=== block 1 ===
--- config.mk ---
export PLATFORM = sky130hd
export DESIGN_NAME = qtc_to_signmag
export DESIGN_NICKNAME = d
export VERILOG_FILES = /design/src/rtl/qtc_to_signmag.sv
export SDC_FILE = /design/constraint.sdc
export NUM_CORES = 1
export LEC_CHECK = 0
export CAP_MARGIN = 20
export CORE_ASPECT_RATIO = 0.5
export CORE_UTILIZATION = 45
export CTS_BUF_LIST = sky130_fd_sc_hd__clkbuf_4 sky130_fd_sc_hd__clkbuf_8
export DETAILED_ROUTE_END_ITERATION = 8
export GPL_TIMING_DRIVEN = 0
export MAX_ROUTING_LAYER = met4
export PLACE_DENSITY = 0.78
export RECOVER_POWER = 50
export SYNTH_ARGS = -nofsm -noshare
export SYNTH_HDL_FRONTEND = slang
export SYNTH_SLANG_ARGS = --single-unit
--- constraint.sdc ---
create_clock -name i_clk -period 9.02 [get_ports i_clk]
set_clock_uncertainty 0.05 [all_clocks]
set_input_delay 0.902 -clock i_clk [delete_from_list [all_inputs] [get_ports i_clk]]
set_output_delay 0.902 -clock i_clk [all_outputs]
set_load 0.05 [all_outputs]
--- src/rtl/qtc_to_signmag.sv ---
// qtc_to_signmag: converts a 2N-bit two's-complement value with 2Q fraction
// bits into an N-bit sign-magnitude word with Q fraction bits. The magnitude is
// rounded half away from zero and saturated. Two-stage pipeline.
//
// Handshake (valid/ready, both sides): a transfer happens on a rising edge
// where valid && ready. A producer holding valid keeps its data stable until
// the transfer. ready never depends combinationally on the same side's valid;
// o_ready depends only on pipeline occupancy and i_ready. While
// o_valid && !i_ready, o_result and o_ovf hold their values.
module qtc_to_signmag #(
  parameter int Q = 15,
  parameter int N = 32
) (
  input  logic           i_clk,
  input  logic           i_rst,
  input  logic [2*N-1:0] i_data,
  input  logic           i_valid,
  output logic           o_ready,
  output logic [N-1:0]   o_result,
  output logic           o_ovf,
  output logic           o_valid,
  input  logic           i_ready
);

  localparam int W = 2 * N;
  // Largest magnitude an N-bit sign-magnitude word can carry, at t's width.
  localparam logic [W:0] MAG_MAX = (W + 1)'({(N - 1){1'b1}});

  logic           s1_valid;
  logic           s1_sign;
  logic [W-1:0]   s1_mag;
  logic [W-1:0]   s1_mag_next;

  logic           s1_en;
  logic           s2_en;

  logic [W:0]     t;
  logic           sat;
  logic [N-2:0]   mag_next;
  logic           sign_next;

  // Stage enables: a stage advances when its output slot is empty or drains.
  always_comb begin
    s2_en   = !o_valid | i_ready;
    s1_en   = !s1_valid | s2_en;
    o_ready = s1_en;
  end

  // Absolute value of the input; the most-negative input maps to 2^(W-1),
  // which still fits as a W-bit unsigned value.
  always_comb begin
    s1_mag_next = i_data[W-1] ? ((~i_data) + W'(1)) : i_data;
  end

  // Stage 1 register: sign and magnitude of the accepted input.
  always_ff @(posedge i_clk) begin
    if (i_rst) begin
      s1_valid <= 1'b0;
    end else if (s1_en) begin
      s1_valid <= i_valid;
      s1_sign  <= i_data[W-1];
      s1_mag   <= s1_mag_next;
    end
  end

  // Rescale by Q with round-half-away-from-zero, then saturate; t is one bit
  // wider than the magnitude so the rounding carry is never lost.
  always_comb begin
    t         = {1'b0, (s1_mag >> Q)} + (W + 1)'(s1_mag[Q-1]);
    sat       = (t > MAG_MAX);
    mag_next  = sat ? {(N - 1){1'b1}} : t[N-2:0];
    sign_next = s1_sign & (mag_next != '0);
  end

  // Stage 2 register: the visible result, held while downstream stalls.
  always_ff @(posedge i_clk) begin
    if (i_rst) begin
      o_valid  <= 1'b0;
      o_result <= '0;
      o_ovf    <= 1'b0;
    end else if (s2_en) begin
      o_valid  <= s1_valid;
      o_result <= {sign_next, mag_next};
      o_ovf    <= sat;
    end
  end

endmodule
=== block 2 ===
===== config.mk =====
export PLATFORM = sky130hd
export DESIGN_NAME = product_accumulator
export DESIGN_NICKNAME = d
export VERILOG_FILES = /design/src/rtl/product_accumulator.sv
export SDC_FILE = /design/constraint.sdc
export NUM_CORES = 1
export LEC_CHECK = 0
export ABC_AREA = 0
export CAP_MARGIN = 30
export CORE_MARGIN = 2
export CORE_UTILIZATION = 53
export CTS_CLUSTER_DIAMETER = 80
export DETAILED_ROUTE_END_ITERATION = 12
export HOLD_SLACK_MARGIN = 0.15
export PLACE_DENSITY = 0.84
export SLEW_MARGIN = 20
export SYNTH_ARGS = -nofsm -noshare
export SYNTH_HDL_FRONTEND = slang
export SYNTH_SLANG_ARGS = --single-unit

===== constraint.sdc =====
create_clock -name clk -period 3.5 [get_ports clk]
set_clock_uncertainty 0.1 [all_clocks]
set_input_delay 0.7 -clock clk [delete_from_list [all_inputs] [get_ports clk]]
set_output_delay 0.7 -clock clk [all_outputs]
set_load 0.005 [all_outputs]

===== src/rtl/product_accumulator.sv =====
// product_accumulator: accumulates a frame of COUNT multiplier products into a saturating sum
//
// Purpose:
//   Sits downstream of the 4x4 array multiplier. Products arrive on a valid/ready
//   handshake and are summed with saturation at 2^ACC_W-1. After COUNT acceptances
//   the frame result is offered on a second valid/ready handshake. Together they
//   form the multiply-accumulate unit.
//
// Ports:
//   clk        rising-edge clock
//   rst_n      asynchronous active-low reset
//   clear      synchronous frame abort, highest synchronous priority
//   in_valid   product valid
//   in_ready   block can accept a product (high in ACCUM)
//   product    unsigned 8-bit product
//   out_valid  frame result available
//   out_ready  consumer takes the result
//   acc_out    frame sum (running sum while accumulating)
//   overflow   sticky saturation flag, qualified by out_valid
//   frame_cnt  products accepted in the current frame
module product_accumulator #(
    parameter int ACC_W = 16,
    parameter int COUNT = 8
) (
    input  logic             clk,
    input  logic             rst_n,
    input  logic             clear,
    input  logic             in_valid,
    output logic             in_ready,
    input  logic [7:0]       product,
    output logic             out_valid,
    input  logic             out_ready,
    output logic [ACC_W-1:0] acc_out,
    output logic             overflow,
    output logic [7:0]       frame_cnt
);
    localparam logic [0:0] S_ACCUM = 1'b0;
    localparam logic [0:0] S_HOLD  = 1'b1;
    localparam logic [7:0] LAST    = 8'(COUNT - 1);

    logic [0:0]       state_q, state_d;
    logic [ACC_W-1:0] acc_q, acc_d;
    logic             ovf_q, ovf_d;
    logic             valid_q, valid_d;
    logic [7:0]       cnt_q, cnt_d;
    logic [ACC_W:0]   sum;
    logic             accept;

    assign in_ready = state_q == S_ACCUM;
    assign accept   = in_valid && in_ready;
    // One extra bit catches the carry that signals saturation
    assign sum      = {1'b0, acc_q} + {{(ACC_W-7){1'b0}}, product};

    always_comb begin
        state_d = state_q;
        acc_d   = acc_q;
        ovf_d   = ovf_q;
        valid_d = valid_q;
        cnt_d   = cnt_q;
        if (clear) begin
            state_d = S_ACCUM;
            acc_d   = '0;
            ovf_d   = 1'b0;
            valid_d = 1'b0;
            cnt_d   = '0;
        end else if (state_q == S_ACCUM) begin
            if (accept) begin
                acc_d = sum[ACC_W] ? '1 : sum[ACC_W-1:0];
                ovf_d = ovf_q | sum[ACC_W];
                if (cnt_q == LAST) begin
                    cnt_d   = '0;
                    state_d = S_HOLD;
                    valid_d = 1'b1;
                end else begin
                    cnt_d = cnt_q + 8'd1;
                end
            end
        end else if (valid_q && out_ready) begin
            // Result transferred: the next frame starts from zero
            state_d = S_ACCUM;
            acc_d   = '0;
            ovf_d   = 1'b0;
            valid_d = 1'b0;
        end
    end

    always_ff @(posedge clk or negedge rst_n) begin
        if (!rst_n) begin
            state_q <= S_ACCUM;
            acc_q   <= '0;
            ovf_q   <= 1'b0;
            valid_q <= 1'b0;
            cnt_q   <= '0;
        end else begin
            state_q <= state_d;
            acc_q   <= acc_d;
            ovf_q   <= ovf_d;
            valid_q <= valid_d;
            cnt_q   <= cnt_d;
        end
    end

    assign out_valid = valid_q;
    assign acc_out   = acc_q;
    assign overflow  = ovf_q;
    assign frame_cnt = cnt_q;
endmodule

=== block 3 ===
File: config.mk
export PLATFORM = sky130hd
export DESIGN_NAME = data_mem_ctrl
export DESIGN_NICKNAME = d
export VERILOG_FILES = /design/src/rtl/data_mem_ctrl.sv
export SDC_FILE = /design/constraint.sdc
export NUM_CORES = 1
export LEC_CHECK = 0
export ABC_AREA = 1
export CAP_MARGIN = 25
export CELL_PAD_IN_SITES_DETAIL_PLACEMENT = 0
export CELL_PAD_IN_SITES_GLOBAL_PLACEMENT = 1
export CORE_ASPECT_RATIO = 0.5
export CORE_UTILIZATION = 40
export CTS_BUF_LIST = sky130_fd_sc_hd__clkbuf_16
export CTS_CLUSTER_DIAMETER = 60
export DETAILED_ROUTE_END_ITERATION = 8
export PLACE_DENSITY = 0.8
export SYNTH_ARGS = -nofsm -noshare
export SYNTH_HDL_FRONTEND = slang
export SYNTH_SLANG_ARGS = --single-unit
File: constraint.sdc
create_clock -name clk -period 2.6 [get_ports clk]
set_clock_uncertainty 0.2 [all_clocks]
set_input_delay 0.39 -clock clk [delete_from_list [all_inputs] [get_ports clk]]
set_output_delay 0.39 -clock clk [all_outputs]
set_load 0.05 [all_outputs]
File: src/rtl/data_mem_ctrl.sv
// Data memory for the 8-bit datapath: separate read/write ports, a zeroing
// sweep after reset or on request, registered read with valid strobe.
module data_mem_ctrl #(
    parameter int unsigned DATA_W         = 8,
    parameter int unsigned ADDR_W         = 4,
    parameter int unsigned WRITE_FIRST    = 0,
    parameter int unsigned CLEAR_ON_RESET = 1
) (
    input  logic              clk,
    input  logic              reset,
    input  logic              wr_en,
    input  logic [ADDR_W-1:0] wr_addr,
    input  logic [DATA_W-1:0] wr_data,
    input  logic              rd_en,
    input  logic [ADDR_W-1:0] rd_addr,
    input  logic              clr_req,
    output logic [DATA_W-1:0] rd_data,
    output logic              rd_valid,
    output logic              busy
);

    localparam int unsigned DEPTH = 2 ** ADDR_W;

    typedef enum logic {
        CLEAR,
        RUN
    } state_t;

    localparam state_t RESET_STATE = (CLEAR_ON_RESET != 0) ? CLEAR : RUN;

    state_t            state;
    state_t            state_next;
    logic [ADDR_W-1:0] ptr;
    logic [DATA_W-1:0] mem [DEPTH];
    logic              collide;

    always_ff @(negedge clk or negedge reset) begin
        if (!reset) begin
            state <= RESET_STATE;
        end else begin
            state <= state_next;
        end
    end

    always_comb begin
        state_next = state;
        case (state)
            CLEAR:   if (ptr == '1) state_next = RUN;
            RUN:     if (clr_req) state_next = CLEAR;
            default: state_next = RESET_STATE;
        endcase
    end

    // Pointer wraps to 0 naturally on the edge that clears the last word.
    always_ff @(negedge clk or negedge reset) begin
        if (!reset) begin
            ptr <= '0;
        end else if (state == CLEAR) begin
            ptr <= ptr + 1'b1;
        end
    end

    // Array has no reset; writes are held off while reset is asserted.
    always_ff @(negedge clk) begin
        if (reset) begin
            if (state == CLEAR) begin
                mem[ptr] <= '0;
            end else if (wr_en) begin
                mem[wr_addr] <= wr_data;
            end
        end
    end

    assign collide = wr_en && (wr_addr == rd_addr);

    always_ff @(negedge clk or negedge reset) begin
        if (!reset) begin
            rd_data  <= '0;
            rd_valid <= 1'b0;
        end else if (state == RUN && rd_en) begin
            rd_valid <= 1'b1;
            if (WRITE_FIRST != 0 && collide) begin
                rd_data <= wr_data;
            end else begin
                rd_data <= mem[rd_addr];
            end
        end else begin
            rd_valid <= 1'b0;
        end
    end

    assign busy = (state == CLEAR);

endmodule

=== block 4 ===
### src/rtl/serial_subtractor_if.sv
// Operand/result handshake bundle for the bit-serial subtractor.
// The master drives operands and consumes results; the slave is the subtractor.
interface serial_subtractor_if #(
    parameter int unsigned WIDTH = 8
);
    logic             in_valid;
    logic             in_ready;
    logic [WIDTH-1:0] a;
    logic [WIDTH-1:0] b;
    logic             out_valid;
    logic             out_ready;
    logic [WIDTH-1:0] diff;
    logic             borrow;
    logic             overflow;

    modport master (
        output in_valid, a, b, out_ready,
        input  in_ready, out_valid, diff, borrow, overflow
    );

    modport slave (
        input  in_valid, a, b, out_ready,
        output in_ready, out_valid, diff, borrow, overflow
    );
endinterface

### src/rtl/serial_subtractor.sv
// Bit-serial unsigned/two's-complement subtractor: one bit per clock, LSB first.
// Result appears WIDTH cycles after accept and is held until the consumer takes it.
module serial_subtractor #(
    parameter int unsigned WIDTH = 8
) (
    input logic                 clock,
    input logic                 reset,
    serial_subtractor_if.slave  bus
);
    localparam int unsigned CntW = $clog2(WIDTH + 1);

    typedef enum logic [1:0] {StIdle, StRun, StDone} state_e;

    state_e           state_q, state_d;
    logic [WIDTH-1:0] a_sr_q, a_sr_d;
    logic [WIDTH-1:0] b_sr_q, b_sr_d;
    logic [WIDTH-1:0] diff_q, diff_d;
    logic [CntW-1:0]  cnt_q, cnt_d;
    logic             bin_q, bin_d;
    logic             borrow_q, borrow_d;
    logic             overflow_q, overflow_d;
    logic             in_ready_q, in_ready_d;
    logic             out_valid_q, out_valid_d;

    logic ai, bi, res_bit, bout;

    assign ai      = a_sr_q[0];
    assign bi      = b_sr_q[0];
    assign res_bit = ai ^ bi ^ bin_q;
    assign bout    = (~ai & bi) | (~(ai ^ bi) & bin_q);

    // Next-state: capture in IDLE, one full-subtractor step per RUN cycle, hold in DONE.
    always_comb begin
        state_d    = state_q;
        a_sr_d     = a_sr_q;
        b_sr_d     = b_sr_q;
        diff_d     = diff_q;
        cnt_d      = cnt_q;
        bin_d      = bin_q;
        borrow_d   = borrow_q;
        overflow_d = overflow_q;
        case (state_q)
            StIdle: begin
                if (bus.in_valid) begin
                    a_sr_d  = bus.a;
                    b_sr_d  = bus.b;
                    bin_d   = 1'b0;
                    cnt_d   = '0;
                    state_d = StRun;
                end
            end
            StRun: begin
                a_sr_d = a_sr_q >> 1;
                b_sr_d = b_sr_q >> 1;
                diff_d = {res_bit, diff_q[WIDTH-1:1]};
                bin_d  = bout;
                cnt_d  = cnt_q + CntW'(1);
                if (cnt_q == CntW'(WIDTH - 1)) begin
                    state_d    = StDone;
                    borrow_d   = bout;
                    // On the last bit the shift registers hold the operand MSBs
                    // and res_bit is the result MSB.
                    overflow_d = (ai ^ bi) & (res_bit ^ ai);
                end
            end
            StDone: begin
                if (bus.out_ready) begin
                    state_d = StIdle;
                end
            end
            default: state_d = StIdle;
        endcase
        in_ready_d  = (state_d == StIdle);
        out_valid_d = (state_d == StDone);
    end

    // State and registered handshake outputs; reset dominates everything.
    always_ff @(posedge clock) begin
        if (reset) begin
            state_q     <= StIdle;
            a_sr_q      <= '0;
            b_sr_q      <= '0;
            diff_q      <= '0;
            cnt_q       <= '0;
            bin_q       <= 1'b0;
            borrow_q    <= 1'b0;
            overflow_q  <= 1'b0;
            in_ready_q  <= 1'b1;
            out_valid_q <= 1'b0;
        end else begin
            state_q     <= state_d;
            a_sr_q      <= a_sr_d;
            b_sr_q      <= b_sr_d;
            diff_q      <= diff_d;
            cnt_q       <= cnt_d;
            bin_q       <= bin_d;
            borrow_q    <= borrow_d;
            overflow_q  <= overflow_d;
            in_ready_q  <= in_ready_d;
            out_valid_q <= out_valid_d;
        end
    end

    assign bus.in_ready  = in_ready_q;
    assign bus.out_valid = out_valid_q;
    assign bus.diff      = diff_q;
    assign bus.borrow    = borrow_q;
    assign bus.overflow  = overflow_q;
endmodule

### src/flat_wrapper.sv
// flat-port wrapper written by rule: the top's interface ports become plain ports
module serial_subtractor_flat 
#(
    parameter int unsigned WIDTH = 8
)
  (clock, reset, bus_in_valid, bus_a, bus_b, bus_out_ready, bus_in_ready, bus_out_valid, bus_diff, bus_borrow, bus_overflow);
  serial_subtractor_if #(.WIDTH(WIDTH)) bus_i ();
  input logic clock;
  input logic reset;
  input wire logic [$bits(bus_i.in_valid)-1:0] bus_in_valid;
  input wire logic [$bits(bus_i.a)-1:0] bus_a;
  input wire logic [$bits(bus_i.b)-1:0] bus_b;
  input wire logic [$bits(bus_i.out_ready)-1:0] bus_out_ready;
  output wire logic [$bits(bus_i.in_ready)-1:0] bus_in_ready;
  output wire logic [$bits(bus_i.out_valid)-1:0] bus_out_valid;
  output wire logic [$bits(bus_i.diff)-1:0] bus_diff;
  output wire logic [$bits(bus_i.borrow)-1:0] bus_borrow;
  output wire logic [$bits(bus_i.overflow)-1:0] bus_overflow;
  assign bus_i.in_valid = bus_in_valid;
  assign bus_i.a = bus_a;
  assign bus_i.b = bus_b;
  assign bus_i.out_ready = bus_out_ready;
  assign bus_in_ready = bus_i.in_ready;
  assign bus_out_valid = bus_i.out_valid;
  assign bus_diff = bus_i.diff;
  assign bus_borrow = bus_i.borrow;
  assign bus_overflow = bus_i.overflow;
  serial_subtractor #(.WIDTH(WIDTH)) u_core (.clock(clock), .reset(reset), .bus(bus_i));
endmodule
### config.mk
export PLATFORM = sky130hd
export DESIGN_NAME = serial_subtractor_flat
export DESIGN_NICKNAME = d
export VERILOG_FILES = /design/src/rtl/serial_subtractor_if.sv /design/src/rtl/serial_subtractor.sv /design/src/flat_wrapper.sv
export SDC_FILE = /design/constraint.sdc
export NUM_CORES = 1
export LEC_CHECK = 0
export ABC_AREA = 1
export CAP_MARGIN = 40
export CORE_MARGIN = 4
export CORE_UTILIZATION = 52
export CTS_BUF_LIST = sky130_fd_sc_hd__clkbuf_4 sky130_fd_sc_hd__clkbuf_8
export DETAILED_ROUTE_END_ITERATION = 6
export PLACE_DENSITY_LB_ADDON = 0.15
export SYNTH_ARGS = -nofsm -noshare
export SYNTH_HDL_FRONTEND = slang
export SYNTH_SLANG_ARGS = --single-unit
### constraint.sdc
create_clock -name clock -period 1.67 [get_ports clock]
set_clock_uncertainty 0.1 [all_clocks]
set_input_delay 0.167 -clock clock [delete_from_list [all_inputs] [get_ports clock]]
set_output_delay 0.167 -clock clock [all_outputs]
set_load 0.01 [all_outputs]
=== block 5 ===
`config.mk`:
```
export PLATFORM = sky130hd
export DESIGN_NAME = clkdiv_multi
export DESIGN_NICKNAME = d
export VERILOG_FILES = /design/src/rtl/clkdiv_multi.sv
export SDC_FILE = /design/constraint.sdc
export NUM_CORES = 1
export LEC_CHECK = 0
export ABC_AREA = 1
export CAP_MARGIN = 20
export CORE_MARGIN = 4
export CORE_UTILIZATION = 40
export CTS_CLUSTER_DIAMETER = 150
export DETAILED_ROUTE_END_ITERATION = 10
export GPL_ROUTABILITY_DRIVEN = 1
export GPL_TIMING_DRIVEN = 1
export SYNTH_ARGS = -nofsm -noshare
export SYNTH_HDL_FRONTEND = slang
export SYNTH_SLANG_ARGS = --single-unit
```
`constraint.sdc`:
```
create_clock -name clk -period 5.39 [get_ports clk]
set_input_delay 1.078 -clock clk [delete_from_list [all_inputs] [get_ports clk]]
set_output_delay 1.078 -clock clk [all_outputs]
set_load 0.1 [all_outputs]
```
`src/rtl/clkdiv_multi.sv`:
```
// Multi-channel clock-enable generator: each channel divides clk by a runtime
// divisor and emits a one-cycle tick plus either a square wave or a pulse.
module clkdiv_multi #(
    parameter int NUM_CH      = 4,
    parameter int CNT_W       = 32,
    parameter int DEFAULT_DIV = 6250000,
    parameter int CH_W        = (NUM_CH > 1) ? $clog2(NUM_CH) : 1
) (
    input  logic              clk,
    input  logic              rst,
    input  logic              en,
    input  logic [NUM_CH-1:0] ch_en,
    input  logic              sync,
    input  logic              cfg_we,
    input  logic [CH_W-1:0]   cfg_ch,
    input  logic [CNT_W-1:0]  cfg_div,
    input  logic              cfg_mode,
    output logic              cfg_ack,
    output logic              cfg_err,
    output logic [NUM_CH-1:0] clk_out,
    output logic [NUM_CH-1:0] tick
);

    localparam logic [CH_W:0]    NUM_CH_V = (CH_W + 1)'(NUM_CH);
    localparam logic [CNT_W-1:0] DIV_RST  = CNT_W'(DEFAULT_DIV);
    localparam logic [CNT_W-1:0] ONE      = CNT_W'(1);

    // Config handshake: cfg_we is a single-cycle strobe with no back-pressure;
    // exactly one of cfg_ack / cfg_err pulses on the following cycle.
    logic cfg_ok;
    assign cfg_ok = cfg_we && (cfg_div != '0) && ({1'b0, cfg_ch} < NUM_CH_V);

    always_ff @(posedge clk) begin
        if (rst) begin
            cfg_ack <= 1'b0;
            cfg_err <= 1'b0;
        end else begin
            cfg_ack <= cfg_ok;
            cfg_err <= cfg_we && !cfg_ok;
        end
    end

    for (genvar g = 0; g < NUM_CH; g++) begin : g_ch
        logic [CNT_W-1:0] cnt;
        logic [CNT_W-1:0] div;
        logic             mode;
        logic             clk_q;
        logic             tick_q;
        logic             pend_v;
        logic [CNT_W-1:0] pend_div;
        logic             pend_mode;
        logic             active;
        logic             terminal;
        logic             mode_chg;
        logic             wr_hit;

        assign active   = en && ch_en[g];
        assign terminal = (cnt == div - ONE);
        assign mode_chg = pend_v && (pend_mode != mode);
        assign wr_hit   = cfg_ok && (cfg_ch == CH_W'(g));

        always_ff @(posedge clk) begin
            if (rst) begin
                cnt       <= '0;
                div       <= DIV_RST;
                mode      <= 1'b0;
                clk_q     <= 1'b0;
                tick_q    <= 1'b0;
                pend_v    <= 1'b0;
                pend_div  <= DIV_RST;
                pend_mode <= 1'b0;
            end else begin
                if (sync) begin
                    cnt    <= '0;
                    clk_q  <= 1'b0;
                    tick_q <= 1'b0;
                    if (pend_v) begin
                        div    <= pend_div;
                        mode   <= pend_mode;
                        pend_v <= 1'b0;
                    end
                end else if (active && terminal) begin
                    cnt    <= '0;
                    tick_q <= 1'b1;
                    // A mode switch starts the new waveform from low.
                    if (mode_chg)
                        clk_q <= 1'b0;
                    else if (mode)
                        clk_q <= 1'b1;
                    else
                        clk_q <= !clk_q;
                    if (pend_v) begin
                        div    <= pend_div;
                        mode   <= pend_mode;
                        pend_v <= 1'b0;
                    end
                end else if (active) begin
                    cnt    <= cnt + ONE;
                    tick_q <= 1'b0;
                    if (mode)
                        clk_q <= 1'b0;
                end else begin
                    tick_q <= 1'b0;
                    if (mode || mode_chg)
                        clk_q <= 1'b0;
                    // Idle channels pick up new settings without waiting for a wrap.
                    if (pend_v) begin
                        cnt    <= '0;
                        div    <= pend_div;
                        mode   <= pend_mode;
                        pend_v <= 1'b0;
                    end
                end

                // Written after the apply so a same-cycle write stays pending.
                if (wr_hit) begin
                    pend_v    <= 1'b1;
                    pend_div  <= cfg_div;
                    pend_mode <= cfg_mode;
                end
            end
        end

        assign clk_out[g] = clk_q;
        assign tick[g]    = tick_q;
    end

endmodule

```
block_5/layers.png
(1.5 px per um)
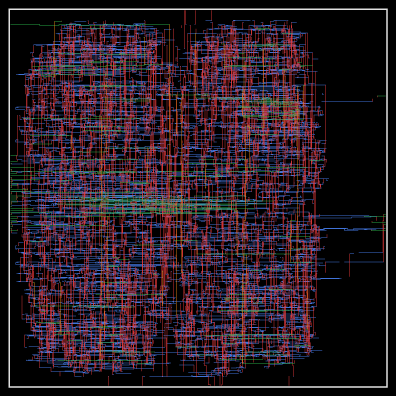
layer	color	wire length
M2	red	30.5 mm
M1	blue	32.0 mm
M3	green	4410 um
M4	orange	1480 um
Post-Route WL: 68.34 mm
mean routed wirelength per cell: 15.34 um
GRT Resource Usage Total: 0.2107
total vias in the final route: 22593

==> job_summary.md, block 5 <==
## Implementation flow summary

| Metric | Value |
|---|---|
| Run status | `completed` |
| Vias in the first global route | `20487` |
| Cell family contributing the most delay on the critical path | `simple AND/OR/NAND/NOR gates` |
| Normalized max-slew margin | `0.3246` |
| Number of sinks driven by the clock tree | `406` |
| Worst hold path startpoint | `g_ch[3].pend_div[2]` |
| Number of clock buffers in the layout | `59` |
| Initial antenna violation count | `4` |
| Cell with the largest stage delay on the worst path | `nor4_1` |
| Leading registers by flop count | `g_ch.cnt (128), g_ch.div (128), g_ch.pend_div (128)` |
| I/O pins | `54` |
| Number of distinct library cell variants in the gate-level netlist after synthesis | `49` |
| Number of standard cells in the layout, taps in and fillers out | `4456` |
| CP Launch Type | `input pin` |
| Cell total in the yosys stat output | `3661` |
| Critical Path, Cell by Cell | `clkdlybuf4s50_1 -> nor4_1 -> nand4_1 -> or2_2 -> nand2_1 -> inv_1 -> nand2_1 -> inv_1 -> nand2_1 -> nand3_1` |
| Max Root-Sink Buffers | `3` |
| Clock tree from TritonCTS | `yes` |
[block 5: cells in the mapped netlist, drive strengths merged, types with 5 or more instances]
master,number
and2,5
nand2,917
o21ai,123
nor2,550
o21a,5
nor3b,10
xnor2,61
nor4,41
a21oi,229
xor2,92
nand4,65
nand3,358
o21bai,15
o22ai,12
nor3,73
a22oi,12
ha,8
nand3b,32
or2,16
dfxtp,406
clkbuf,90
buf,55
inv,408
clkinv,5
a211oi,52
[block 5: power by group]
part           leakage (uW)  total [uW]  switching [uW]  internal, uW
Combinational       0.00618         630             417           213
Sequential          0.00330        3160            70.2          3090
Clock              0.000827        3460            1320          2140
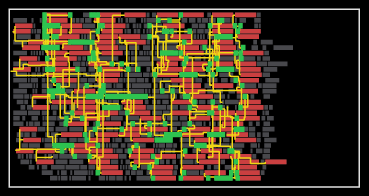
block_3/clock_wires.png
(2 px per um)
[clock-net drivers] green | count: 145
[clock wires] yellow | length: 2900 um
[flip-flops] red | count: 142
routed clock nets	146
Insertion Delay late pin: 490 ps
power in the clock group: 3480 uW
relative contribution of the clock network to total power: 0.387

block_3/layers.png
(3 px per um)
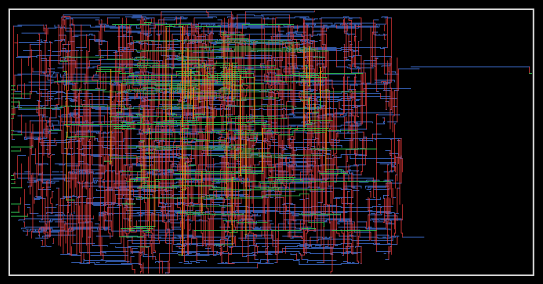
layer	color	wire length
M4	orange	793 um
M3	green	2230 um
M1	blue	7710 um
M2	red	9950 um
Post-Route WL: 20.69 mm
mean routed wirelength per cell: 21.11 um
GRT Resource Usage Total: 0.2381
total vias in the final route: 5336

==> job_summary.md, block 3 <==
## Implementation flow summary

| Metric | Value |
|---|---|
| Summed standard-cell area reported by yosys | `5937 um^2` |
| Final number of max-transition violations | `0` |
| Combinational share of power | `0.283` |
| P_sw | `3305 uW` |
| Final worst setup slack | `-308.4 ps` |
| Number of sinks driven by the clock tree | `142` |
| Power drawn by the combinational cells | `2540 uW` |
| Dominant kind of combinational cell | `simple AND/OR/NAND/NOR gates` |
| Power density relative to cell area | `914.0 nW/um^2` |
| Xor and xnor fraction of the mapped netlist area | `0.004426` |
| CP Buf/Inv Count | `2` |
| Violated checks | `setup timing` |
| Largest net degree at the start of global routing | `40` |
| Run status | `complete, but fails checks` |
| DP HPWL | `9.854 mm` |
| Worst VDD drop | `0.8527 mV` |
| Basic-gate share of the synthesized area counting and, or, nand and nor cells | `0.2386` |
| Wire length of the first global-routing pass | `26.57 mm` |
| Cell count of the worst reg-to-reg path | `7` |
| Final Instance Area | `9823 um^2` |
| Number of stages on the worst setup path | `2` |
| RR Endpoint | `mem[0][3]` |
| Area share, top type | `0.6474` |
| Most frequent cell after synthesis | `nand2_1` |
| Class of the most critical setup path | `register to output pin` |
| Total design power | `8978 uW` |
| Aggregate negative setup slack | `-26860 ps` |
| Hold depth | `1` |
| Fraction of met3 tracks used by global routing | `0.07682` |
| Critical Path, Cell by Cell | `inv_2 -> buf_12` |
| Detailed-routing iteration count for the pre-antenna-repair pass | `6` |
| Count of hold-fix buffers inserted at cts | `0` |
| Synthesis-to-layout area growth | `65.46%` |
| Final-report setup violation count | `146` |
| Number of antenna repair diodes | `0` |
| Tightest Pin Transition | `292.9 ps` |
| Flip-flop and latch count after synthesis | `142` |
| Max Root-Sink Buffers | `2` |
| Number of buffer cells added on primary ports | `30` |
[block 3: area by class of cell]
class | instances | area (um^2) | area share
Sequential cell | 142 | 4194 | 0.4270
Multi-Input combinational cell | 343 | 2550 | 0.2596
Timing Repair Buffer | 112 | 1584 | 0.1613
Inverter | 24 | 147.6 | 0.01503
Timing Repair inverter | 1 | 7.507 | 0.0007642
Clock inverter | 143 | 666.9 | 0.06789
Tap cell | 198 | 247.7 | 0.02522
Clock buffer | 17 | 425.4 | 0.04331
block_1/closeup.png
Region (107, 10) to (127, 30) um. Cells in gray, sequential cells in the stronger gray; small squares are vias.
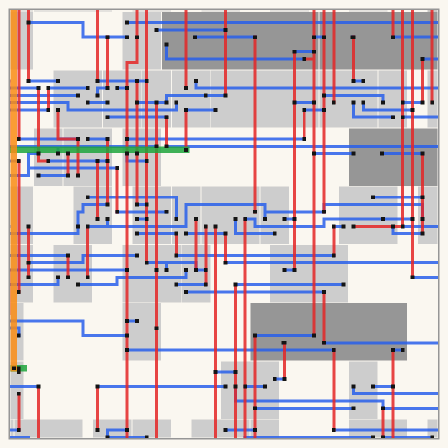
layer	color
M4	orange
M2	red
M3	green
M1	blue
most frequent	nor2_1 (7), nor3_1 (6), a211oi_1 (5)
cells with their middle in the window	30
sequential cells in the window	4
netlist names of flops here include	`o_result` (4)

block_1/layers.png
(3 px per um)
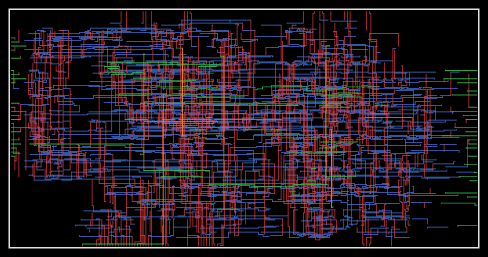
layer	color	wire length
M2	red	6220 um
M3	green	984 um
M4	orange	241 um
M1	blue	7360 um
GRT Resource Usage Total: 0.2591
mean routed wirelength per cell: 17.50 um

==> job_summary.md, block 1 <==
## Implementation flow summary

| Metric | Value |
|---|---|
| Met1 track demand over resource in global routing | `0.3557` |
| Termination of the worst setup path | `s1_mag[21]` |
| Final number of max-transition violations | `54` |
| Die outline height | `79 um` |
| Post-Route WL | `14.80 mm` |
| Worst VDD drop | `0.07313 mV` |
| Violated checks | `capacitance limit, slew limit` |
| Layer with the highest usage after global routing | `met2` |
| Power density relative to cell area | `138.3 nW/um^2` |
| I/O pins | `103` |
| Number of max-cap violations | `2` |
| Launch instance of the worst register-to-register path | `o_valid` |
| Dominant power group | `sequential cells` |
| Run status | `complete, but fails checks` |
| DRC violations left | `0` |
-- block 1: registers in the layout (all words and copies together) (netlist names) --
signal / flops
o_ovf: 1
o_result: 32
o_valid: 1
s1_mag: 50
s1_sign: 1
s1_valid: 1
-- block 1: logic make-up after synthesis --
family	after synthesis	share of synthesized area
compound gates	106	0.1461
buf+inv	34	0.02696
xor+xnor	74	0.1215
mux	5	0.009848
simple gates	262	0.2727
flops	86	0.4183
fa+ha+maj	2	0.004689
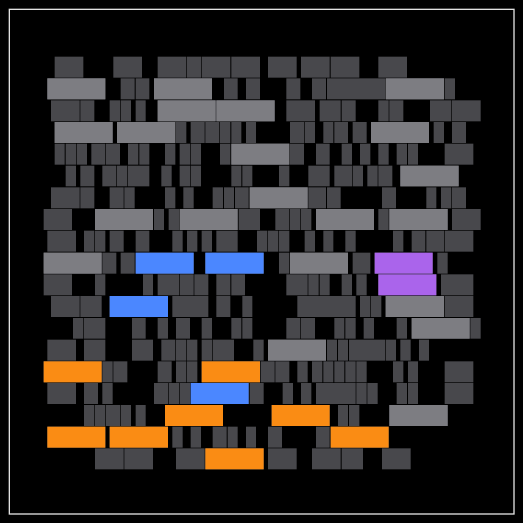
block_4/ff_map.png
(8 px per um) Other sequential cells in the stronger gray, the rest of the logic in the fainter gray.
signal	color	placed flops
`u_core.cnt_q`	blue	4
`u_core.state_q`	purple	2
`u_core.bus.diff`	orange	8
power dissipated in sequential cells: 908 uW
final core utilization: 0.7072

block_4/clock_wires.png
(4 px per um)
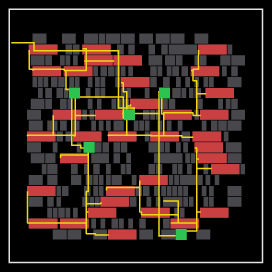
[clock-net drivers] green | count: 5
[flip-flops] red | count: 35
[clock wires] yellow | length: 428 um
flops lie	widely spread
Insertion Delay late pin: 340 ps
relative contribution of the clock network to total power: 0.282

==> job_summary.md, block 4 <==
## Implementation flow summary

| Metric | Value |
|---|---|
| Termination of the worst setup path | `bus_diff[7]` |
| Via density per instance | `5.047` |
| Async SR Flop Fraction | `0` |
| Worst VDD drop | `0.4986 mV` |
| Clock tree from TritonCTS | `yes` |
| Placement row count | `19` |
| Number of stages on the worst setup path | `1` |
| Basic-gate share of the synthesized area counting and, or, nand and nor cells | `0.3743` |
| Post-route worst hold slack | `277.6 ps` |
| Hold depth | `3` |
| Class of the most critical setup path | `register to output pin` |
| Flop Count | `35` |
| Dominant power group | `sequential cells` |
| Summed standard-cell area reported by yosys | `1568 um^2` |
| Post-layout min period | `1517 ps` |
| Final-report setup violation count | `0` |
| Max layer used | `met4` |
| Cell class ranked first by area | `multi-input combinational cells` |
| Area share, top type | `0.4469` |
| RR Endpoint | `u_core.bus.overflow` |
| Horizontal die dimension | `62.91 um` |
| Final-layout non-clock buffer area share | `0.1989` |
| Aggregate negative setup slack | `0 ps` |
| Vias in the first global route | `1378` |
| Run status | `completed` |
| Warning total across the stage logs | `27` |
| Power in the clock group | `467 uW` |
| Internal power consumption | `1216 uW` |
| GRT Resource Usage Total | `0.1855` |
| Power density relative to cell area | `828.7 nW/um^2` |
| Well-Tap Cells | `31` |
| Met1 track demand over resource in global routing | `0.2359` |
-- block 4: worst register-to-register path, delay by kind of cell, from the launching register on --
| family | cells | cell delay (ps) |
|---|---|---|
| adder cells (fa/ha/maj) | 1 | 540 |
| flip-flops | 1 | 350 |
| buffers and inverters | 2 | 140 |
| AND/OR/NAND/NOR | 5 | 310 |
-- block 4: through the flow --
step                      std cells  power, uW  area (um^2)
after floorplan                 229       1082         1568
after global placement          290       1207         1944
after detailed placement        290       1212         1944
after CTS                       297       1678         2001
after global routing            297       1758         2001
final                           297       1658         2001
block_2/ff_map.png
(8 px per um) Other sequential cells in the stronger gray, the rest of the logic in the fainter gray.
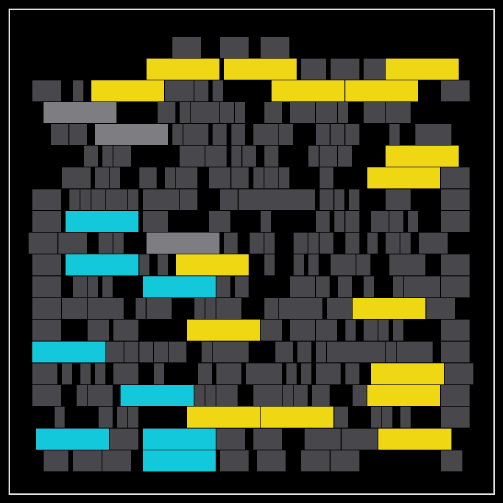
signal	color	placed flops
`acc_out`	yellow	16
`frame_cnt`	cyan	8
final core utilization: 0.7061
power dissipated in sequential cells: 342 uW
sequential cell area share: 0.3134
sequential standard cell area: 675.6 um^2

==> job_summary.md, block 2 <==
## Implementation flow summary

| Metric | Value |
|---|---|
| Run status | `completed` |
| CTS root buf | `clkbuf_4` |
| CP arrival | `3120 ps` |
| Seq share, synth | `0.4003` |
| Number of sinks driven by the clock tree | `27` |
| Final number of max-transition violations | `0` |
| Clock tree from TritonCTS | `yes` |
| DP HPWL | `2.684 mm` |
| Met1 track demand over resource in global routing | `0.3233` |
| Cell family contributing the most delay on the critical path | `AND-OR/OR-AND gates` |
| Nonclk buf count | `42` |
| Area share, top type | `0.4003` |
| Max layer used | `met4` |
| Number of buffer cells added on primary ports | `39` |
| Wire length the detailed router placed on met1 | `1.793 mm` |
| Internal power consumption | `466.0 uW` |
| Well-Tap Cells | `44` |
| Power drawn by the combinational cells | `188 uW` |
| Combinational gates | `156` |
| Logic share of the area | `0.4452` |
| Commonest non-fill, non-tap cells in the layout | `clkdlybuf4s50_1, nand2_1, dfrtp_1, nor2_1, o21ai_0` |
| Mean routed wirelength per cell | `13.21 um` |
| Area of the die | `3652 um^2` |
| Initial antenna violation count | `0` |
| Post-synthesis instance total | `195` |
| Warning total across the stage logs | `26` |
| Flip-flop count of the largest register after layout | `16` |
| Cell count after placement | `276` |
| Most common cell after layout, fill and taps aside | `clkdlybuf4s50_1` |
| Tightest Pin Transition | `609.6 ps` |
| Summed standard-cell area reported by yosys | `1688 um^2` |
| Dominant power group | `sequential cells` |
| Iter 0 DRT Violations | `61` |
| Wire length of the first global-routing pass | `6.334 mm` |
| Flip-flop and latch count after synthesis | `27` |
| Max Root-Sink Buffers | `2` |
| Detailed-routing iteration count for the pre-antenna-repair pass | `4` |
| Aggregate negative setup slack | `0 ps` |
| Multi-input combinational cell area | `959.7 um^2` |
| Async SR Flop Fraction | `1.000` |
| Net total in the final layout | `260` |
| Final Instance Area | `2156 um^2` |
| Adder Area Share | `0.07858` |
| Count of hold-fix buffers inserted at cts | `0` |
| Class of the most critical setup path | `input pin to register` |
## block 2: worst paths after layout
| check | startpoint | to | slack [ps] |
|---|---|---|---|
| min reg2reg | acc_out[6] | acc_out[6] | 420 |
| max in group asynchronous | rst_n | frame_cnt[2] | 2420 |
| min in group asynchronous | rst_n | acc_out[7] | 630 |
| max | product[0] | acc_out[2] | 510 |
| min | acc_out[6] | acc_out[6] | 420 |
| max reg2reg | acc_out[0] | acc_out[2] | 870 |

==> layout pictures side by side <==
The metal 4 layer.
Plate I
(3 px per um)
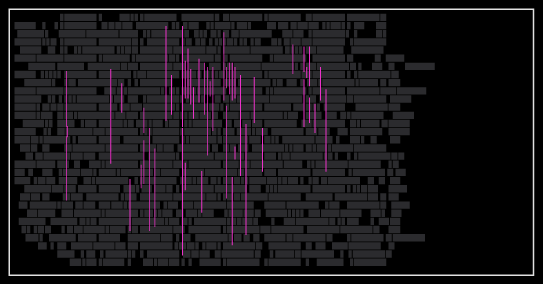
Plate II
(3 px per um)
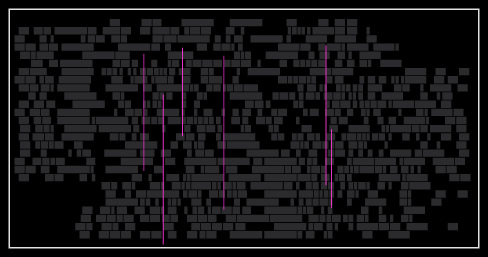
Plate III
(1.5 px per um)
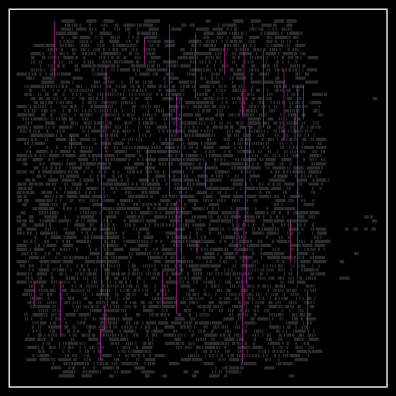
| picture | from |
|---|---|
| Plate I | block 3 |
| Plate II | block 1 |
| Plate III | block 5 |
The one with the smallest die is Plate II.
The one with the largest die is Plate III.

Key to Plate I:
longest straight run	42.2 um
wire length on this layer	793 um
main direction	vertical


=== block 6 ===
==> config.mk <==
export PLATFORM = sky130hd
export DESIGN_NAME = i2c_target
export DESIGN_NICKNAME = d
export VERILOG_FILES = /design/src/rtl/i2c_target.sv
export SDC_FILE = /design/constraint.sdc
export NUM_CORES = 1
export LEC_CHECK = 0
export CAP_MARGIN = 25
export CORE_MARGIN = 2
export CORE_UTILIZATION = 59
export DETAILED_ROUTE_END_ITERATION = 7
export PLACE_DENSITY_LB_ADDON = 0.05
export SLEW_MARGIN = 30
export SYNTH_ARGS = -nofsm -noshare
export SYNTH_HDL_FRONTEND = slang
export SYNTH_SLANG_ARGS = --single-unit
==> constraint.sdc <==
create_clock -name clk -period 5.8 [get_ports clk]
set_clock_uncertainty 0.05 [all_clocks]
set_input_delay 1.74 -clock clk [delete_from_list [all_inputs] [get_ports clk]]
set_output_delay 1.74 -clock clk [all_outputs]
set_load 0.005 [all_outputs]
==> src/rtl/i2c_target.sv <==
// I2C target answering a single 7-bit address: oversampled SCL/SDA, START/STOP
// detection, address match, ACK generation and byte shifting to/from the fabric.
//
// state      | meaning
// S_IDLE     | ignore bus until START
// S_ADDR     | shifting address + R/W bit
// S_ADDR_ACK | driving ACK for our address
// S_RX       | shifting a write byte in
// S_RX_ACK   | driving ACK for a received byte
// S_TX       | driving a read byte out
// S_TX_ACK   | sampling controller ACK/NACK
module i2c_target #(
  parameter logic [6:0] ADDR        = 7'h42,
  parameter int         SYNC_STAGES = 2
) (
  input  logic       clk,
  input  logic       rst_n,
  input  logic       scl_in,
  input  logic       sda_in,
  output logic       sda_oe,
  output logic [7:0] rx_data,
  output logic       rx_valid,
  output logic       rx_first,
  input  logic [7:0] tx_data,
  output logic       tx_req,
  output logic       busy,
  output logic       stop_det
);

  typedef enum logic [2:0] {
    S_IDLE, S_ADDR, S_ADDR_ACK, S_RX, S_RX_ACK, S_TX, S_TX_ACK
  } state_t;

  logic [SYNC_STAGES-1:0] r_scl_sync, r_sda_sync;
  logic                   r_scl_d, r_sda_d;
  logic                   w_scl, w_sda;
  logic                   w_scl_rise, w_scl_fall, w_start, w_stop;

  state_t      r_state;
  logic [2:0]  r_cnt;
  logic [6:0]  r_sr;
  logic [6:0]  r_tx_sr;
  logic        r_rw;
  logic        r_ack_ph;
  logic        r_first;
  logic        r_sda_oe, r_rx_valid, r_rx_first, r_tx_req, r_busy, r_stop_det;
  logic [7:0]  r_rx_data;

  always_ff @(posedge clk or negedge rst_n) begin
    if (!rst_n) begin
      r_scl_sync <= '1;
      r_sda_sync <= '1;
      r_scl_d    <= 1'b1;
      r_sda_d    <= 1'b1;
    end else begin
      r_scl_sync <= {r_scl_sync[SYNC_STAGES-2:0], scl_in};
      r_sda_sync <= {r_sda_sync[SYNC_STAGES-2:0], sda_in};
      r_scl_d    <= r_scl_sync[SYNC_STAGES-1];
      r_sda_d    <= r_sda_sync[SYNC_STAGES-1];
    end
  end

  assign w_scl      = r_scl_sync[SYNC_STAGES-1];
  assign w_sda      = r_sda_sync[SYNC_STAGES-1];
  assign w_scl_rise = w_scl & ~r_scl_d;
  assign w_scl_fall = ~w_scl & r_scl_d;
  // SCL must be high in both this and the previous sample, so an SDA edge
  // coinciding with an SCL edge is never taken as START/STOP.
  assign w_start    = w_scl & r_scl_d & r_sda_d & ~w_sda;
  assign w_stop     = w_scl & r_scl_d & ~r_sda_d & w_sda;

  always_ff @(posedge clk or negedge rst_n) begin
    if (!rst_n) begin
      r_state    <= S_IDLE;
      r_cnt      <= 3'd0;
      r_sr       <= 7'd0;
      r_tx_sr    <= 7'd0;
      r_rw       <= 1'b0;
      r_ack_ph   <= 1'b0;
      r_first    <= 1'b0;
      r_sda_oe   <= 1'b0;
      r_rx_data  <= 8'd0;
      r_rx_valid <= 1'b0;
      r_rx_first <= 1'b0;
      r_tx_req   <= 1'b0;
      r_busy     <= 1'b0;
      r_stop_det <= 1'b0;
    end else begin
      r_rx_valid <= 1'b0;
      r_tx_req   <= 1'b0;
      r_stop_det <= 1'b0;
      if (w_stop) begin
        r_state    <= S_IDLE;
        r_sda_oe   <= 1'b0;
        r_busy     <= 1'b0;
        r_stop_det <= 1'b1;
      end else if (w_start) begin
        r_state  <= S_ADDR;
        r_sda_oe <= 1'b0;
        r_cnt    <= 3'd0;
      end else begin
        case (r_state)
          S_IDLE: ;
          S_ADDR: begin
            if (w_scl_rise) begin
              r_sr  <= {r_sr[5:0], w_sda};
              r_cnt <= r_cnt + 3'd1;
              if (r_cnt == 3'd7) begin
                if (r_sr == ADDR) begin
                  r_busy   <= 1'b1;
                  r_rw     <= w_sda;
                  r_tx_req <= w_sda;
                  r_first  <= 1'b1;
                  r_ack_ph <= 1'b0;
                  r_state  <= S_ADDR_ACK;
                end else begin
                  r_state <= S_IDLE;
                end
              end
            end
          end
          S_ADDR_ACK: begin
            if (w_scl_fall) begin
              if (!r_ack_ph) begin
                r_sda_oe <= 1'b1;
                r_ack_ph <= 1'b1;
              end else if (!r_rw) begin
                r_sda_oe <= 1'b0;
                r_state  <= S_RX;
              end else begin
                r_tx_sr  <= tx_data[6:0];
                r_sda_oe <= ~tx_data[7];
                r_cnt    <= 3'd0;
                r_state  <= S_TX;
              end
            end
          end
          S_RX: begin
            if (w_scl_rise) begin
              r_sr  <= {r_sr[5:0], w_sda};
              r_cnt <= r_cnt + 3'd1;
              if (r_cnt == 3'd7) begin
                r_rx_data  <= {r_sr, w_sda};
                r_rx_valid <= 1'b1;
                r_rx_first <= r_first;
                r_first    <= 1'b0;
                r_ack_ph   <= 1'b0;
                r_state    <= S_RX_ACK;
              end
            end
          end
          S_RX_ACK: begin
            if (w_scl_fall) begin
              if (!r_ack_ph) begin
                r_sda_oe <= 1'b1;
                r_ack_ph <= 1'b1;
              end else begin
                r_sda_oe <= 1'b0;
                r_state  <= S_RX;
              end
            end
          end
          S_TX: begin
            if (w_scl_fall) begin
              r_cnt <= r_cnt + 3'd1;
              if (r_cnt == 3'd7) begin
                r_sda_oe <= 1'b0;
                r_ack_ph <= 1'b0;
                r_state  <= S_TX_ACK;
              end else begin
                r_sda_oe <= ~r_tx_sr[6];
                r_tx_sr  <= {r_tx_sr[5:0], 1'b0};
              end
            end
          end
          S_TX_ACK: begin
            if (w_scl_rise && !r_ack_ph) begin
              if (!w_sda) begin
                r_tx_req <= 1'b1;
                r_ack_ph <= 1'b1;
              end else begin
                r_busy   <= 1'b0;
                r_sda_oe <= 1'b0;
                r_state  <= S_IDLE;
              end
            end else if (w_scl_fall && r_ack_ph) begin
              r_tx_sr  <= tx_data[6:0];
              r_sda_oe <= ~tx_data[7];
              r_cnt    <= 3'd0;
              r_state  <= S_TX;
            end
          end
          default: r_state <= S_IDLE;
        endcase
      end
    end
  end

  assign sda_oe   = r_sda_oe;
  assign rx_data  = r_rx_data;
  assign rx_valid = r_rx_valid;
  assign rx_first = r_rx_first;
  assign tx_req   = r_tx_req;
  assign busy     = r_busy;
  assign stop_det = r_stop_det;

endmodule
=== block 7 ===
**config.mk**
```make
export PLATFORM = sky130hd
export DESIGN_NAME = vga_display_top
export DESIGN_NICKNAME = d
export VERILOG_FILES = /design/src/rtl/vga_pkg.sv /design/src/rtl/vga_timing.sv /design/src/rtl/vga_display_top.sv
export SDC_FILE = /design/constraint.sdc
export NUM_CORES = 1
export LEC_CHECK = 0
export CAP_MARGIN = 20
export CORE_ASPECT_RATIO = 1.4
export CORE_UTILIZATION = 33
export CTS_CLUSTER_DIAMETER = 30
export DETAILED_ROUTE_END_ITERATION = 8
export SYNTH_ARGS = -nofsm -noshare
export SYNTH_HDL_FRONTEND = slang
export SYNTH_SLANG_ARGS = --single-unit
```
**constraint.sdc**
```tcl
create_clock -name clk_100MHz -period 3.8 [get_ports clk_100MHz]
set_input_delay 0.76 -clock clk_100MHz [delete_from_list [all_inputs] [get_ports clk_100MHz]]
set_output_delay 0.76 -clock clk_100MHz [all_outputs]
set_load 0.03 [all_outputs]
```
**src/rtl/vga_pkg.sv**
```systemverilog
// vga_pkg: shared 640x480@60 timing constants and colour-bar palette.
// Imported by the timing generator and the display top.
package vga_pkg;

  localparam logic [9:0] H_DISPLAY = 10'd640;
  localparam logic [9:0] H_FRONT   = 10'd16;
  localparam logic [9:0] H_SYNC    = 10'd96;
  localparam logic [9:0] H_BACK    = 10'd48;

  localparam logic [9:0] V_DISPLAY = 10'd480;
  localparam logic [9:0] V_FRONT   = 10'd10;
  localparam logic [9:0] V_SYNC    = 10'd2;
  localparam logic [9:0] V_BACK    = 10'd33;

  localparam logic [9:0] BAR_WIDTH = 10'd80;

  localparam logic [9:0] H_TOTAL =
    H_DISPLAY + H_FRONT + H_SYNC + H_BACK;
  localparam logic [9:0] V_TOTAL =
    V_DISPLAY + V_FRONT + V_SYNC + V_BACK;

  localparam logic [9:0] H_MAX = H_TOTAL - 10'd1;
  localparam logic [9:0] V_MAX = V_TOTAL - 10'd1;

  localparam logic [9:0] HS_START = H_DISPLAY + H_FRONT;
  localparam logic [9:0] HS_END   = HS_START + H_SYNC - 10'd1;
  localparam logic [9:0] VS_START = V_DISPLAY + V_FRONT;
  localparam logic [9:0] VS_END   = VS_START + V_SYNC - 10'd1;

  localparam logic [11:0] C_WHITE   = 12'hFFF;
  localparam logic [11:0] C_YELLOW  = 12'hFF0;
  localparam logic [11:0] C_CYAN    = 12'h0FF;
  localparam logic [11:0] C_GREEN   = 12'h0F0;
  localparam logic [11:0] C_MAGENTA = 12'hF0F;
  localparam logic [11:0] C_RED     = 12'hF00;
  localparam logic [11:0] C_BLUE    = 12'h00F;
  localparam logic [11:0] C_BLACK   = 12'h000;

  // Bar colour for a visible column; a compare chain avoids a divider.
  function automatic logic [11:0] bar_colour(input logic [9:0] px);
    logic [11:0] c;
    if (px < BAR_WIDTH)
      c = C_WHITE;
    else if (px < 10'd2 * BAR_WIDTH)
      c = C_YELLOW;
    else if (px < 10'd3 * BAR_WIDTH)
      c = C_CYAN;
    else if (px < 10'd4 * BAR_WIDTH)
      c = C_GREEN;
    else if (px < 10'd5 * BAR_WIDTH)
      c = C_MAGENTA;
    else if (px < 10'd6 * BAR_WIDTH)
      c = C_RED;
    else if (px < 10'd7 * BAR_WIDTH)
      c = C_BLUE;
    else
      c = C_BLACK;
    return c;
  endfunction

endpackage

```
**src/rtl/vga_timing.sv**
```systemverilog
// vga_timing: 100->25 MHz pixel strobe, x/y raster counters and
// the sync / visible-area decode. Outputs are pure decodes of state.
module vga_timing
  import vga_pkg::*;
(
  input  logic       i_clk,
  input  logic       i_rst_n,
  output logic       o_hsync,
  output logic       o_vsync,
  output logic       o_video_on,
  output logic       o_p_tick,
  output logic [9:0] o_x,
  output logic [9:0] o_y
);

  logic [1:0] r_div;
  logic [9:0] r_x;
  logic [9:0] r_y;
  logic       w_tick;
  logic       w_line_end;

  assign w_tick     = (r_div == 2'd3);
  assign w_line_end = w_tick && (r_x == H_MAX);

  // Free-running divide-by-4 for the pixel strobe.
  always_ff @(posedge i_clk or negedge i_rst_n) begin
    if (!i_rst_n)
      r_div <= 2'd0;
    else
      r_div <= r_div + 2'd1;
  end

  // Horizontal pixel counter, one step per pixel strobe.
  always_ff @(posedge i_clk or negedge i_rst_n) begin
    if (!i_rst_n)
      r_x <= 10'd0;
    else if (w_tick)
      r_x <= (r_x == H_MAX) ? 10'd0 : r_x + 10'd1;
  end

  // Vertical line counter, steps when the line wraps.
  always_ff @(posedge i_clk or negedge i_rst_n) begin
    if (!i_rst_n)
      r_y <= 10'd0;
    else if (w_line_end)
      r_y <= (r_y == V_MAX) ? 10'd0 : r_y + 10'd1;
  end

  // Sync pulses and visible-area flag decoded from the counters.
  always_comb begin
    o_hsync    = 1'b1;
    o_vsync    = 1'b1;
    o_video_on = 1'b0;
    if (r_x >= HS_START && r_x <= HS_END)
      o_hsync = 1'b0;
    if (r_y >= VS_START && r_y <= VS_END)
      o_vsync = 1'b0;
    if (r_x < H_DISPLAY && r_y < V_DISPLAY)
      o_video_on = 1'b1;
  end

  assign o_p_tick = w_tick;
  assign o_x      = r_x;
  assign o_y      = r_y;

endmodule

```
**src/rtl/vga_display_top.sv**
```systemverilog
// vga_display_top: Basys 3 VGA block, 640x480@60 with an 8-bar
// colour test pattern; raster signals exported for downstream logic.
module vga_display_top
  import vga_pkg::*;
(
  input  logic        clk_100MHz,
  input  logic        reset,
  output logic        hsync,
  output logic        vsync,
  output logic [11:0] rgb,
  output logic        video_on,
  output logic        p_tick,
  output logic [9:0]  x,
  output logic [9:0]  y
);

  logic       w_hsync;
  logic       w_vsync;
  logic       w_video_on;
  logic       w_p_tick;
  logic [9:0] w_x;
  logic [9:0] w_y;

  vga_timing u_timing (
    .i_clk      (clk_100MHz),
    .i_rst_n    (reset),
    .o_hsync    (w_hsync),
    .o_vsync    (w_vsync),
    .o_video_on (w_video_on),
    .o_p_tick   (w_p_tick),
    .o_x        (w_x),
    .o_y        (w_y)
  );

  // Bar colour inside the visible area, black during blanking.
  always_comb begin
    rgb = C_BLACK;
    if (w_video_on)
      rgb = bar_colour(w_x);
  end

  assign hsync    = w_hsync;
  assign vsync    = w_vsync;
  assign video_on = w_video_on;
  assign p_tick   = w_p_tick;
  assign x        = w_x;
  assign y        = w_y;

endmodule

```
=== block 8 ===
`src/rtl/overcurrent_guard.sv`:
```
// overcurrent_guard: synchronizes, filters and latches per-channel overcurrent trips with cooldown retry and lockout.
// Define BATTERY_LOCKOUT_EN to lock the battery channel out on its first trip.
module ocg_channel #(
  parameter int FILTER_LEN = 16,
  parameter int COOLDOWN   = 100000,
  parameter int MAX_RETRY  = 3,
  parameter bit LOCK_FIRST = 1'b0
) (
  input  logic       CLK,
  input  logic       RST,
  input  logic       i_raw,
  input  logic       i_clear,
  output logic       o_over,
  output logic       o_lock_nxt,
  output logic [1:0] o_trips
);
  typedef enum logic [1:0] {OK, TRIP, COOL, LOCK} state_t;
  localparam logic [7:0]  FL = 8'(FILTER_LEN);
  localparam logic [19:0] CD = 20'(COOLDOWN);
  localparam logic [1:0]  MR = 2'(MAX_RETRY);
  state_t      r_state, w_state_nxt;
  logic [1:0]  r_sync;
  logic [7:0]  r_filt, w_filt_nxt;
  logic [19:0] r_cool, w_cool_nxt;
  logic [1:0]  r_trips, w_trips_nxt;
  logic        r_over;
  logic        w_raw;
  assign w_raw = r_sync[1];
  always_comb begin
    w_state_nxt = r_state;
    w_filt_nxt  = '0;
    w_cool_nxt  = r_cool;
    w_trips_nxt = (i_clear && r_state != LOCK) ? 2'd0 : r_trips;
    case (r_state)
      OK: begin
        w_filt_nxt = w_raw ? ((r_filt == FL) ? r_filt : r_filt + 8'd1) : 8'd0;
        if (w_raw && r_filt == FL - 8'd1) begin
          if (LOCK_FIRST || w_trips_nxt >= MR) begin
            w_state_nxt = LOCK;
            w_trips_nxt = (LOCK_FIRST && w_trips_nxt != 2'd3) ? w_trips_nxt + 2'd1 : w_trips_nxt;
          end else begin
            w_state_nxt = TRIP;
            w_trips_nxt = w_trips_nxt + 2'd1;
          end
        end
      end
      TRIP: begin
        w_state_nxt = w_raw ? TRIP : COOL;
        w_cool_nxt  = w_raw ? r_cool : CD - 20'd1;
      end
      COOL: begin
        // Reload one above the TRIP->COOL value so release after the last fall matches the TRIP path.
        w_cool_nxt  = w_raw ? CD : (r_cool == 20'd0 ? r_cool : r_cool - 20'd1);
        w_state_nxt = (!w_raw && r_cool == 20'd0) ? OK : COOL;
      end
      LOCK: begin
        w_state_nxt = (i_clear && !w_raw) ? OK : LOCK;
        w_trips_nxt = (i_clear && !w_raw) ? 2'd0 : r_trips;
      end
      default: w_state_nxt = OK;
    endcase
  end
  always_ff @(posedge CLK or posedge RST) begin
    if (RST) begin
      r_state <= OK;
      r_sync  <= '0;
      r_filt  <= '0;
      r_cool  <= '0;
      r_trips <= '0;
      r_over  <= 1'b0;
    end else begin
      r_state <= w_state_nxt;
      r_sync  <= {r_sync[0], i_raw};
      r_filt  <= w_filt_nxt;
      r_cool  <= w_cool_nxt;
      r_trips <= w_trips_nxt;
      r_over  <= (w_state_nxt != OK);
    end
  end
  assign o_over     = r_over;
  assign o_lock_nxt = (w_state_nxt == LOCK);
  assign o_trips    = r_trips;
endmodule

module overcurrent_guard #(
  parameter int FILTER_LEN = 16,
  parameter int COOLDOWN   = 100000,
  parameter int MAX_RETRY  = 3
) (
  input  logic       CLK,
  input  logic       RST,
  input  logic       RawA,
  input  logic       RawB,
  input  logic       RawBat,
  input  logic       ClearFault,
  output logic       OverA,
  output logic       OverB,
  output logic       OverBat,
  output logic       Lockout,
  output logic [1:0] TripsA,
  output logic [1:0] TripsB,
  output logic [1:0] TripsBat
);
`ifdef BATTERY_LOCKOUT_EN
  localparam bit BAT_LOCK_FIRST = 1'b1;
`else
  localparam bit BAT_LOCK_FIRST = 1'b0;
`endif
  logic [2:0] w_lock_nxt;
  logic       r_lockout;
  ocg_channel #(.FILTER_LEN(FILTER_LEN), .COOLDOWN(COOLDOWN), .MAX_RETRY(MAX_RETRY), .LOCK_FIRST(1'b0)) u_a (
    .CLK(CLK), .RST(RST), .i_raw(RawA), .i_clear(ClearFault),
    .o_over(OverA), .o_lock_nxt(w_lock_nxt[0]), .o_trips(TripsA));
  ocg_channel #(.FILTER_LEN(FILTER_LEN), .COOLDOWN(COOLDOWN), .MAX_RETRY(MAX_RETRY), .LOCK_FIRST(1'b0)) u_b (
    .CLK(CLK), .RST(RST), .i_raw(RawB), .i_clear(ClearFault),
    .o_over(OverB), .o_lock_nxt(w_lock_nxt[1]), .o_trips(TripsB));
  ocg_channel #(.FILTER_LEN(FILTER_LEN), .COOLDOWN(COOLDOWN), .MAX_RETRY(MAX_RETRY), .LOCK_FIRST(BAT_LOCK_FIRST)) u_bat (
    .CLK(CLK), .RST(RST), .i_raw(RawBat), .i_clear(ClearFault),
    .o_over(OverBat), .o_lock_nxt(w_lock_nxt[2]), .o_trips(TripsBat));
  always_ff @(posedge CLK or posedge RST) begin
    if (RST) r_lockout <= 1'b0;
    else     r_lockout <= |w_lock_nxt;
  end
  assign Lockout = r_lockout;
endmodule

```
`config.mk`:
```
export PLATFORM = sky130hd
export DESIGN_NAME = overcurrent_guard
export DESIGN_NICKNAME = d
export VERILOG_FILES = /design/src/rtl/overcurrent_guard.sv
export SDC_FILE = /design/constraint.sdc
export NUM_CORES = 1
export LEC_CHECK = 0
export CORE_MARGIN = 2
export CORE_UTILIZATION = 64
export CTS_BUF_LIST = sky130_fd_sc_hd__clkbuf_8
export CTS_CLUSTER_SIZE = 28
export DETAILED_ROUTE_END_ITERATION = 8
export GPL_TIMING_DRIVEN = 0
export HOLD_SLACK_MARGIN = 0.15
export PLACE_DENSITY = 0.89
export SLEW_MARGIN = 0
export SYNTH_ARGS = -nofsm -noshare
export SYNTH_HDL_FRONTEND = slang
export SYNTH_SLANG_ARGS = --single-unit
```
`constraint.sdc`:
```
create_clock -name CLK -period 3.4 [get_ports CLK]
set_input_delay 0.34 -clock CLK [delete_from_list [all_inputs] [get_ports CLK]]
set_output_delay 0.34 -clock CLK [all_outputs]
set_load 0.01 [all_outputs]
```
block_8/clock_wires.png
(3 px per um)
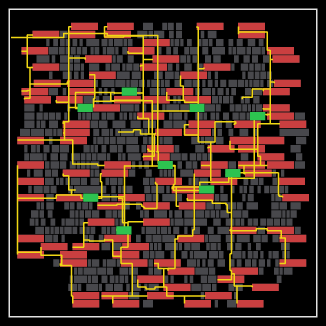
[clock-net drivers] green | count: 9
[flip-flops] red | count: 106
[clock wires] yellow | length: 1280 um
routed clock nets	10
flops lie	widely spread
power in the clock group: 788 uW
relative contribution of the clock network to total power: 0.251
setup clock skew after layout: 7.740 ps

==> job_summary.md, block 8 <==
## Implementation flow summary

| Metric | Value |
|---|---|
| Post-Route WL | `13.71 mm` |
| Via density per instance | `6.477` |
| Async SR Flop Fraction | `1.000` |
| Number of H-tree levels | `3` |
| Most common reg cell | `dfrtp_1` |
| Leakage | `0.002688 uW` |
| Number of antenna repair diodes | `0` |
| Number of fill cells in the layout | `691` |
| Number of buffer cells added on primary ports | `15` |
| Wire length of the first global-routing pass | `23.67 mm` |
| Cell class ranked first by area | `multi-input combinational cells` |
| Routability congestion estimate from global placement | `0.9493` |
| Synthesis-to-layout area growth | `8.713%` |
| Syn_nets | `718` |
| I/O pins | `16` |
| Net Sw Frac | `0.3605` |
| Sequential standard cell area | `2653 um^2` |
| Met2 track demand over resource | `0.4641` |
| Area of the core | `9284 um^2` |
| Cell family contributing the most delay on the critical path | `simple AND/OR/NAND/NOR gates` |
| Area share, top type | `0.4316` |
| Run status | `completed` |
==> block 8: worst min path at each step <==
stage	start	end	slack (ps)	depth (start not counted)
floorplan	u_a.r_sync[0]	u_a.r_sync[1]	330	0
global placement	u_a.r_sync[0]	u_a.r_sync[1]	330	0
detailed placement	u_a.r_sync[0]	u_a.r_sync[1]	340	0
CTS	u_a.r_sync[0]	u_a.r_sync[1]	360	0
global route	u_b.r_sync[0]	u_b.r_sync[1]	380	0
finish	u_a.r_sync[0]	u_a.r_sync[1]	360	0
block_6/congestion_map.png
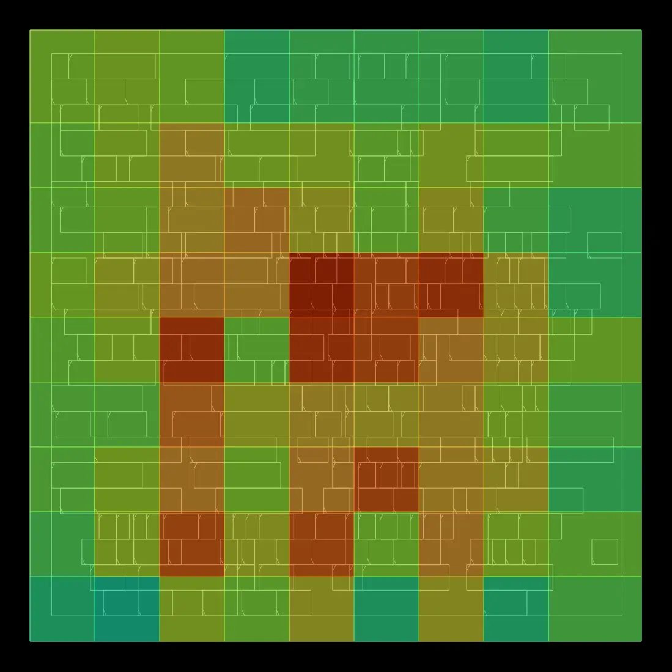
met2 track demand over resource: 0.3776
mean routed wirelength per cell: 16.05 um
layer with the highest usage after global routing: met2
fraction of met3 tracks used by global routing: 0.05903
GRT Resource Usage Total: 0.2382

==> job_summary.md, block 6 <==
## Implementation flow summary

| Metric | Value |
|---|---|
| Run status | `completed` |
| FMAX | `337.3 MHz` |
| Normalized max-slew margin | `0.5055` |
| Flip-flop count of the largest register after layout | `8` |
| Relative area of clock buffers and inverters in the final design | `0.03882` |
| DP HPWL | `2.973 mm` |
| Residual antenna-violating net count after detailed routing | `0` |
| Aggregate negative setup slack | `0 ps` |
| Warning total across the stage logs | `26` |
| Number of fill cells in the layout | `277` |
| Number of synthesized flops with an enable pin | `0` |
| Count of hold-fix buffers inserted at cts | `0` |
| Biggest area cells | `dfrtp_1, mux2_2, dfstp_2, o21ai_0, nand2_1` |
| Termination of the worst setup path | `busy` |
| Iter 0 DRT Violations | `203` |
| Clock tree from TritonCTS | `yes` |
| Power in the clock group | `202 uW` |
| Multi-input combinational cell area | `1037 um^2` |
| Relative contribution of the clock network to total power | `0.355` |
| CP Buf/Inv Count | `1` |
| Logic share of the area | `0.4074` |
| Final number of max-transition violations | `0` |
| CTS root buf | `clkbuf_8` |
| Vias in the first global route | `1666` |
| Post-synthesis instance total | `207` |
| Max layer used | `met4` |
| Internal power consumption | `430.8 uW` |
| Resized Gates After CTS | `0` |
| Summed standard-cell area reported by yosys | `2201 um^2` |
| Commonest cells post-synth | `dfrtp_1, nand2_1, mux2_2` |
| CP arrival | `1170 ps` |
| Insertion Delay late pin | `300 ps` |
| FP Core Util | `0.6057` |
| Adder Area Share | `0.01137` |
| Num CTS Buffers | `5` |
| Async SR Flop Fraction | `1.000` |
| Dominant kind of combinational cell | `simple AND/OR/NAND/NOR gates` |
| Share of the cycle needed by the critical path after routing | `0.5111` |
| Post-Route WL | `4.413 mm` |
| Area share, top type | `0.4207` |
| Launch instance of the worst register-to-register path | `r_state[2]` |
| RR Endpoint | `r_state[2]` |
| Flop Count | `43` |
| Number of stages on the worst setup path | `1` |
## block 6: metrics by stage
stage | cell area, um^2 | total power [uW] | setup WS [ps] | hold slack [ps] | util
finish | 2546 | 568.8 | 2835 | 305.4 | 0.7008
floorplan | 2201 | 348.7 | 3356 | 295.2 | -
global route | 2546 | 593.3 | 2787 | 312.4 | 0.7008
global placement | 2445 | 368.9 | 2860 | 295.8 | 0.6729
detailed placement | 2445 | 372.3 | 2830 | 299.0 | 0.6729
CTS | 2544 | 575.0 | 2817 | 313.9 | 0.7001
block_7/ff_map.png
(6 px per um) Other sequential cells in the stronger gray, the rest of the logic in the fainter gray.
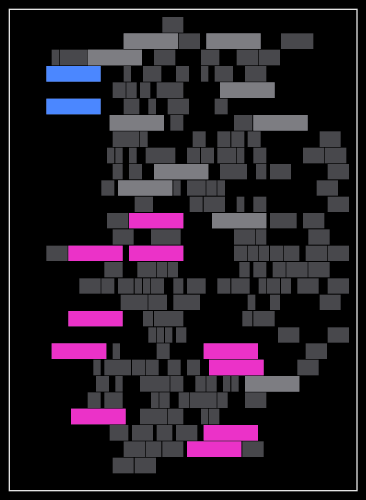
signal	color	placed flops
`u_timing.o_y`	magenta	10
`u_timing.r_div`	blue	2
power dissipated in sequential cells: 234 uW
final core utilization: 0.4274
sequential standard cell area: 550.5 um^2

==> job_summary.md, block 7 <==
## Implementation flow summary

| Metric | Value |
|---|---|
| CTS root buf | `clkbuf_8` |
| Violated checks | `DRC` |
| Run status | `complete, but fails checks` |
| Adder Area Share | `0.04363` |
| Worst VDD drop | `0.1082 mV` |
| Number of standard cells in the layout, taps in and fillers out | `224` |
| Termination of the worst setup path | `rgb[10]` |
| Multi-input combinational cell area | `708.2 um^2` |
| Num CTS Buffers | `3` |
| Logic share of the area | `0.3942` |
| Multiplexer area fraction after synthesis | `0.006981` |
| Cell taking the most area after synthesis | `dfrtp_1` |
| Combinational gates | `104` |
| DRC violations left | `5` |
| Total design power | `414.4 uW` |
| P_sw | `85.61 uW` |
| CP Buf/Inv Count | `1` |
| Vias in the first global route | `1133` |
block 7: layer usage:
metal | wire length, um | track usage | vias to the layer above
li1 | - | - | 583
met4 | 68 | 0.07143 | 0
met5 | 0 | 0 | -
met2 | 1750 | 0.2605 | 52
met3 | 212 | 0.01783 | 5
met1 | 1373 | 0.1870 | 613
block 7: sequential cells by signal, indices dropped and copies added (netlist names):
name            flops
u_timing.o_x       10
u_timing.o_y       10
u_timing.r_div      2

==> notes/layouts.md <==
Pictures saved along the way, in no particular order.

A small window of the routed layout.
picture 1
Region (33, 10) to (53, 30) um. Cells in gray, sequential cells in the stronger gray; small squares are vias.
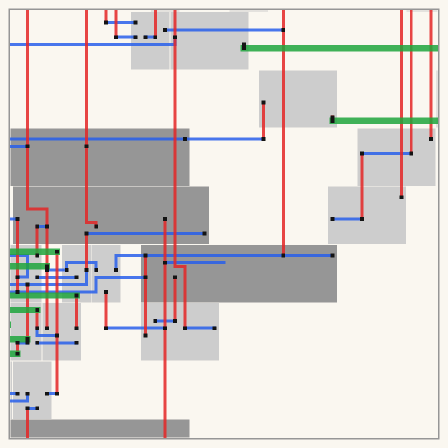
picture 2
Region (66, 15) to (86, 35) um. Cells in gray, sequential cells in the stronger gray; small squares are vias.
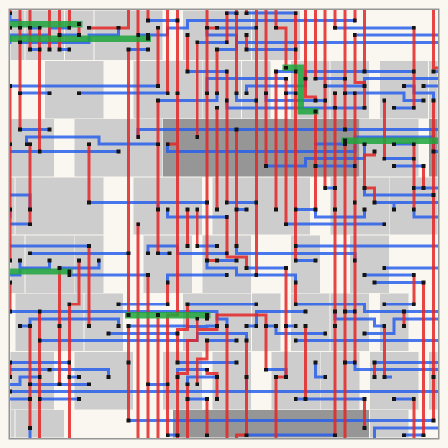
picture 3
Region (39, 6) to (59, 26) um. Cells in gray, sequential cells in the stronger gray; small squares are vias.
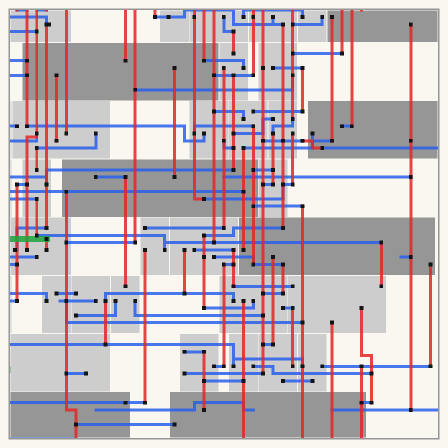
Picture 1 is block 7.
Picture 2 is block 8.
Picture 3 is block 6.

Key to picture 3:
layer	color
M3	green
M2	red
M1	blue
most frequent	nor2_1 (7), dfrtp_1 (7)
sequential cells in the window	7
cells with their middle in the window	33
netlist names of flops here include	`r_cnt` (3), `r_state` (2)


=== block 9 ===
block_9/layers.png
(3 px per um)
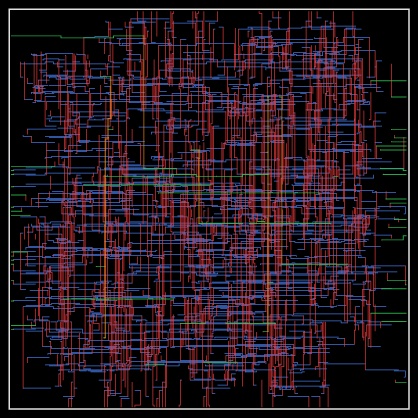

<file path="src/rtl/change_dispense_ctrl_if.sv">
// Coin hopper handshake: one ejection request and coin code, acknowledged per coin.
interface change_dispense_ctrl_if;
   logic       eject_req;
   logic [2:0] eject_sel;
   logic       hopper_ack;

   modport master (output eject_req, output eject_sel, input hopper_ack);
   modport slave  (input eject_req, input eject_sel, output hopper_ack);
endinterface

</file>
<file path="src/rtl/change_dispense_ctrl.sv">
// Greedy change payout sequencer: drives one coin at a time through the hopper
// handshake, limited by an inventory snapshot, with a bounded wait on each ack.
module change_dispense_ctrl #(
   parameter int ACK_TIMEOUT = 15
) (
   input  logic                  clk,
   input  logic                  rst,
   input  logic                  start,
   input  logic [7:0]            change_amount,
   input  logic [4:0]            nickelct,
   input  logic [4:0]            dimect,
   input  logic [4:0]            quarterct,
   input  logic [4:0]            half_dollarct,
   input  logic [4:0]            dollarct,
   change_dispense_ctrl_if.master hop,
   output logic                  busy,
   output logic                  done,
   output logic                  short,
   output logic                  fault,
   output logic [7:0]            remaining,
   output logic [4:0]            nickel_out,
   output logic [4:0]            dime_out,
   output logic [4:0]            quarter_out,
   output logic [4:0]            half_dollar_out,
   output logic [4:0]            dollar_out
);

   typedef enum logic [2:0] {S_IDLE, S_SELECT, S_ISSUE, S_GAP, S_DONE} state_t;

   // Index i holds denomination with coin code i+1 (nickel .. dollar).
   localparam logic [7:0] COIN_VAL [5] = '{8'd1, 8'd2, 8'd5, 8'd10, 8'd20};

   state_t     state_q, state_d;
   logic [7:0] remaining_q, remaining_d;
   logic [7:0] timer_q, timer_d;
   logic [4:0] inv_q [5];
   logic [4:0] inv_d [5];
   logic [4:0] paid_q [5];
   logic [4:0] paid_d [5];
   logic       eject_req_q, eject_req_d;
   logic [2:0] eject_sel_q, eject_sel_d;
   logic       busy_q, busy_d;
   logic       done_q, done_d;
   logic       short_q, short_d;
   logic       fault_q, fault_d;

   logic [4:0] fits;
   logic       pick_found;
   logic [2:0] pick_idx;
   logic [2:0] sel_idx;

   genvar gi;
   generate
      for (gi = 0; gi < 5; gi++) begin : g_fits
         assign fits[gi] = (inv_q[gi] != 5'd0) && (COIN_VAL[gi] <= remaining_q);
      end
   endgenerate

   // Ascending scan so the last qualifying (largest) denomination wins.
   always_comb begin
      pick_found = 1'b0;
      pick_idx   = 3'd0;
      for (int i = 0; i < 5; i++) begin
         if (fits[i]) begin
            pick_found = 1'b1;
            pick_idx   = 3'(i);
         end
      end
   end

   assign sel_idx = eject_sel_q - 3'd1;

   always_comb begin
      state_d     = state_q;
      remaining_d = remaining_q;
      timer_d     = timer_q;
      inv_d       = inv_q;
      paid_d      = paid_q;
      short_d     = short_q;
      fault_d     = fault_q;
      eject_sel_d = 3'b000;

      case (state_q)
         S_IDLE: begin
            if (start) begin
               remaining_d = change_amount;
               inv_d[0]    = nickelct;
               inv_d[1]    = dimect;
               inv_d[2]    = quarterct;
               inv_d[3]    = half_dollarct;
               inv_d[4]    = dollarct;
               for (int i = 0; i < 5; i++) paid_d[i] = 5'd0;
               short_d     = 1'b0;
               fault_d     = 1'b0;
               timer_d     = 8'd0;
               state_d     = S_SELECT;
            end
         end
         S_SELECT: begin
            if (remaining_q == 8'd0) begin
               state_d = S_DONE;
            end else if (pick_found) begin
               eject_sel_d = pick_idx + 3'd1;
               state_d     = S_ISSUE;
            end else begin
               short_d = 1'b1;
               state_d = S_DONE;
            end
         end
         S_ISSUE: begin
            eject_sel_d = eject_sel_q;
            if (hop.hopper_ack) begin
               remaining_d     = remaining_q - COIN_VAL[sel_idx];
               inv_d[sel_idx]  = inv_q[sel_idx] - 5'd1;
               paid_d[sel_idx] = paid_q[sel_idx] + 5'd1;
               timer_d         = 8'd0;
               eject_sel_d     = 3'b000;
               state_d         = S_GAP;
            end else if (timer_q == 8'(ACK_TIMEOUT - 1)) begin
               // Counter reaches ACK_TIMEOUT on this edge: give up on this coin.
               fault_d     = 1'b1;
               timer_d     = 8'd0;
               eject_sel_d = 3'b000;
               state_d     = S_DONE;
            end else begin
               timer_d = timer_q + 8'd1;
            end
         end
         S_GAP:   state_d = S_SELECT;
         S_DONE:  state_d = S_IDLE;
         default: state_d = S_IDLE;
      endcase

      eject_req_d = (state_d == S_ISSUE);
      busy_d      = (state_d == S_SELECT) || (state_d == S_ISSUE) || (state_d == S_GAP);
      done_d      = (state_d == S_DONE);
   end

   always_ff @(posedge clk or negedge rst) begin
      if (!rst) begin
         state_q     <= S_IDLE;
         remaining_q <= 8'd0;
         timer_q     <= 8'd0;
         for (int i = 0; i < 5; i++) begin
            inv_q[i]  <= 5'd0;
            paid_q[i] <= 5'd0;
         end
         eject_req_q <= 1'b0;
         eject_sel_q <= 3'b000;
         busy_q      <= 1'b0;
         done_q      <= 1'b0;
         short_q     <= 1'b0;
         fault_q     <= 1'b0;
      end else begin
         state_q     <= state_d;
         remaining_q <= remaining_d;
         timer_q     <= timer_d;
         inv_q       <= inv_d;
         paid_q      <= paid_d;
         eject_req_q <= eject_req_d;
         eject_sel_q <= eject_sel_d;
         busy_q      <= busy_d;
         done_q      <= done_d;
         short_q     <= short_d;
         fault_q     <= fault_d;
      end
   end

   assign hop.eject_req   = eject_req_q;
   assign hop.eject_sel   = eject_sel_q;
   assign busy            = busy_q;
   assign done            = done_q;
   assign short           = short_q;
   assign fault           = fault_q;
   assign remaining       = remaining_q;
   assign nickel_out      = paid_q[0];
   assign dime_out        = paid_q[1];
   assign quarter_out     = paid_q[2];
   assign half_dollar_out = paid_q[3];
   assign dollar_out      = paid_q[4];

endmodule

</file>
<file path="src/flat_wrapper.sv">
// flat-port wrapper written by rule: the top's interface ports become plain ports
module change_dispense_ctrl_flat 
#(
   parameter int ACK_TIMEOUT = 15
)
  (clk, rst, start, change_amount, nickelct, dimect, quarterct, half_dollarct, dollarct, busy, done, short, fault, remaining, nickel_out, dime_out, quarter_out, half_dollar_out, dollar_out, hop_eject_req, hop_eject_sel, hop_hopper_ack);
  change_dispense_ctrl_if hop_i ();
  input  logic clk;
  input  logic rst;
  input  logic start;
  input  logic [7:0] change_amount;
  input  logic [4:0] nickelct;
  input  logic [4:0] dimect;
  input  logic [4:0] quarterct;
  input  logic [4:0] half_dollarct;
  input  logic [4:0] dollarct;
  output logic busy;
  output logic done;
  output logic short;
  output logic fault;
  output logic [7:0] remaining;
  output logic [4:0] nickel_out;
  output logic [4:0] dime_out;
  output logic [4:0] quarter_out;
  output logic [4:0] half_dollar_out;
  output logic [4:0] dollar_out;
  output wire logic [$bits(hop_i.eject_req)-1:0] hop_eject_req;
  output wire logic [$bits(hop_i.eject_sel)-1:0] hop_eject_sel;
  input wire logic [$bits(hop_i.hopper_ack)-1:0] hop_hopper_ack;
  assign hop_eject_req = hop_i.eject_req;
  assign hop_eject_sel = hop_i.eject_sel;
  assign hop_i.hopper_ack = hop_hopper_ack;
  change_dispense_ctrl #(.ACK_TIMEOUT(ACK_TIMEOUT)) u_core (.clk(clk), .rst(rst), .start(start), .change_amount(change_amount), .nickelct(nickelct), .dimect(dimect), .quarterct(quarterct), .half_dollarct(half_dollarct), .dollarct(dollarct), .hop(hop_i), .busy(busy), .done(done), .short(short), .fault(fault), .remaining(remaining), .nickel_out(nickel_out), .dime_out(dime_out), .quarter_out(quarter_out), .half_dollar_out(half_dollar_out), .dollar_out(dollar_out));
endmodule
</file>
<file path="config.mk">
export PLATFORM = sky130hd
export DESIGN_NAME = change_dispense_ctrl_flat
export DESIGN_NICKNAME = d
export VERILOG_FILES = /design/src/rtl/change_dispense_ctrl_if.sv /design/src/rtl/change_dispense_ctrl.sv /design/src/flat_wrapper.sv
export SDC_FILE = /design/constraint.sdc
export NUM_CORES = 1
export LEC_CHECK = 0
export ABC_AREA = 1
export CAP_MARGIN = 25
export CELL_PAD_IN_SITES_DETAIL_PLACEMENT = 2
export CELL_PAD_IN_SITES_GLOBAL_PLACEMENT = 2
export CORE_MARGIN = 1
export CORE_UTILIZATION = 27
export DETAILED_ROUTE_END_ITERATION = 10
export GPL_ROUTABILITY_DRIVEN = 0
export PLACE_DENSITY_LB_ADDON = 0.1
export SYNTH_ARGS = -nofsm -noshare
export SYNTH_HDL_FRONTEND = slang
export SYNTH_SLANG_ARGS = --single-unit
</file>
<file path="constraint.sdc">
create_clock -name clk -period 2.3 [get_ports clk]
set_input_delay 0.345 -clock clk [delete_from_list [all_inputs] [get_ports clk]]
set_output_delay 0.345 -clock clk [all_outputs]
set_load 0.01 [all_outputs]
</file>
=== block 10 ===
===== src/rtl/mips_hazard_defs.sv =====
// Shared encodings for the MIPS hazard controller: forwarding selects, memory-wait FSM states
// and the register-match helper used by both stall detection and forwarding.
package mips_hazard_defs;

    localparam logic [1:0] FWD_RF  = 2'b00;
    localparam logic [1:0] FWD_WB  = 2'b01;
    localparam logic [1:0] FWD_MEM = 2'b10;

    localparam logic [0:0] RUN      = 1'b0;
    localparam logic [0:0] MEM_WAIT = 1'b1;

    // $0 is hardwired to zero, so it never counts as a producer/consumer match
    function automatic logic reg_match(input logic [4:0] a, input logic [4:0] b);
        return (a != 5'd0) && (a == b);
    endfunction

endpackage


===== src/rtl/hazard_mem_fsm.sv =====
// Data-memory handshake FSM: tracks how long a load/store in M has been waiting and raises a
// sticky timeout flag once the wait reaches MEM_TIMEOUT cycles.
module hazard_mem_fsm #(
    parameter int MEM_TIMEOUT = 255
) (
    input  logic clk,
    input  logic rst,
    input  logic memstall,
    input  logic dmem_ready,
    output logic mem_err
);
    import mips_hazard_defs::*;

    localparam int WW = $clog2(MEM_TIMEOUT + 1);
    localparam logic [WW-1:0] TO_VAL = WW'(MEM_TIMEOUT);

    logic [0:0]    state_reg;
    logic [WW-1:0] wait_cnt_reg;
    logic [WW-1:0] wait_cnt_next;
    logic          mem_err_reg;

    assign wait_cnt_next = (wait_cnt_reg == TO_VAL) ? wait_cnt_reg : wait_cnt_reg + 1'b1;
    assign mem_err       = mem_err_reg;

    always_ff @(posedge clk or posedge rst) begin
        if (rst) begin
            state_reg    <= RUN;
            wait_cnt_reg <= '0;
            mem_err_reg  <= 1'b0;
        end else begin
            case (state_reg)
                RUN: begin
                    wait_cnt_reg <= '0;
                    if (memstall) state_reg <= MEM_WAIT;
                end
                default: begin
                    // the timeout only flags the problem; the pipeline keeps waiting
                    wait_cnt_reg <= wait_cnt_next;
                    if (wait_cnt_next == TO_VAL) mem_err_reg <= 1'b1;
                    if (dmem_ready) state_reg <= RUN;
                end
            endcase
        end
    end

endmodule


===== src/rtl/hazard_ctrl.sv =====
// Hazard/stall controller for the 5-stage MIPS pipeline: stall/flush/bubble control, forwarding
// selects and stall-cycle counter. Define HAZARD_FWD_EN to enable forwarding paths.
module hazard_ctrl #(
    parameter int MEM_TIMEOUT = 255,
    parameter int CNT_WIDTH   = 32
) (
    input  logic                 clk,
    input  logic                 rst,
    input  logic [4:0]           rsD,
    input  logic [4:0]           rtD,
    input  logic [4:0]           rsE,
    input  logic [4:0]           rtE,
    input  logic [4:0]           write_regE,
    input  logic [4:0]           write_regM,
    input  logic [4:0]           write_regW,
    input  logic                 RegWriteE,
    input  logic                 RegWriteM,
    input  logic                 RegWriteW,
    input  logic                 MemtoRegE,
    input  logic                 MemtoRegM,
    input  logic                 BranchD,
    input  logic                 PCSrcD,
    input  logic                 MemReadM,
    input  logic                 MemWriteM,
    input  logic                 dmem_ready,
    output logic                 dmem_req,
    output logic                 stallF,
    output logic                 stallD,
    output logic                 stallE,
    output logic                 stallM,
    output logic                 flushD,
    output logic                 flushE,
    output logic                 bubbleW,
    output logic [1:0]           ForwardAE,
    output logic [1:0]           ForwardBE,
    output logic                 ForwardAD,
    output logic                 ForwardBD,
    output logic                 mem_err,
    output logic [CNT_WIDTH-1:0] stall_cnt
);
    import mips_hazard_defs::*;

`ifdef HAZARD_FWD_EN
    localparam bit FWD_EN = 1'b1;
`else
    localparam bit FWD_EN = 1'b0;
`endif

    logic       memstall;
    logic       lwstall;
    logic       branchstall;
    logic       raw_stall;
    logic       hz_stall;
    logic [4:0] src_e [2];
    logic [4:0] src_d [2];
    logic [1:0] fwd_e [2];
    logic       fwd_d [2];
    logic [CNT_WIDTH-1:0] stall_cnt_reg;

    assign dmem_req = MemReadM | MemWriteM;
    assign memstall = dmem_req & ~dmem_ready;

    assign src_e[0] = rsE;
    assign src_e[1] = rtE;
    assign src_d[0] = rsD;
    assign src_d[1] = rtD;

    genvar gi;
    generate
        for (gi = 0; gi < 2; gi++) begin : g_fwd
            assign fwd_e[gi] = (RegWriteM && reg_match(src_e[gi], write_regM)) ? FWD_MEM :
                               (RegWriteW && reg_match(src_e[gi], write_regW)) ? FWD_WB  : FWD_RF;
            assign fwd_d[gi] = RegWriteM && reg_match(src_d[gi], write_regM);
        end
    endgenerate

    assign lwstall = MemtoRegE & (reg_match(rtE, rsD) | reg_match(rtE, rtD));
    assign branchstall = BranchD &
        ((RegWriteE & (reg_match(write_regE, rsD) | reg_match(write_regE, rtD))) |
         (MemtoRegM & (reg_match(write_regM, rsD) | reg_match(write_regM, rtD))));

    // without forwarding, Decode must wait out every in-flight E/M producer it reads
    assign raw_stall =
        (RegWriteE & (reg_match(write_regE, rsD) | reg_match(write_regE, rtD))) |
        (RegWriteM & (reg_match(write_regM, rsD) | reg_match(write_regM, rtD)));

    assign hz_stall = FWD_EN ? (lwstall | branchstall) : (lwstall | branchstall | raw_stall);

    assign stallF  = memstall | hz_stall;
    assign stallD  = memstall | hz_stall;
    assign stallE  = memstall;
    assign stallM  = memstall;
    assign bubbleW = memstall;
    assign flushE  = ~memstall & hz_stall;
    assign flushD  = PCSrcD & ~stallD;

    assign ForwardAE = FWD_EN ? fwd_e[0] : FWD_RF;
    assign ForwardBE = FWD_EN ? fwd_e[1] : FWD_RF;
    assign ForwardAD = FWD_EN & fwd_d[0];
    assign ForwardBD = FWD_EN & fwd_d[1];

    hazard_mem_fsm #(
        .MEM_TIMEOUT(MEM_TIMEOUT)
    ) u_mem_fsm (
        .clk       (clk),
        .rst       (rst),
        .memstall  (memstall),
        .dmem_ready(dmem_ready),
        .mem_err   (mem_err)
    );

    always_ff @(posedge clk or posedge rst) begin
        if (rst) begin
            stall_cnt_reg <= '0;
        end else if (stallF && (stall_cnt_reg != {CNT_WIDTH{1'b1}})) begin
            stall_cnt_reg <= stall_cnt_reg + 1'b1;
        end
    end

    assign stall_cnt = stall_cnt_reg;

endmodule


===== config.mk =====
export PLATFORM = sky130hd
export DESIGN_NAME = hazard_ctrl
export DESIGN_NICKNAME = d
export VERILOG_FILES = /design/src/rtl/mips_hazard_defs.sv /design/src/rtl/hazard_mem_fsm.sv /design/src/rtl/hazard_ctrl.sv
export SDC_FILE = /design/constraint.sdc
export NUM_CORES = 1
export LEC_CHECK = 0
export ABC_AREA = 0
export CELL_PAD_IN_SITES_DETAIL_PLACEMENT = 0
export CELL_PAD_IN_SITES_GLOBAL_PLACEMENT = 1
export CORE_MARGIN = 2
export CORE_UTILIZATION = 37
export CTS_CLUSTER_DIAMETER = 120
export DETAILED_ROUTE_END_ITERATION = 6
export PLACE_DENSITY = 0.95
export SLEW_MARGIN = 15
export SYNTH_ARGS = -nofsm -noshare
export SYNTH_HDL_FRONTEND = slang
export SYNTH_SLANG_ARGS = --single-unit
export TNS_END_PERCENT = 30

===== constraint.sdc =====
create_clock -name clk -period 7 [get_ports clk]
set_input_delay 1.05 -clock clk [delete_from_list [all_inputs] [get_ports clk]]
set_output_delay 1.05 -clock clk [all_outputs]
set_load 0.05 [all_outputs]

=== block 11 ===
==> src/rtl/pc_pkg.sv <==
// Shared constants and the next-PC select encoding for the fetch-stage PC generator.
package pc_pkg;

   localparam int unsigned PC_W_DEF      = 32;
   localparam logic [31:0] RESET_VEC_DEF = 32'h0000_3000;
   localparam logic [31:0] EXC_VEC_DEF   = 32'h0000_4180;
   localparam int unsigned STEP_DEF      = 4;
   localparam int unsigned RAS_DEPTH_DEF = 4;

   typedef enum logic [2:0] {
      SEL_RST,
      SEL_EXC,
      SEL_ERET,
      SEL_HOLD,
      SEL_BR,
      SEL_JMP,
      SEL_RET,
      SEL_SEQ
   } sel_e;

   // Only eret/branch/jump/ret targets come from outside and may be misaligned.
   function automatic logic is_ext_target(input sel_e sel);
      return (sel == SEL_ERET) || (sel == SEL_BR) || (sel == SEL_JMP) || (sel == SEL_RET);
   endfunction

endpackage

==> src/rtl/ras_stack.sv <==
// Circular return-address stack; a push when full overwrites the oldest entry.
module ras_stack #(
   parameter int unsigned WIDTH     = 32,
   parameter int unsigned RAS_DEPTH = 4
) (
   input  logic             clk,
   input  logic             rst,
   input  logic             push,
   input  logic             pop,
   input  logic [WIDTH-1:0] push_data,
   output logic [WIDTH-1:0] top,
   output logic             empty,
   output logic             full
);

   localparam int unsigned PTR_W = (RAS_DEPTH > 1) ? $clog2(RAS_DEPTH) : 1;
   localparam int unsigned CNT_W = $clog2(RAS_DEPTH + 1);

   logic [WIDTH-1:0] mem_q [RAS_DEPTH];
   logic [PTR_W-1:0] tos_q, tos_d;
   logic [CNT_W-1:0] cnt_q, cnt_d;

   assign empty = (cnt_q == '0);
   assign full  = (cnt_q == CNT_W'(RAS_DEPTH));
   assign top   = mem_q[tos_q];

   // Push wins over pop; a pop on an empty stack is ignored.
   always_comb begin
      tos_d = tos_q;
      cnt_d = cnt_q;
      if (push) begin
         tos_d = tos_q + PTR_W'(1);
         if (!full) cnt_d = cnt_q + CNT_W'(1);
      end else if (pop && !empty) begin
         tos_d = tos_q - PTR_W'(1);
         cnt_d = cnt_q - CNT_W'(1);
      end
   end

   always_ff @(posedge clk) begin
      if (rst) begin
         tos_q <= '0;
         cnt_q <= '0;
      end else begin
         tos_q <= tos_d;
         cnt_q <= cnt_d;
      end
   end

   always_ff @(posedge clk) begin
      if (!rst && push) mem_q[tos_d] <= push_data;
   end

endmodule

==> src/rtl/pc_gen.sv <==
// Fetch-stage program-counter generator: fixed-priority next-PC mux, PC register and RAS.
// Optional alignment trap enabled by defining PC_ALIGN_CHECK_EN.
module pc_gen
   import pc_pkg::*;
#(
   parameter int unsigned      WIDTH     = PC_W_DEF,
   parameter logic [WIDTH-1:0] RESET_VEC = WIDTH'(RESET_VEC_DEF),
   parameter logic [WIDTH-1:0] EXC_VEC   = WIDTH'(EXC_VEC_DEF),
   parameter int unsigned      STEP      = STEP_DEF,
   parameter int unsigned      RAS_DEPTH = RAS_DEPTH_DEF
) (
   input  logic             clk,
   input  logic             rst,
   input  logic             en,
   input  logic             exc_req,
   input  logic             eret_req,
   input  logic [WIDTH-1:0] epc_in,
   input  logic             br_taken,
   input  logic [WIDTH-1:0] br_target,
   input  logic             jmp_req,
   input  logic             call,
   input  logic [WIDTH-1:0] jmp_target,
   input  logic             ret_req,
   input  logic [WIDTH-1:0] ret_target,
   output logic [WIDTH-1:0] pc,
   output logic [WIDTH-1:0] pc_plus,
`ifdef PC_ALIGN_CHECK_EN
   output logic             misalign,
`endif
   output logic             ras_empty,
   output logic             ras_full,
   output logic             ras_hit
);

   logic [WIDTH-1:0] pc_q, pc_d, pc_raw;
   logic             ras_hit_q, ras_hit_d;
   logic [WIDTH-1:0] link_addr;
   logic [WIDTH-1:0] ras_top;
   logic             ras_push, ras_pop;
   sel_e             sel;

`ifdef PC_ALIGN_CHECK_EN
   logic             misalign_q, misalign_d;
`endif

   assign pc_plus   = pc_q + WIDTH'(STEP);
   assign link_addr = pc_q + WIDTH'(2 * STEP);
   assign pc        = pc_q;
   assign ras_hit   = ras_hit_q;

   // Fixed-priority source select; a pending misalign trap outranks everything below eret.
   always_comb begin
      sel = SEL_SEQ;
      if (rst)                 sel = SEL_RST;
      else if (exc_req)        sel = SEL_EXC;
      else if (eret_req)       sel = SEL_ERET;
`ifdef PC_ALIGN_CHECK_EN
      else if (misalign_q)     sel = SEL_EXC;
`endif
      else if (!en)            sel = SEL_HOLD;
      else if (br_taken)       sel = SEL_BR;
      else if (jmp_req)        sel = SEL_JMP;
      else if (ret_req)        sel = SEL_RET;
   end

   assign ras_push = (sel == SEL_JMP) && call;
   assign ras_pop  = (sel == SEL_RET);

   always_comb begin
      pc_raw    = pc_plus;
      ras_hit_d = 1'b0;
      unique case (sel)
         SEL_RST:  pc_raw = RESET_VEC;
         SEL_EXC:  pc_raw = EXC_VEC;
         SEL_ERET: pc_raw = epc_in;
         SEL_HOLD: pc_raw = pc_q;
         SEL_BR:   pc_raw = br_target;
         SEL_JMP:  pc_raw = jmp_target;
         SEL_RET: begin
            pc_raw    = ras_empty ? ret_target : ras_top;
            ras_hit_d = !ras_empty && (ras_top == ret_target);
         end
         SEL_SEQ:  pc_raw = pc_plus;
         default:  pc_raw = pc_plus;
      endcase
   end

`ifdef PC_ALIGN_CHECK_EN
   always_comb begin
      misalign_d = is_ext_target(sel) && (pc_raw[1:0] != 2'b00);
      pc_d       = is_ext_target(sel) ? (pc_raw & ~WIDTH'(3)) : pc_raw;
   end
`else
   assign pc_d = pc_raw;
`endif

   always_ff @(posedge clk) begin
      if (rst) begin
         pc_q      <= RESET_VEC;
         ras_hit_q <= 1'b0;
      end else begin
         pc_q      <= pc_d;
         ras_hit_q <= ras_hit_d;
      end
   end

`ifdef PC_ALIGN_CHECK_EN
   always_ff @(posedge clk) begin
      if (rst) misalign_q <= 1'b0;
      else     misalign_q <= misalign_d;
   end

   assign misalign = misalign_q;
`endif

   ras_stack #(
      .WIDTH     (WIDTH),
      .RAS_DEPTH (RAS_DEPTH)
   ) u_ras (
      .clk       (clk),
      .rst       (rst),
      .push      (ras_push),
      .pop       (ras_pop),
      .push_data (link_addr),
      .top       (ras_top),
      .empty     (ras_empty),
      .full      (ras_full)
   );

endmodule
==> config.mk <==
export PLATFORM = sky130hd
export DESIGN_NAME = pc_gen
export DESIGN_NICKNAME = d
export VERILOG_FILES = /design/src/rtl/pc_pkg.sv /design/src/rtl/ras_stack.sv /design/src/rtl/pc_gen.sv
export SDC_FILE = /design/constraint.sdc
export NUM_CORES = 1
export LEC_CHECK = 0
export ABC_AREA = 1
export ABC_CLOCK_PERIOD_IN_PS = 3150
export CORE_AREA = 2 2 139 141
export DETAILED_ROUTE_END_ITERATION = 8
export DIE_AREA = 0 0 141 143
export GPL_ROUTABILITY_DRIVEN = 0
export HOLD_SLACK_MARGIN = 0.12
export PLACE_DENSITY = 0.87
export SKIP_LAST_GASP = 1
export SLEW_MARGIN = 40
export SYNTH_ARGS = -nofsm -noshare
export SYNTH_HDL_FRONTEND = slang
export SYNTH_SLANG_ARGS = --single-unit
==> constraint.sdc <==
create_clock -name clk -period 3.15 [get_ports clk]
set_input_delay 0.315 -clock clk [delete_from_list [all_inputs] [get_ports clk]]
set_output_delay 0.315 -clock clk [all_outputs]
set_load 0.01 [all_outputs]
block_10/congestion_map.png
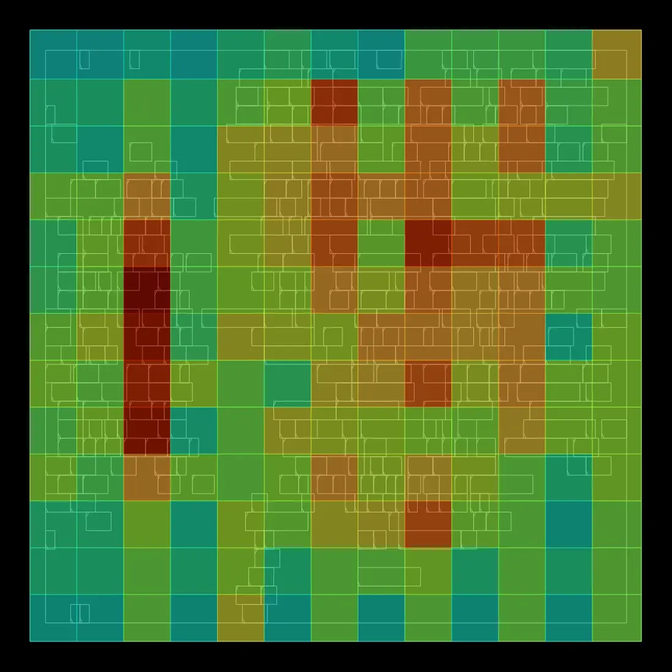
mean routed wirelength per cell: 14.24 um
met2 track demand over resource: 0.2776
met1 track demand over resource in global routing: 0.2146

block_10/closeup.png
Region (58, 13) to (78, 33) um. Cells in gray, sequential cells in the stronger gray; small squares are vias.
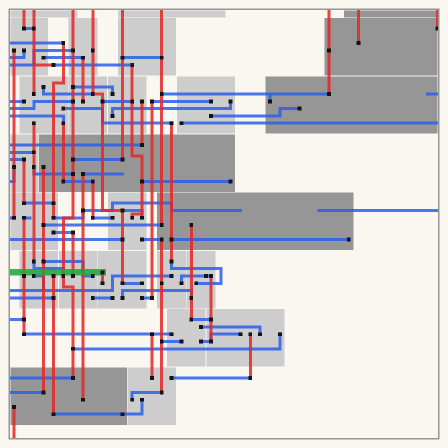
layer	color
M1	blue
M2	red
M3	green
cells with their middle in the window	22
netlist names of flops here include	`u_mem_fsm.wait_cnt_reg` (3)
most frequent	dfrtp_1 (5), o21ai_0 (3)
sequential cells in the window	5

==> job_summary.md, block 10 <==
## Implementation flow summary

| Metric | Value |
|---|---|
| DP HPWL | `4.981 mm` |
| Resized Gates After CTS | `0` |
| Final hold violation count | `0` |
| Run status | `completed` |
| DR WL met2 | `3.177 mm` |
| Post-CTS setup repair buffer count | `0` |
| Well-Tap Cells | `99` |
| Total design power | `768.7 uW` |
| Basic-gate share of the synthesized area counting and, or, nand and nor cells | `0.2832` |
| Synthesized area divided by synthesized cell count | `9.747 um^2` |
| Number of standard cells in the layout, taps in and fillers out | `456` |
| Layout cell share with drive strength beyond 1 | `0.08403` |
| Final Instance Area | `3655 um^2` |
| Startpoint of the most critical setup path | `rsD[0]` |
| Power density relative to cell area | `210.3 nW/um^2` |
| Number of max-cap violations | `0` |
| P_sw | `288.0 uW` |
| Number of synthesized flops with an enable pin | `0` |
| Relative contribution of the clock network to total power | `0.256` |
## block 10: synth_stat cells (3+ instances only)
master   count
a21oi_1      6
and2_1       3
and3_1      11
and4_1       4
buf_4        9
dfrtp_1     42
inv_1        4
nand2_1     21
nand3_1     17
nand3_2      6
nand4_1     19
nand4_2      3
nor2_1      12
nor2b_1      4
nor3_1       5
nor4b_1      4
o21ai_0      8
o22ai_1      4
xnor2_1     58
xor2_1       5
## block 10: worst reg2reg max path, delay by kind of cell, from the launching register on
family | cells | cell delay (ps)
DFF | 1 | 430
muxes | 1 | 290
and+or+nand+nor | 5 | 1540
adders and majority gates | 1 | 220
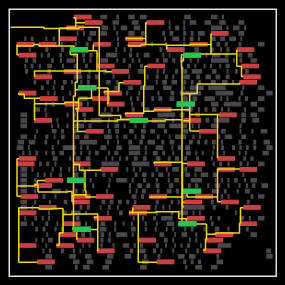
block_9/clock_wires.png
(2 px per um)
[clock wires] yellow | length: 1350 um
[flip-flops] red | count: 77
[clock-net drivers] green | count: 9
routed clock nets	10
flops lie	widely spread
Insertion Delay late pin: 350 ps
relative contribution of the clock network to total power: 0.162
setup clock skew after layout: 7.424 ps

## Picture notes: block_9/layers.png
layer	color	wire length
M1	blue	8520 um
M4	orange	292 um
M2	red	9710 um
M3	green	553 um
Post-Route WL: 19.08 mm
mean routed wirelength per cell: 19.63 um
total vias in the final route: 4787
GRT Resource Usage Total: 0.2193

==> job_summary.md, block 9 <==
## Implementation flow summary

| Metric | Value |
|---|---|
| Fraction of met3 tracks used by global routing | `0.02529` |
| Die outline height | `132.7 um` |
| Run status | `complete, but fails checks` |
| Max layer used | `met4` |
| Wire length of the first global-routing pass | `29.58 mm` |
| Most common reg cell | `dfrtp_1` |
| Flop Count | `77` |
| DR WL met2 | `9.712 mm` |
| Most frequent cell after synthesis | `nand2_1` |
| Amount of wire on met3 after detailed routing | `553 um` |
| Endpoint of the worst hold-timing path | `u_core.fault` |
| Final core utilization | `0.4025` |
| Met1 track demand over resource in global routing | `0.2795` |
| Sequential cell area share | `0.2877` |
| Cell count of the worst reg-to-reg path | `12` |
| CP Capture Type | `register` |
| Internal power consumption | `5405 uW` |
| Final-report setup violation count | `5` |
| Final worst setup slack | `-60.48 ps` |
| Sum of overflow across all layers after global routing | `0` |
| Violated checks | `setup timing` |
| Number of stages on the worst setup path | `12` |
| Sequential standard cell area | `1927 um^2` |
| Number of clock buffers in the layout | `13` |
| Commonest cells post-synth | `nand2_1, dfrtp_1, inv_1` |
==> block 9: timing repair <==
action                                 CTS  global route
pin swaps                               14            19
endpoints found under the hold margin    8             0
setup endpoints to repair               31            45
setup buffers                            7             6
gates cloned                             0             1
resized                                 15            49
hold buffers                             1             0
==> block 9: cells by family (layout without fill, tap and decap cells) <==
kind of cell | Yosys count | in the layout | synth area share
buf+inv | 91 | 222 | 0.08028
simple gates | 302 | 302 | 0.2834
flops | 77 | 77 | 0.4177
fa+ha+maj | 14 | 14 | 0.03960
compound gates | 132 | 132 | 0.1695
xor+xnor | 5 | 5 | 0.009492
block_11/m4.png
(2 px per um)
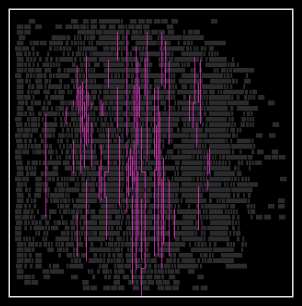
nets with wire on the layer	52
wire length on this layer	1790 um
longest straight run	90.4 um
total vias in the final route: 9630
Post-Route WL: 33.14 mm

block_11/layers.png
(2 px per um)
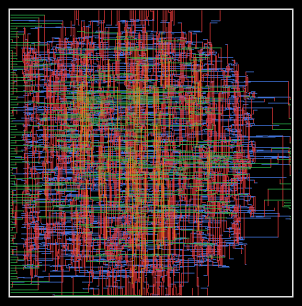
layer	color	wire length
M1	blue	11600 um
M3	green	4480 um
M4	orange	1790 um
M2	red	15200 um
GRT Resource Usage Total: 0.3282
mean routed wirelength per cell: 20.47 um

==> job_summary.md, block 11 <==
## Implementation flow summary

| Metric | Value |
|---|---|
| Number of distinct library cell variants in the gate-level netlist after synthesis | `36` |
| Horizontal die dimension | `141 um` |
| Synthesis-to-layout area growth | `29.98%` |
| Number of H-tree levels | `4` |
| Flop Count | `166` |
| Final Instance Area | `12420 um^2` |
| Area of the core | `18580 um^2` |
| Commonest cells post-synth | `nand2_1, nand3_1, edfxtp_1` |
| FP Core Util | `0.5143` |
| DR WL met2 | `15.24 mm` |
| Wire length of the first global-routing pass | `49.48 mm` |
| Flip-flop and latch count after synthesis | `166` |
| Fraction of met3 tracks used by global routing | `0.08216` |
| Most common reg cell | `edfxtp_1` |
| Via density per instance | `5.948` |
| CP Capture Type | `output pin` |
| Layer with the highest usage after global routing | `met2` |
| CP Launch Type | `register` |
| Placement row count | `50` |
| Amount of wire on met3 after detailed routing | `4.478 mm` |
| Final hold violation count | `0` |
| CP peak stage delay | `570 ps` |
| Number of stages on the worst setup path | `8` |
| Number of synthesized flops with an enable pin | `128` |
| Post-DP Area | `11770 um^2` |
| Layout cell share with drive strength beyond 1 | `0.07514` |
| Number of clock buffers in the layout | `18` |
| Worst hold path startpoint | `epc_in[0]` |
| Run status | `completed` |
| Max Fanout on Critical Path | `6` |
| Cell class ranked first by area | `flip-flops and latches` |
| Number of max-cap violations | `0` |
| Power density relative to cell area | `424.0 nW/um^2` |
| Max layer used | `met4` |
| Syn_nets | `1327` |
| DRC violations left | `0` |
block 11: worst min-delay path: cells and delay by family:
family | cells | cell delay [ps]
buffers and inverters | 1 | 400
AND/OR/NAND/NOR | 2 | 130
block 11: registers in the layout, indices dropped and copies added, names as in the netlist:
signal,cells
u_ras.mem_q,128
pc,32
u_ras.cnt_q,3
u_ras.tos_q,2
ras_hit,1
block 11: power by group:
| group | switching [uW] | internal (uW) |
|---|---|---|
| Sequential | 58.0 | 2390 |
| Clock | 891 | 1250 |
| Combinational | 338 | 335 |
| Total | 1290 | 3980 |

=== block 12 ===
===== config.mk =====
export PLATFORM = sky130hd
export DESIGN_NAME = sn_generate_flat
export DESIGN_NICKNAME = d
export VERILOG_FILES = /design/src/rtl/sn_pkg.sv /design/src/rtl/sn_generate_if.sv /design/src/rtl/sn_lfsr.sv /design/src/rtl/sn_generate.sv /design/src/flat_wrapper.sv
export SDC_FILE = /design/constraint.sdc
export NUM_CORES = 1
export LEC_CHECK = 0
export ABC_AREA = 1
export CAP_MARGIN = 40
export CORE_MARGIN = 5
export CORE_UTILIZATION = 35
export DETAILED_ROUTE_END_ITERATION = 10
export PLACE_DENSITY_LB_ADDON = 0.2
export SYNTH_ARGS = -nofsm -noshare
export SYNTH_HDL_FRONTEND = slang
export SYNTH_SLANG_ARGS = --single-unit

===== constraint.sdc =====
create_clock -name CLK -period 2.4 [get_ports CLK]
set_clock_uncertainty 0.1 [all_clocks]
set_input_delay 0.48 -clock CLK [delete_from_list [all_inputs] [get_ports CLK]]
set_output_delay 0.48 -clock CLK [all_outputs]
set_load 0.01 [all_outputs]

===== src/rtl/sn_pkg.sv =====
// Shared definitions for the stochastic-number generator and its ones-counter:
// number formats, LFSR polynomial mask and the power-on seed.
package sn_pkg;

  typedef enum logic [1:0] {
    SN_UNIPOLAR = 2'd0,
    SN_BIPOLAR  = 2'd1,
    SN_TWOLINE  = 2'd2
  } sn_mode_e;

  localparam logic [31:0] SN_LFSR_MASK    = 32'h8020_0003;
  localparam logic [31:0] SN_DEFAULT_SEED = 32'h1234_5678;

  // Right-shifting Galois step for x^32+x^22+x^2+x+1
  function automatic logic [31:0] sn_lfsr_step(input logic [31:0] state);
    return {1'b0, state[31:1]} ^ (state[0] ? SN_LFSR_MASK : 32'h0000_0000);
  endfunction

endpackage


===== src/rtl/sn_generate_if.sv =====
// Register-side bus of the stochastic-number generator: write strobes, write
// data, stream outputs and value readback.
interface sn_generate_if;
  logic        EN;
  logic [31:0] DATA_IN;
  logic        DATA_WE;
  logic        SEED_WE;
  logic        LEN_WE;
  logic        SN_OUT_P;
  logic        SN_OUT_N;
  logic [31:0] DATA_OUT;
  logic        DONE;

  modport master (
    output EN, DATA_IN, DATA_WE, SEED_WE, LEN_WE,
    input  SN_OUT_P, SN_OUT_N, DATA_OUT, DONE
  );

  modport slave (
    input  EN, DATA_IN, DATA_WE, SEED_WE, LEN_WE,
    output SN_OUT_P, SN_OUT_N, DATA_OUT, DONE
  );
endinterface


===== src/rtl/sn_lfsr.sv =====
// 32-bit Galois LFSR random source with seed load and advance enable.
// A zero seed would lock the register, so it is replaced by 1.
module sn_lfsr
  import sn_pkg::*;
(
  input  logic        CLK,
  input  logic        RST_X,
  input  logic        load,
  input  logic [31:0] seed,
  input  logic        advance,
  output logic [31:0] state
);

  // Load has priority over advance so a seed write always lands intact
  always_ff @(posedge CLK or negedge RST_X) begin
    if (!RST_X) begin
      state <= SN_DEFAULT_SEED;
    end else if (load) begin
      state <= (seed == 32'h0000_0000) ? 32'h0000_0001 : seed;
    end else if (advance) begin
      state <= sn_lfsr_step(state);
    end
  end

endmodule


===== src/rtl/sn_generate.sv =====
// Stochastic-number generator: compares LFSR samples against a saturated value
// register to emit one stream bit per EN cycle. Optional SN_LENGTH_EN adds a length counter.
module sn_generate
  import sn_pkg::*;
#(
  parameter logic [1:0] MODE  = 2'd0,
  parameter int         WIDTH = 16
) (
  input logic          CLK,
  input logic          RST_X,
  sn_generate_if.slave bus
);

  localparam int                     VW      = WIDTH + 2;
  localparam logic signed [32:0]     LIMIT   = 33'sd1 <<< WIDTH;
  localparam logic signed [VW-1:0]   LIMIT_V = VW'(LIMIT);
  localparam logic [VW-1:0]          OFFSET  = VW'(LIMIT);
  localparam bit                     IS_UNI  = (MODE == SN_UNIPOLAR);
  localparam bit                     IS_BIP  = (MODE == SN_BIPOLAR);

  logic signed [VW-1:0] val;
  logic signed [VW-1:0] sat;
  logic signed [31:0]   val_ext;
  logic signed [32:0]   din_u;
  logic signed [32:0]   din_s;
  logic [31:0]          lfsr_state;
  logic [WIDTH:0]       r;
  logic [VW-1:0]        bip_thresh;
  logic signed [VW-1:0] neg_val;
  logic [WIDTH:0]       mag;
  logic                 uni_hit;
  logic                 bip_hit;
  logic                 two_hit;
  logic                 p_next;
  logic                 n_next;
  logic                 p_q;
  logic                 n_q;
  logic                 active;
  logic                 unused_state_hi;

  assign din_u = {1'b0, bus.DATA_IN};
  assign din_s = {bus.DATA_IN[31], bus.DATA_IN};

  // Unipolar treats the write as unsigned; the signed formats clamp symmetrically
  always_comb begin
    sat = '0;
    if (IS_UNI) begin
      sat = (din_u > LIMIT) ? LIMIT_V : din_u[VW-1:0];
    end else if (din_s > LIMIT) begin
      sat = LIMIT_V;
    end else if (din_s < -LIMIT) begin
      sat = -LIMIT_V;
    end else begin
      sat = din_s[VW-1:0];
    end
  end

  assign r               = lfsr_state[WIDTH:0];
  assign unused_state_hi = ^lfsr_state[31:WIDTH+1];
  assign bip_thresh      = val + OFFSET;
  assign neg_val         = -val;
  assign mag             = val[VW-1] ? neg_val[WIDTH:0] : val[WIDTH:0];

  assign uni_hit = {1'b0, r[WIDTH-1:0]} < val[WIDTH:0];
  assign bip_hit = {1'b0, r} < bip_thresh;
  assign two_hit = {1'b0, r[WIDTH-1:0]} < mag;

  always_comb begin
    p_next = 1'b0;
    n_next = 1'b0;
    if (IS_UNI) begin
      p_next = uni_hit;
    end else if (IS_BIP) begin
      p_next = bip_hit;
    end else begin
      p_next = two_hit & ~val[VW-1];
      n_next = two_hit &  val[VW-1];
    end
  end

`ifdef SN_LENGTH_EN
  logic [31:0] rem;
  logic        done_q;

  assign active   = bus.EN && (rem != 32'd0);
  assign bus.DONE = done_q;

  // A length write wins over the decrement of the same cycle
  always_ff @(posedge CLK or negedge RST_X) begin
    if (!RST_X) begin
      rem    <= 32'd0;
      done_q <= 1'b1;
    end else if (bus.LEN_WE) begin
      rem    <= bus.DATA_IN;
      done_q <= (bus.DATA_IN == 32'd0);
    end else if (active) begin
      rem    <= rem - 32'd1;
      done_q <= (rem == 32'd1);
    end
  end
`else
  logic unused_len_we;

  assign active        = bus.EN;
  assign bus.DONE      = 1'b0;
  assign unused_len_we = bus.LEN_WE;
`endif

  // Emitted bit always uses the pre-edge value and LFSR state
  always_ff @(posedge CLK or negedge RST_X) begin
    if (!RST_X) begin
      val <= '0;
      p_q <= 1'b0;
      n_q <= 1'b0;
    end else begin
      if (bus.DATA_WE) begin
        val <= sat;
      end
      if (bus.EN) begin
        p_q <= active & p_next;
        n_q <= active & n_next;
      end
    end
  end

  assign val_ext      = val;
  assign bus.DATA_OUT = val_ext;
  assign bus.SN_OUT_P = p_q;
  assign bus.SN_OUT_N = n_q;

  sn_lfsr u_lfsr (
    .CLK     (CLK),
    .RST_X   (RST_X),
    .load    (bus.SEED_WE),
    .seed    (bus.DATA_IN),
    .advance (active),
    .state   (lfsr_state)
  );

endmodule


===== src/flat_wrapper.sv =====
// flat-port wrapper written by rule: the top's interface ports become plain ports
module sn_generate_flat import sn_pkg::*;
#(
  parameter logic [1:0] MODE  = 2'd0,
  parameter int         WIDTH = 16
)
  (CLK, RST_X, bus_EN, bus_DATA_IN, bus_DATA_WE, bus_SEED_WE, bus_LEN_WE, bus_SN_OUT_P, bus_SN_OUT_N, bus_DATA_OUT, bus_DONE);
  sn_generate_if bus_i ();
  input logic CLK;
  input logic RST_X;
  input wire logic [$bits(bus_i.EN)-1:0] bus_EN;
  input wire logic [$bits(bus_i.DATA_IN)-1:0] bus_DATA_IN;
  input wire logic [$bits(bus_i.DATA_WE)-1:0] bus_DATA_WE;
  input wire logic [$bits(bus_i.SEED_WE)-1:0] bus_SEED_WE;
  input wire logic [$bits(bus_i.LEN_WE)-1:0] bus_LEN_WE;
  output wire logic [$bits(bus_i.SN_OUT_P)-1:0] bus_SN_OUT_P;
  output wire logic [$bits(bus_i.SN_OUT_N)-1:0] bus_SN_OUT_N;
  output wire logic [$bits(bus_i.DATA_OUT)-1:0] bus_DATA_OUT;
  output wire logic [$bits(bus_i.DONE)-1:0] bus_DONE;
  assign bus_i.EN = bus_EN;
  assign bus_i.DATA_IN = bus_DATA_IN;
  assign bus_i.DATA_WE = bus_DATA_WE;
  assign bus_i.SEED_WE = bus_SEED_WE;
  assign bus_i.LEN_WE = bus_LEN_WE;
  assign bus_SN_OUT_P = bus_i.SN_OUT_P;
  assign bus_SN_OUT_N = bus_i.SN_OUT_N;
  assign bus_DATA_OUT = bus_i.DATA_OUT;
  assign bus_DONE = bus_i.DONE;
  sn_generate #(.MODE(MODE), .WIDTH(WIDTH)) u_core (.CLK(CLK), .RST_X(RST_X), .bus(bus_i));
endmodule

block_12/closeup.png
Region (68, 16) to (88, 36) um. Cells in gray, sequential cells in the stronger gray; small squares are vias.
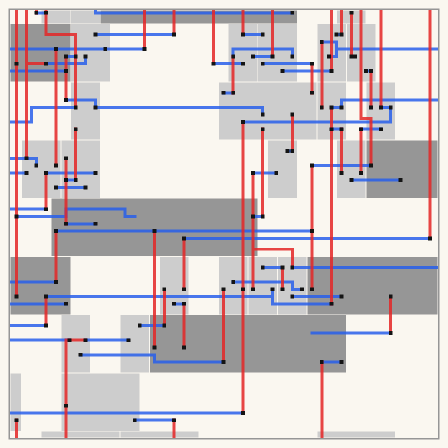
layer	color
M2	red
M1	blue
netlist names of flops here include	`u_core.val` (2), `u_core.u_lfsr.state` (1)
most frequent	nand2_1 (7), inv_1 (5)
cells with their middle in the window	23
sequential cells in the window	3

==> job_summary.md <==
## Implementation flow summary

| Metric | Value |
|---|---|
| Most common cell after layout, fill and taps aside | `nand2_1` |
| Area of the core | `8678 um^2` |
| Met2 track demand over resource | `0.2295` |
| Relative area of clock buffers and inverters in the final design | `0.02569` |
| Placement row count | `34` |
| Die outline height | `103.9 um` |
| Aggregate negative setup slack | `0 ps` |
| Final-layout non-clock buffer area share | `0.1985` |
| Wire length of the first global-routing pass | `12.79 mm` |
| Share of the cycle needed by the critical path after routing | `0.8767` |
| Internal reg-to-reg setup slack | `930 ps` |
| DP HPWL | `5.514 mm` |
| Final number of max-transition violations | `0` |
| Async SR Flop Fraction | `1.000` |
| Tightest Hold Check Type | `input pin to asynchronous set/reset pin` |
| Power density relative to cell area | `483.2 nW/um^2` |
| Critical Path, Cell by Cell | `clkdlybuf4s50_1` |
| CTS root buf | `clkbuf_8` |
| Normalized max-slew margin | `0.6400` |
| Number of H-tree levels | `2` |
| Number of sinks driven by the clock tree | `51` |
| Most common reg cell | `dfrtp_1` |
| FMAX | `475.3 MHz` |
| Adder Area Share | `0.06080` |
| CP Buf/Inv Count | `1` |
| Total vias in the final route | `2763` |
| Seq share, synth | `0.4187` |
| Commonest non-fill, non-tap cells in the layout | `nand2_1, clkdlybuf4s50_1, nor2_1, inv_1, dfrtp_1` |
| Run status | `completed` |
| Post-DP Area | `3796 um^2` |
| Fraction of met3 tracks used by global routing | `0.02855` |
| Met1 track demand over resource in global routing | `0.1925` |
| Final-report setup violation count | `0` |
| Cell with the largest stage delay on the worst path | `clkdlybuf4s50_1` |
| Layer with the highest usage after global routing | `met2` |
| Leakage | `0.001920 uW` |
| Num CTS Buffers | `5` |
| CP Launch Type | `register` |
| Number of distinct library cell variants in the gate-level netlist after synthesis | `21` |
| Post-CTS setup repair buffer count | `0` |
| Number of stages on the worst setup path | `1` |
| Max layer used | `met4` |
| Final worst setup slack | `296.0 ps` |
| Flop Count | `51` |
block_12/clock_wires.png
(3 px per um)
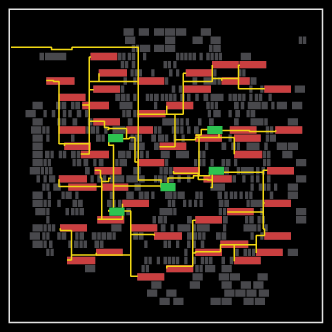
[flip-flops] red | count: 51
[clock-net drivers] green | count: 5
[clock wires] yellow | length: 711 um
routed clock nets	6
Insertion Delay late pin: 300 ps
relative contribution of the clock network to total power: 0.291
power in the clock group: 547 uW

## logic make-up (layout without fill, tap and decap cells)
| family | count (synthesis) | after routing |
|---|---|---|
| adders and majority gates | 15 | 15 |
| DFF | 51 | 51 |
| xor gates and xnor gates | 1 | 1 |
| buffers and inverters | 89 | 143 |
| and+or+nand+nor | 209 | 209 |
| AOI/OAI and AO/OA | 72 | 72 |
| other | 1 | 2 |
## where the power goes
group          switching (uW)  internal (uW)
Combinational             193            160
Clock                     284            264
Sequential               42.3            940
Total                     519           1360


## Gallery

Clock network drawn from the DEF.
shot_01.png
(1 px per um)
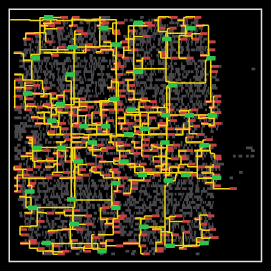
shot_02.png
(3 px per um)
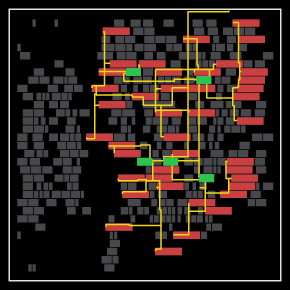
shot_03.png
(2 px per um)
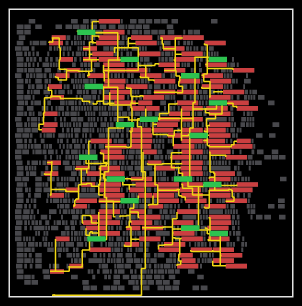
shot_04.png
(2 px per um)
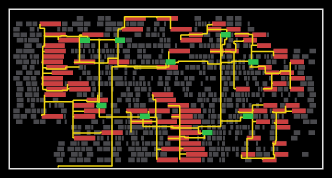
shot_05.png
(3 px per um)
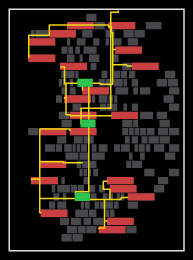
shot_06.png
(4 px per um)
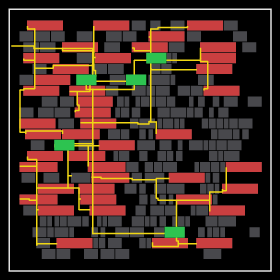
- fewest sequential cells: shot_05.png
- most sequential cells: shot_01.png
block 5: shot_01.png
block 6: shot_06.png
block 7: shot_05.png
block 11: shot_03.png
block 10: shot_02.png
block 1: shot_04.png

Key to shot_03.png:
[clock-net drivers] green | count: 17
[flip-flops] red | count: 166
[clock wires] yellow | length: 1870 um
routed clock nets	18


==> notes/layouts.md <==
Pictures saved along the way, in no particular order.

A small window of the routed layout.
panel A
Region (121, 12) to (141, 32) um. Cells in gray, sequential cells in the stronger gray; small squares are vias.
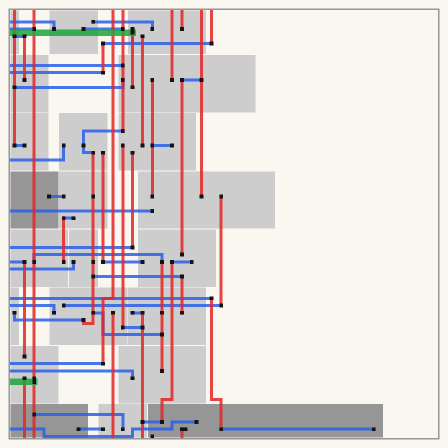
panel B
Region (90, 23) to (110, 43) um. Cells in gray, sequential cells in the stronger gray; small squares are vias.
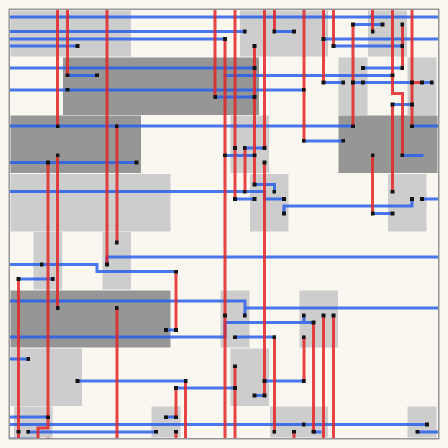
panel C
Region (178, 53) to (198, 73) um. Cells in gray, sequential cells in the stronger gray; small squares are vias.
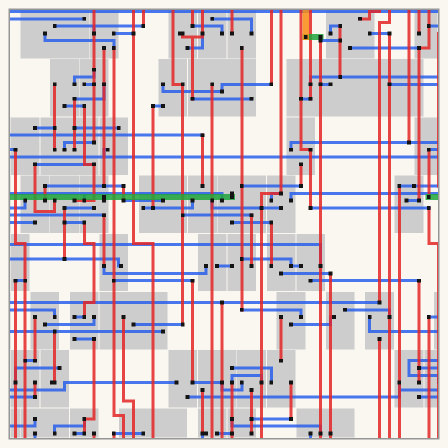
panel D
Region (96, 26) to (116, 46) um. Cells in gray, sequential cells in the stronger gray; small squares are vias.
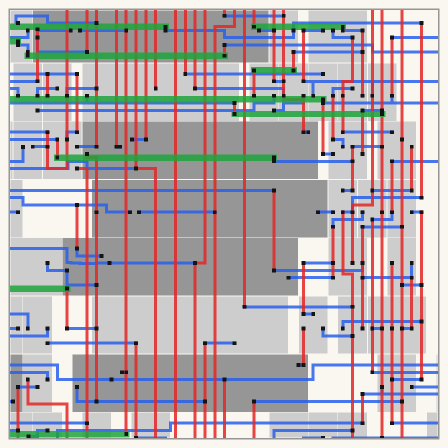
panel E
Region (37, 6) to (57, 26) um. Cells in gray, sequential cells in the stronger gray; small squares are vias.
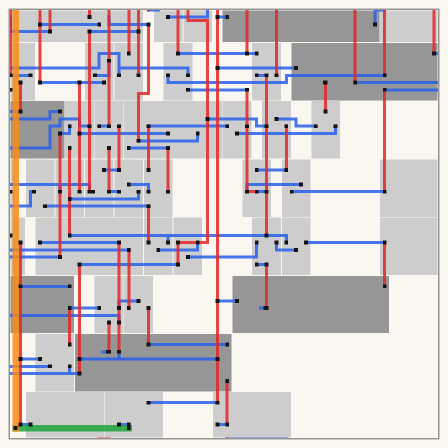
panel F
Region (35, 5) to (55, 25) um. Cells in gray, sequential cells in the stronger gray; small squares are vias.
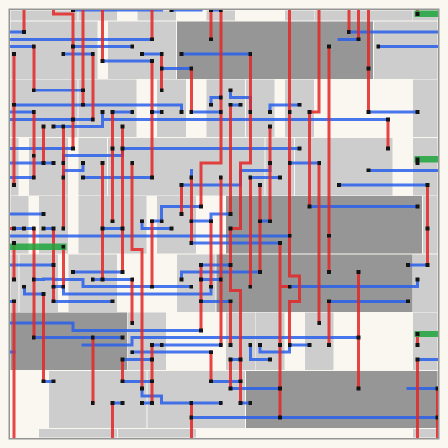
Block 3 is panel A.
Block 5 is panel C.
Block 4 is panel E.
Block 2 is panel F.
Block 11 is panel D.
Block 9 is panel B.

Key to panel D:
layer	color
M3	green
M2	red
M1	blue
cells with their middle in the window	33
sequential cells in the window	5
netlist names of flops here include	`u_ras.mem_q` (5)
most frequent	nand2_1 (15), edfxtp_1 (5), nand3_1 (4)

Power is estimated from default activity; no workload was simulated.
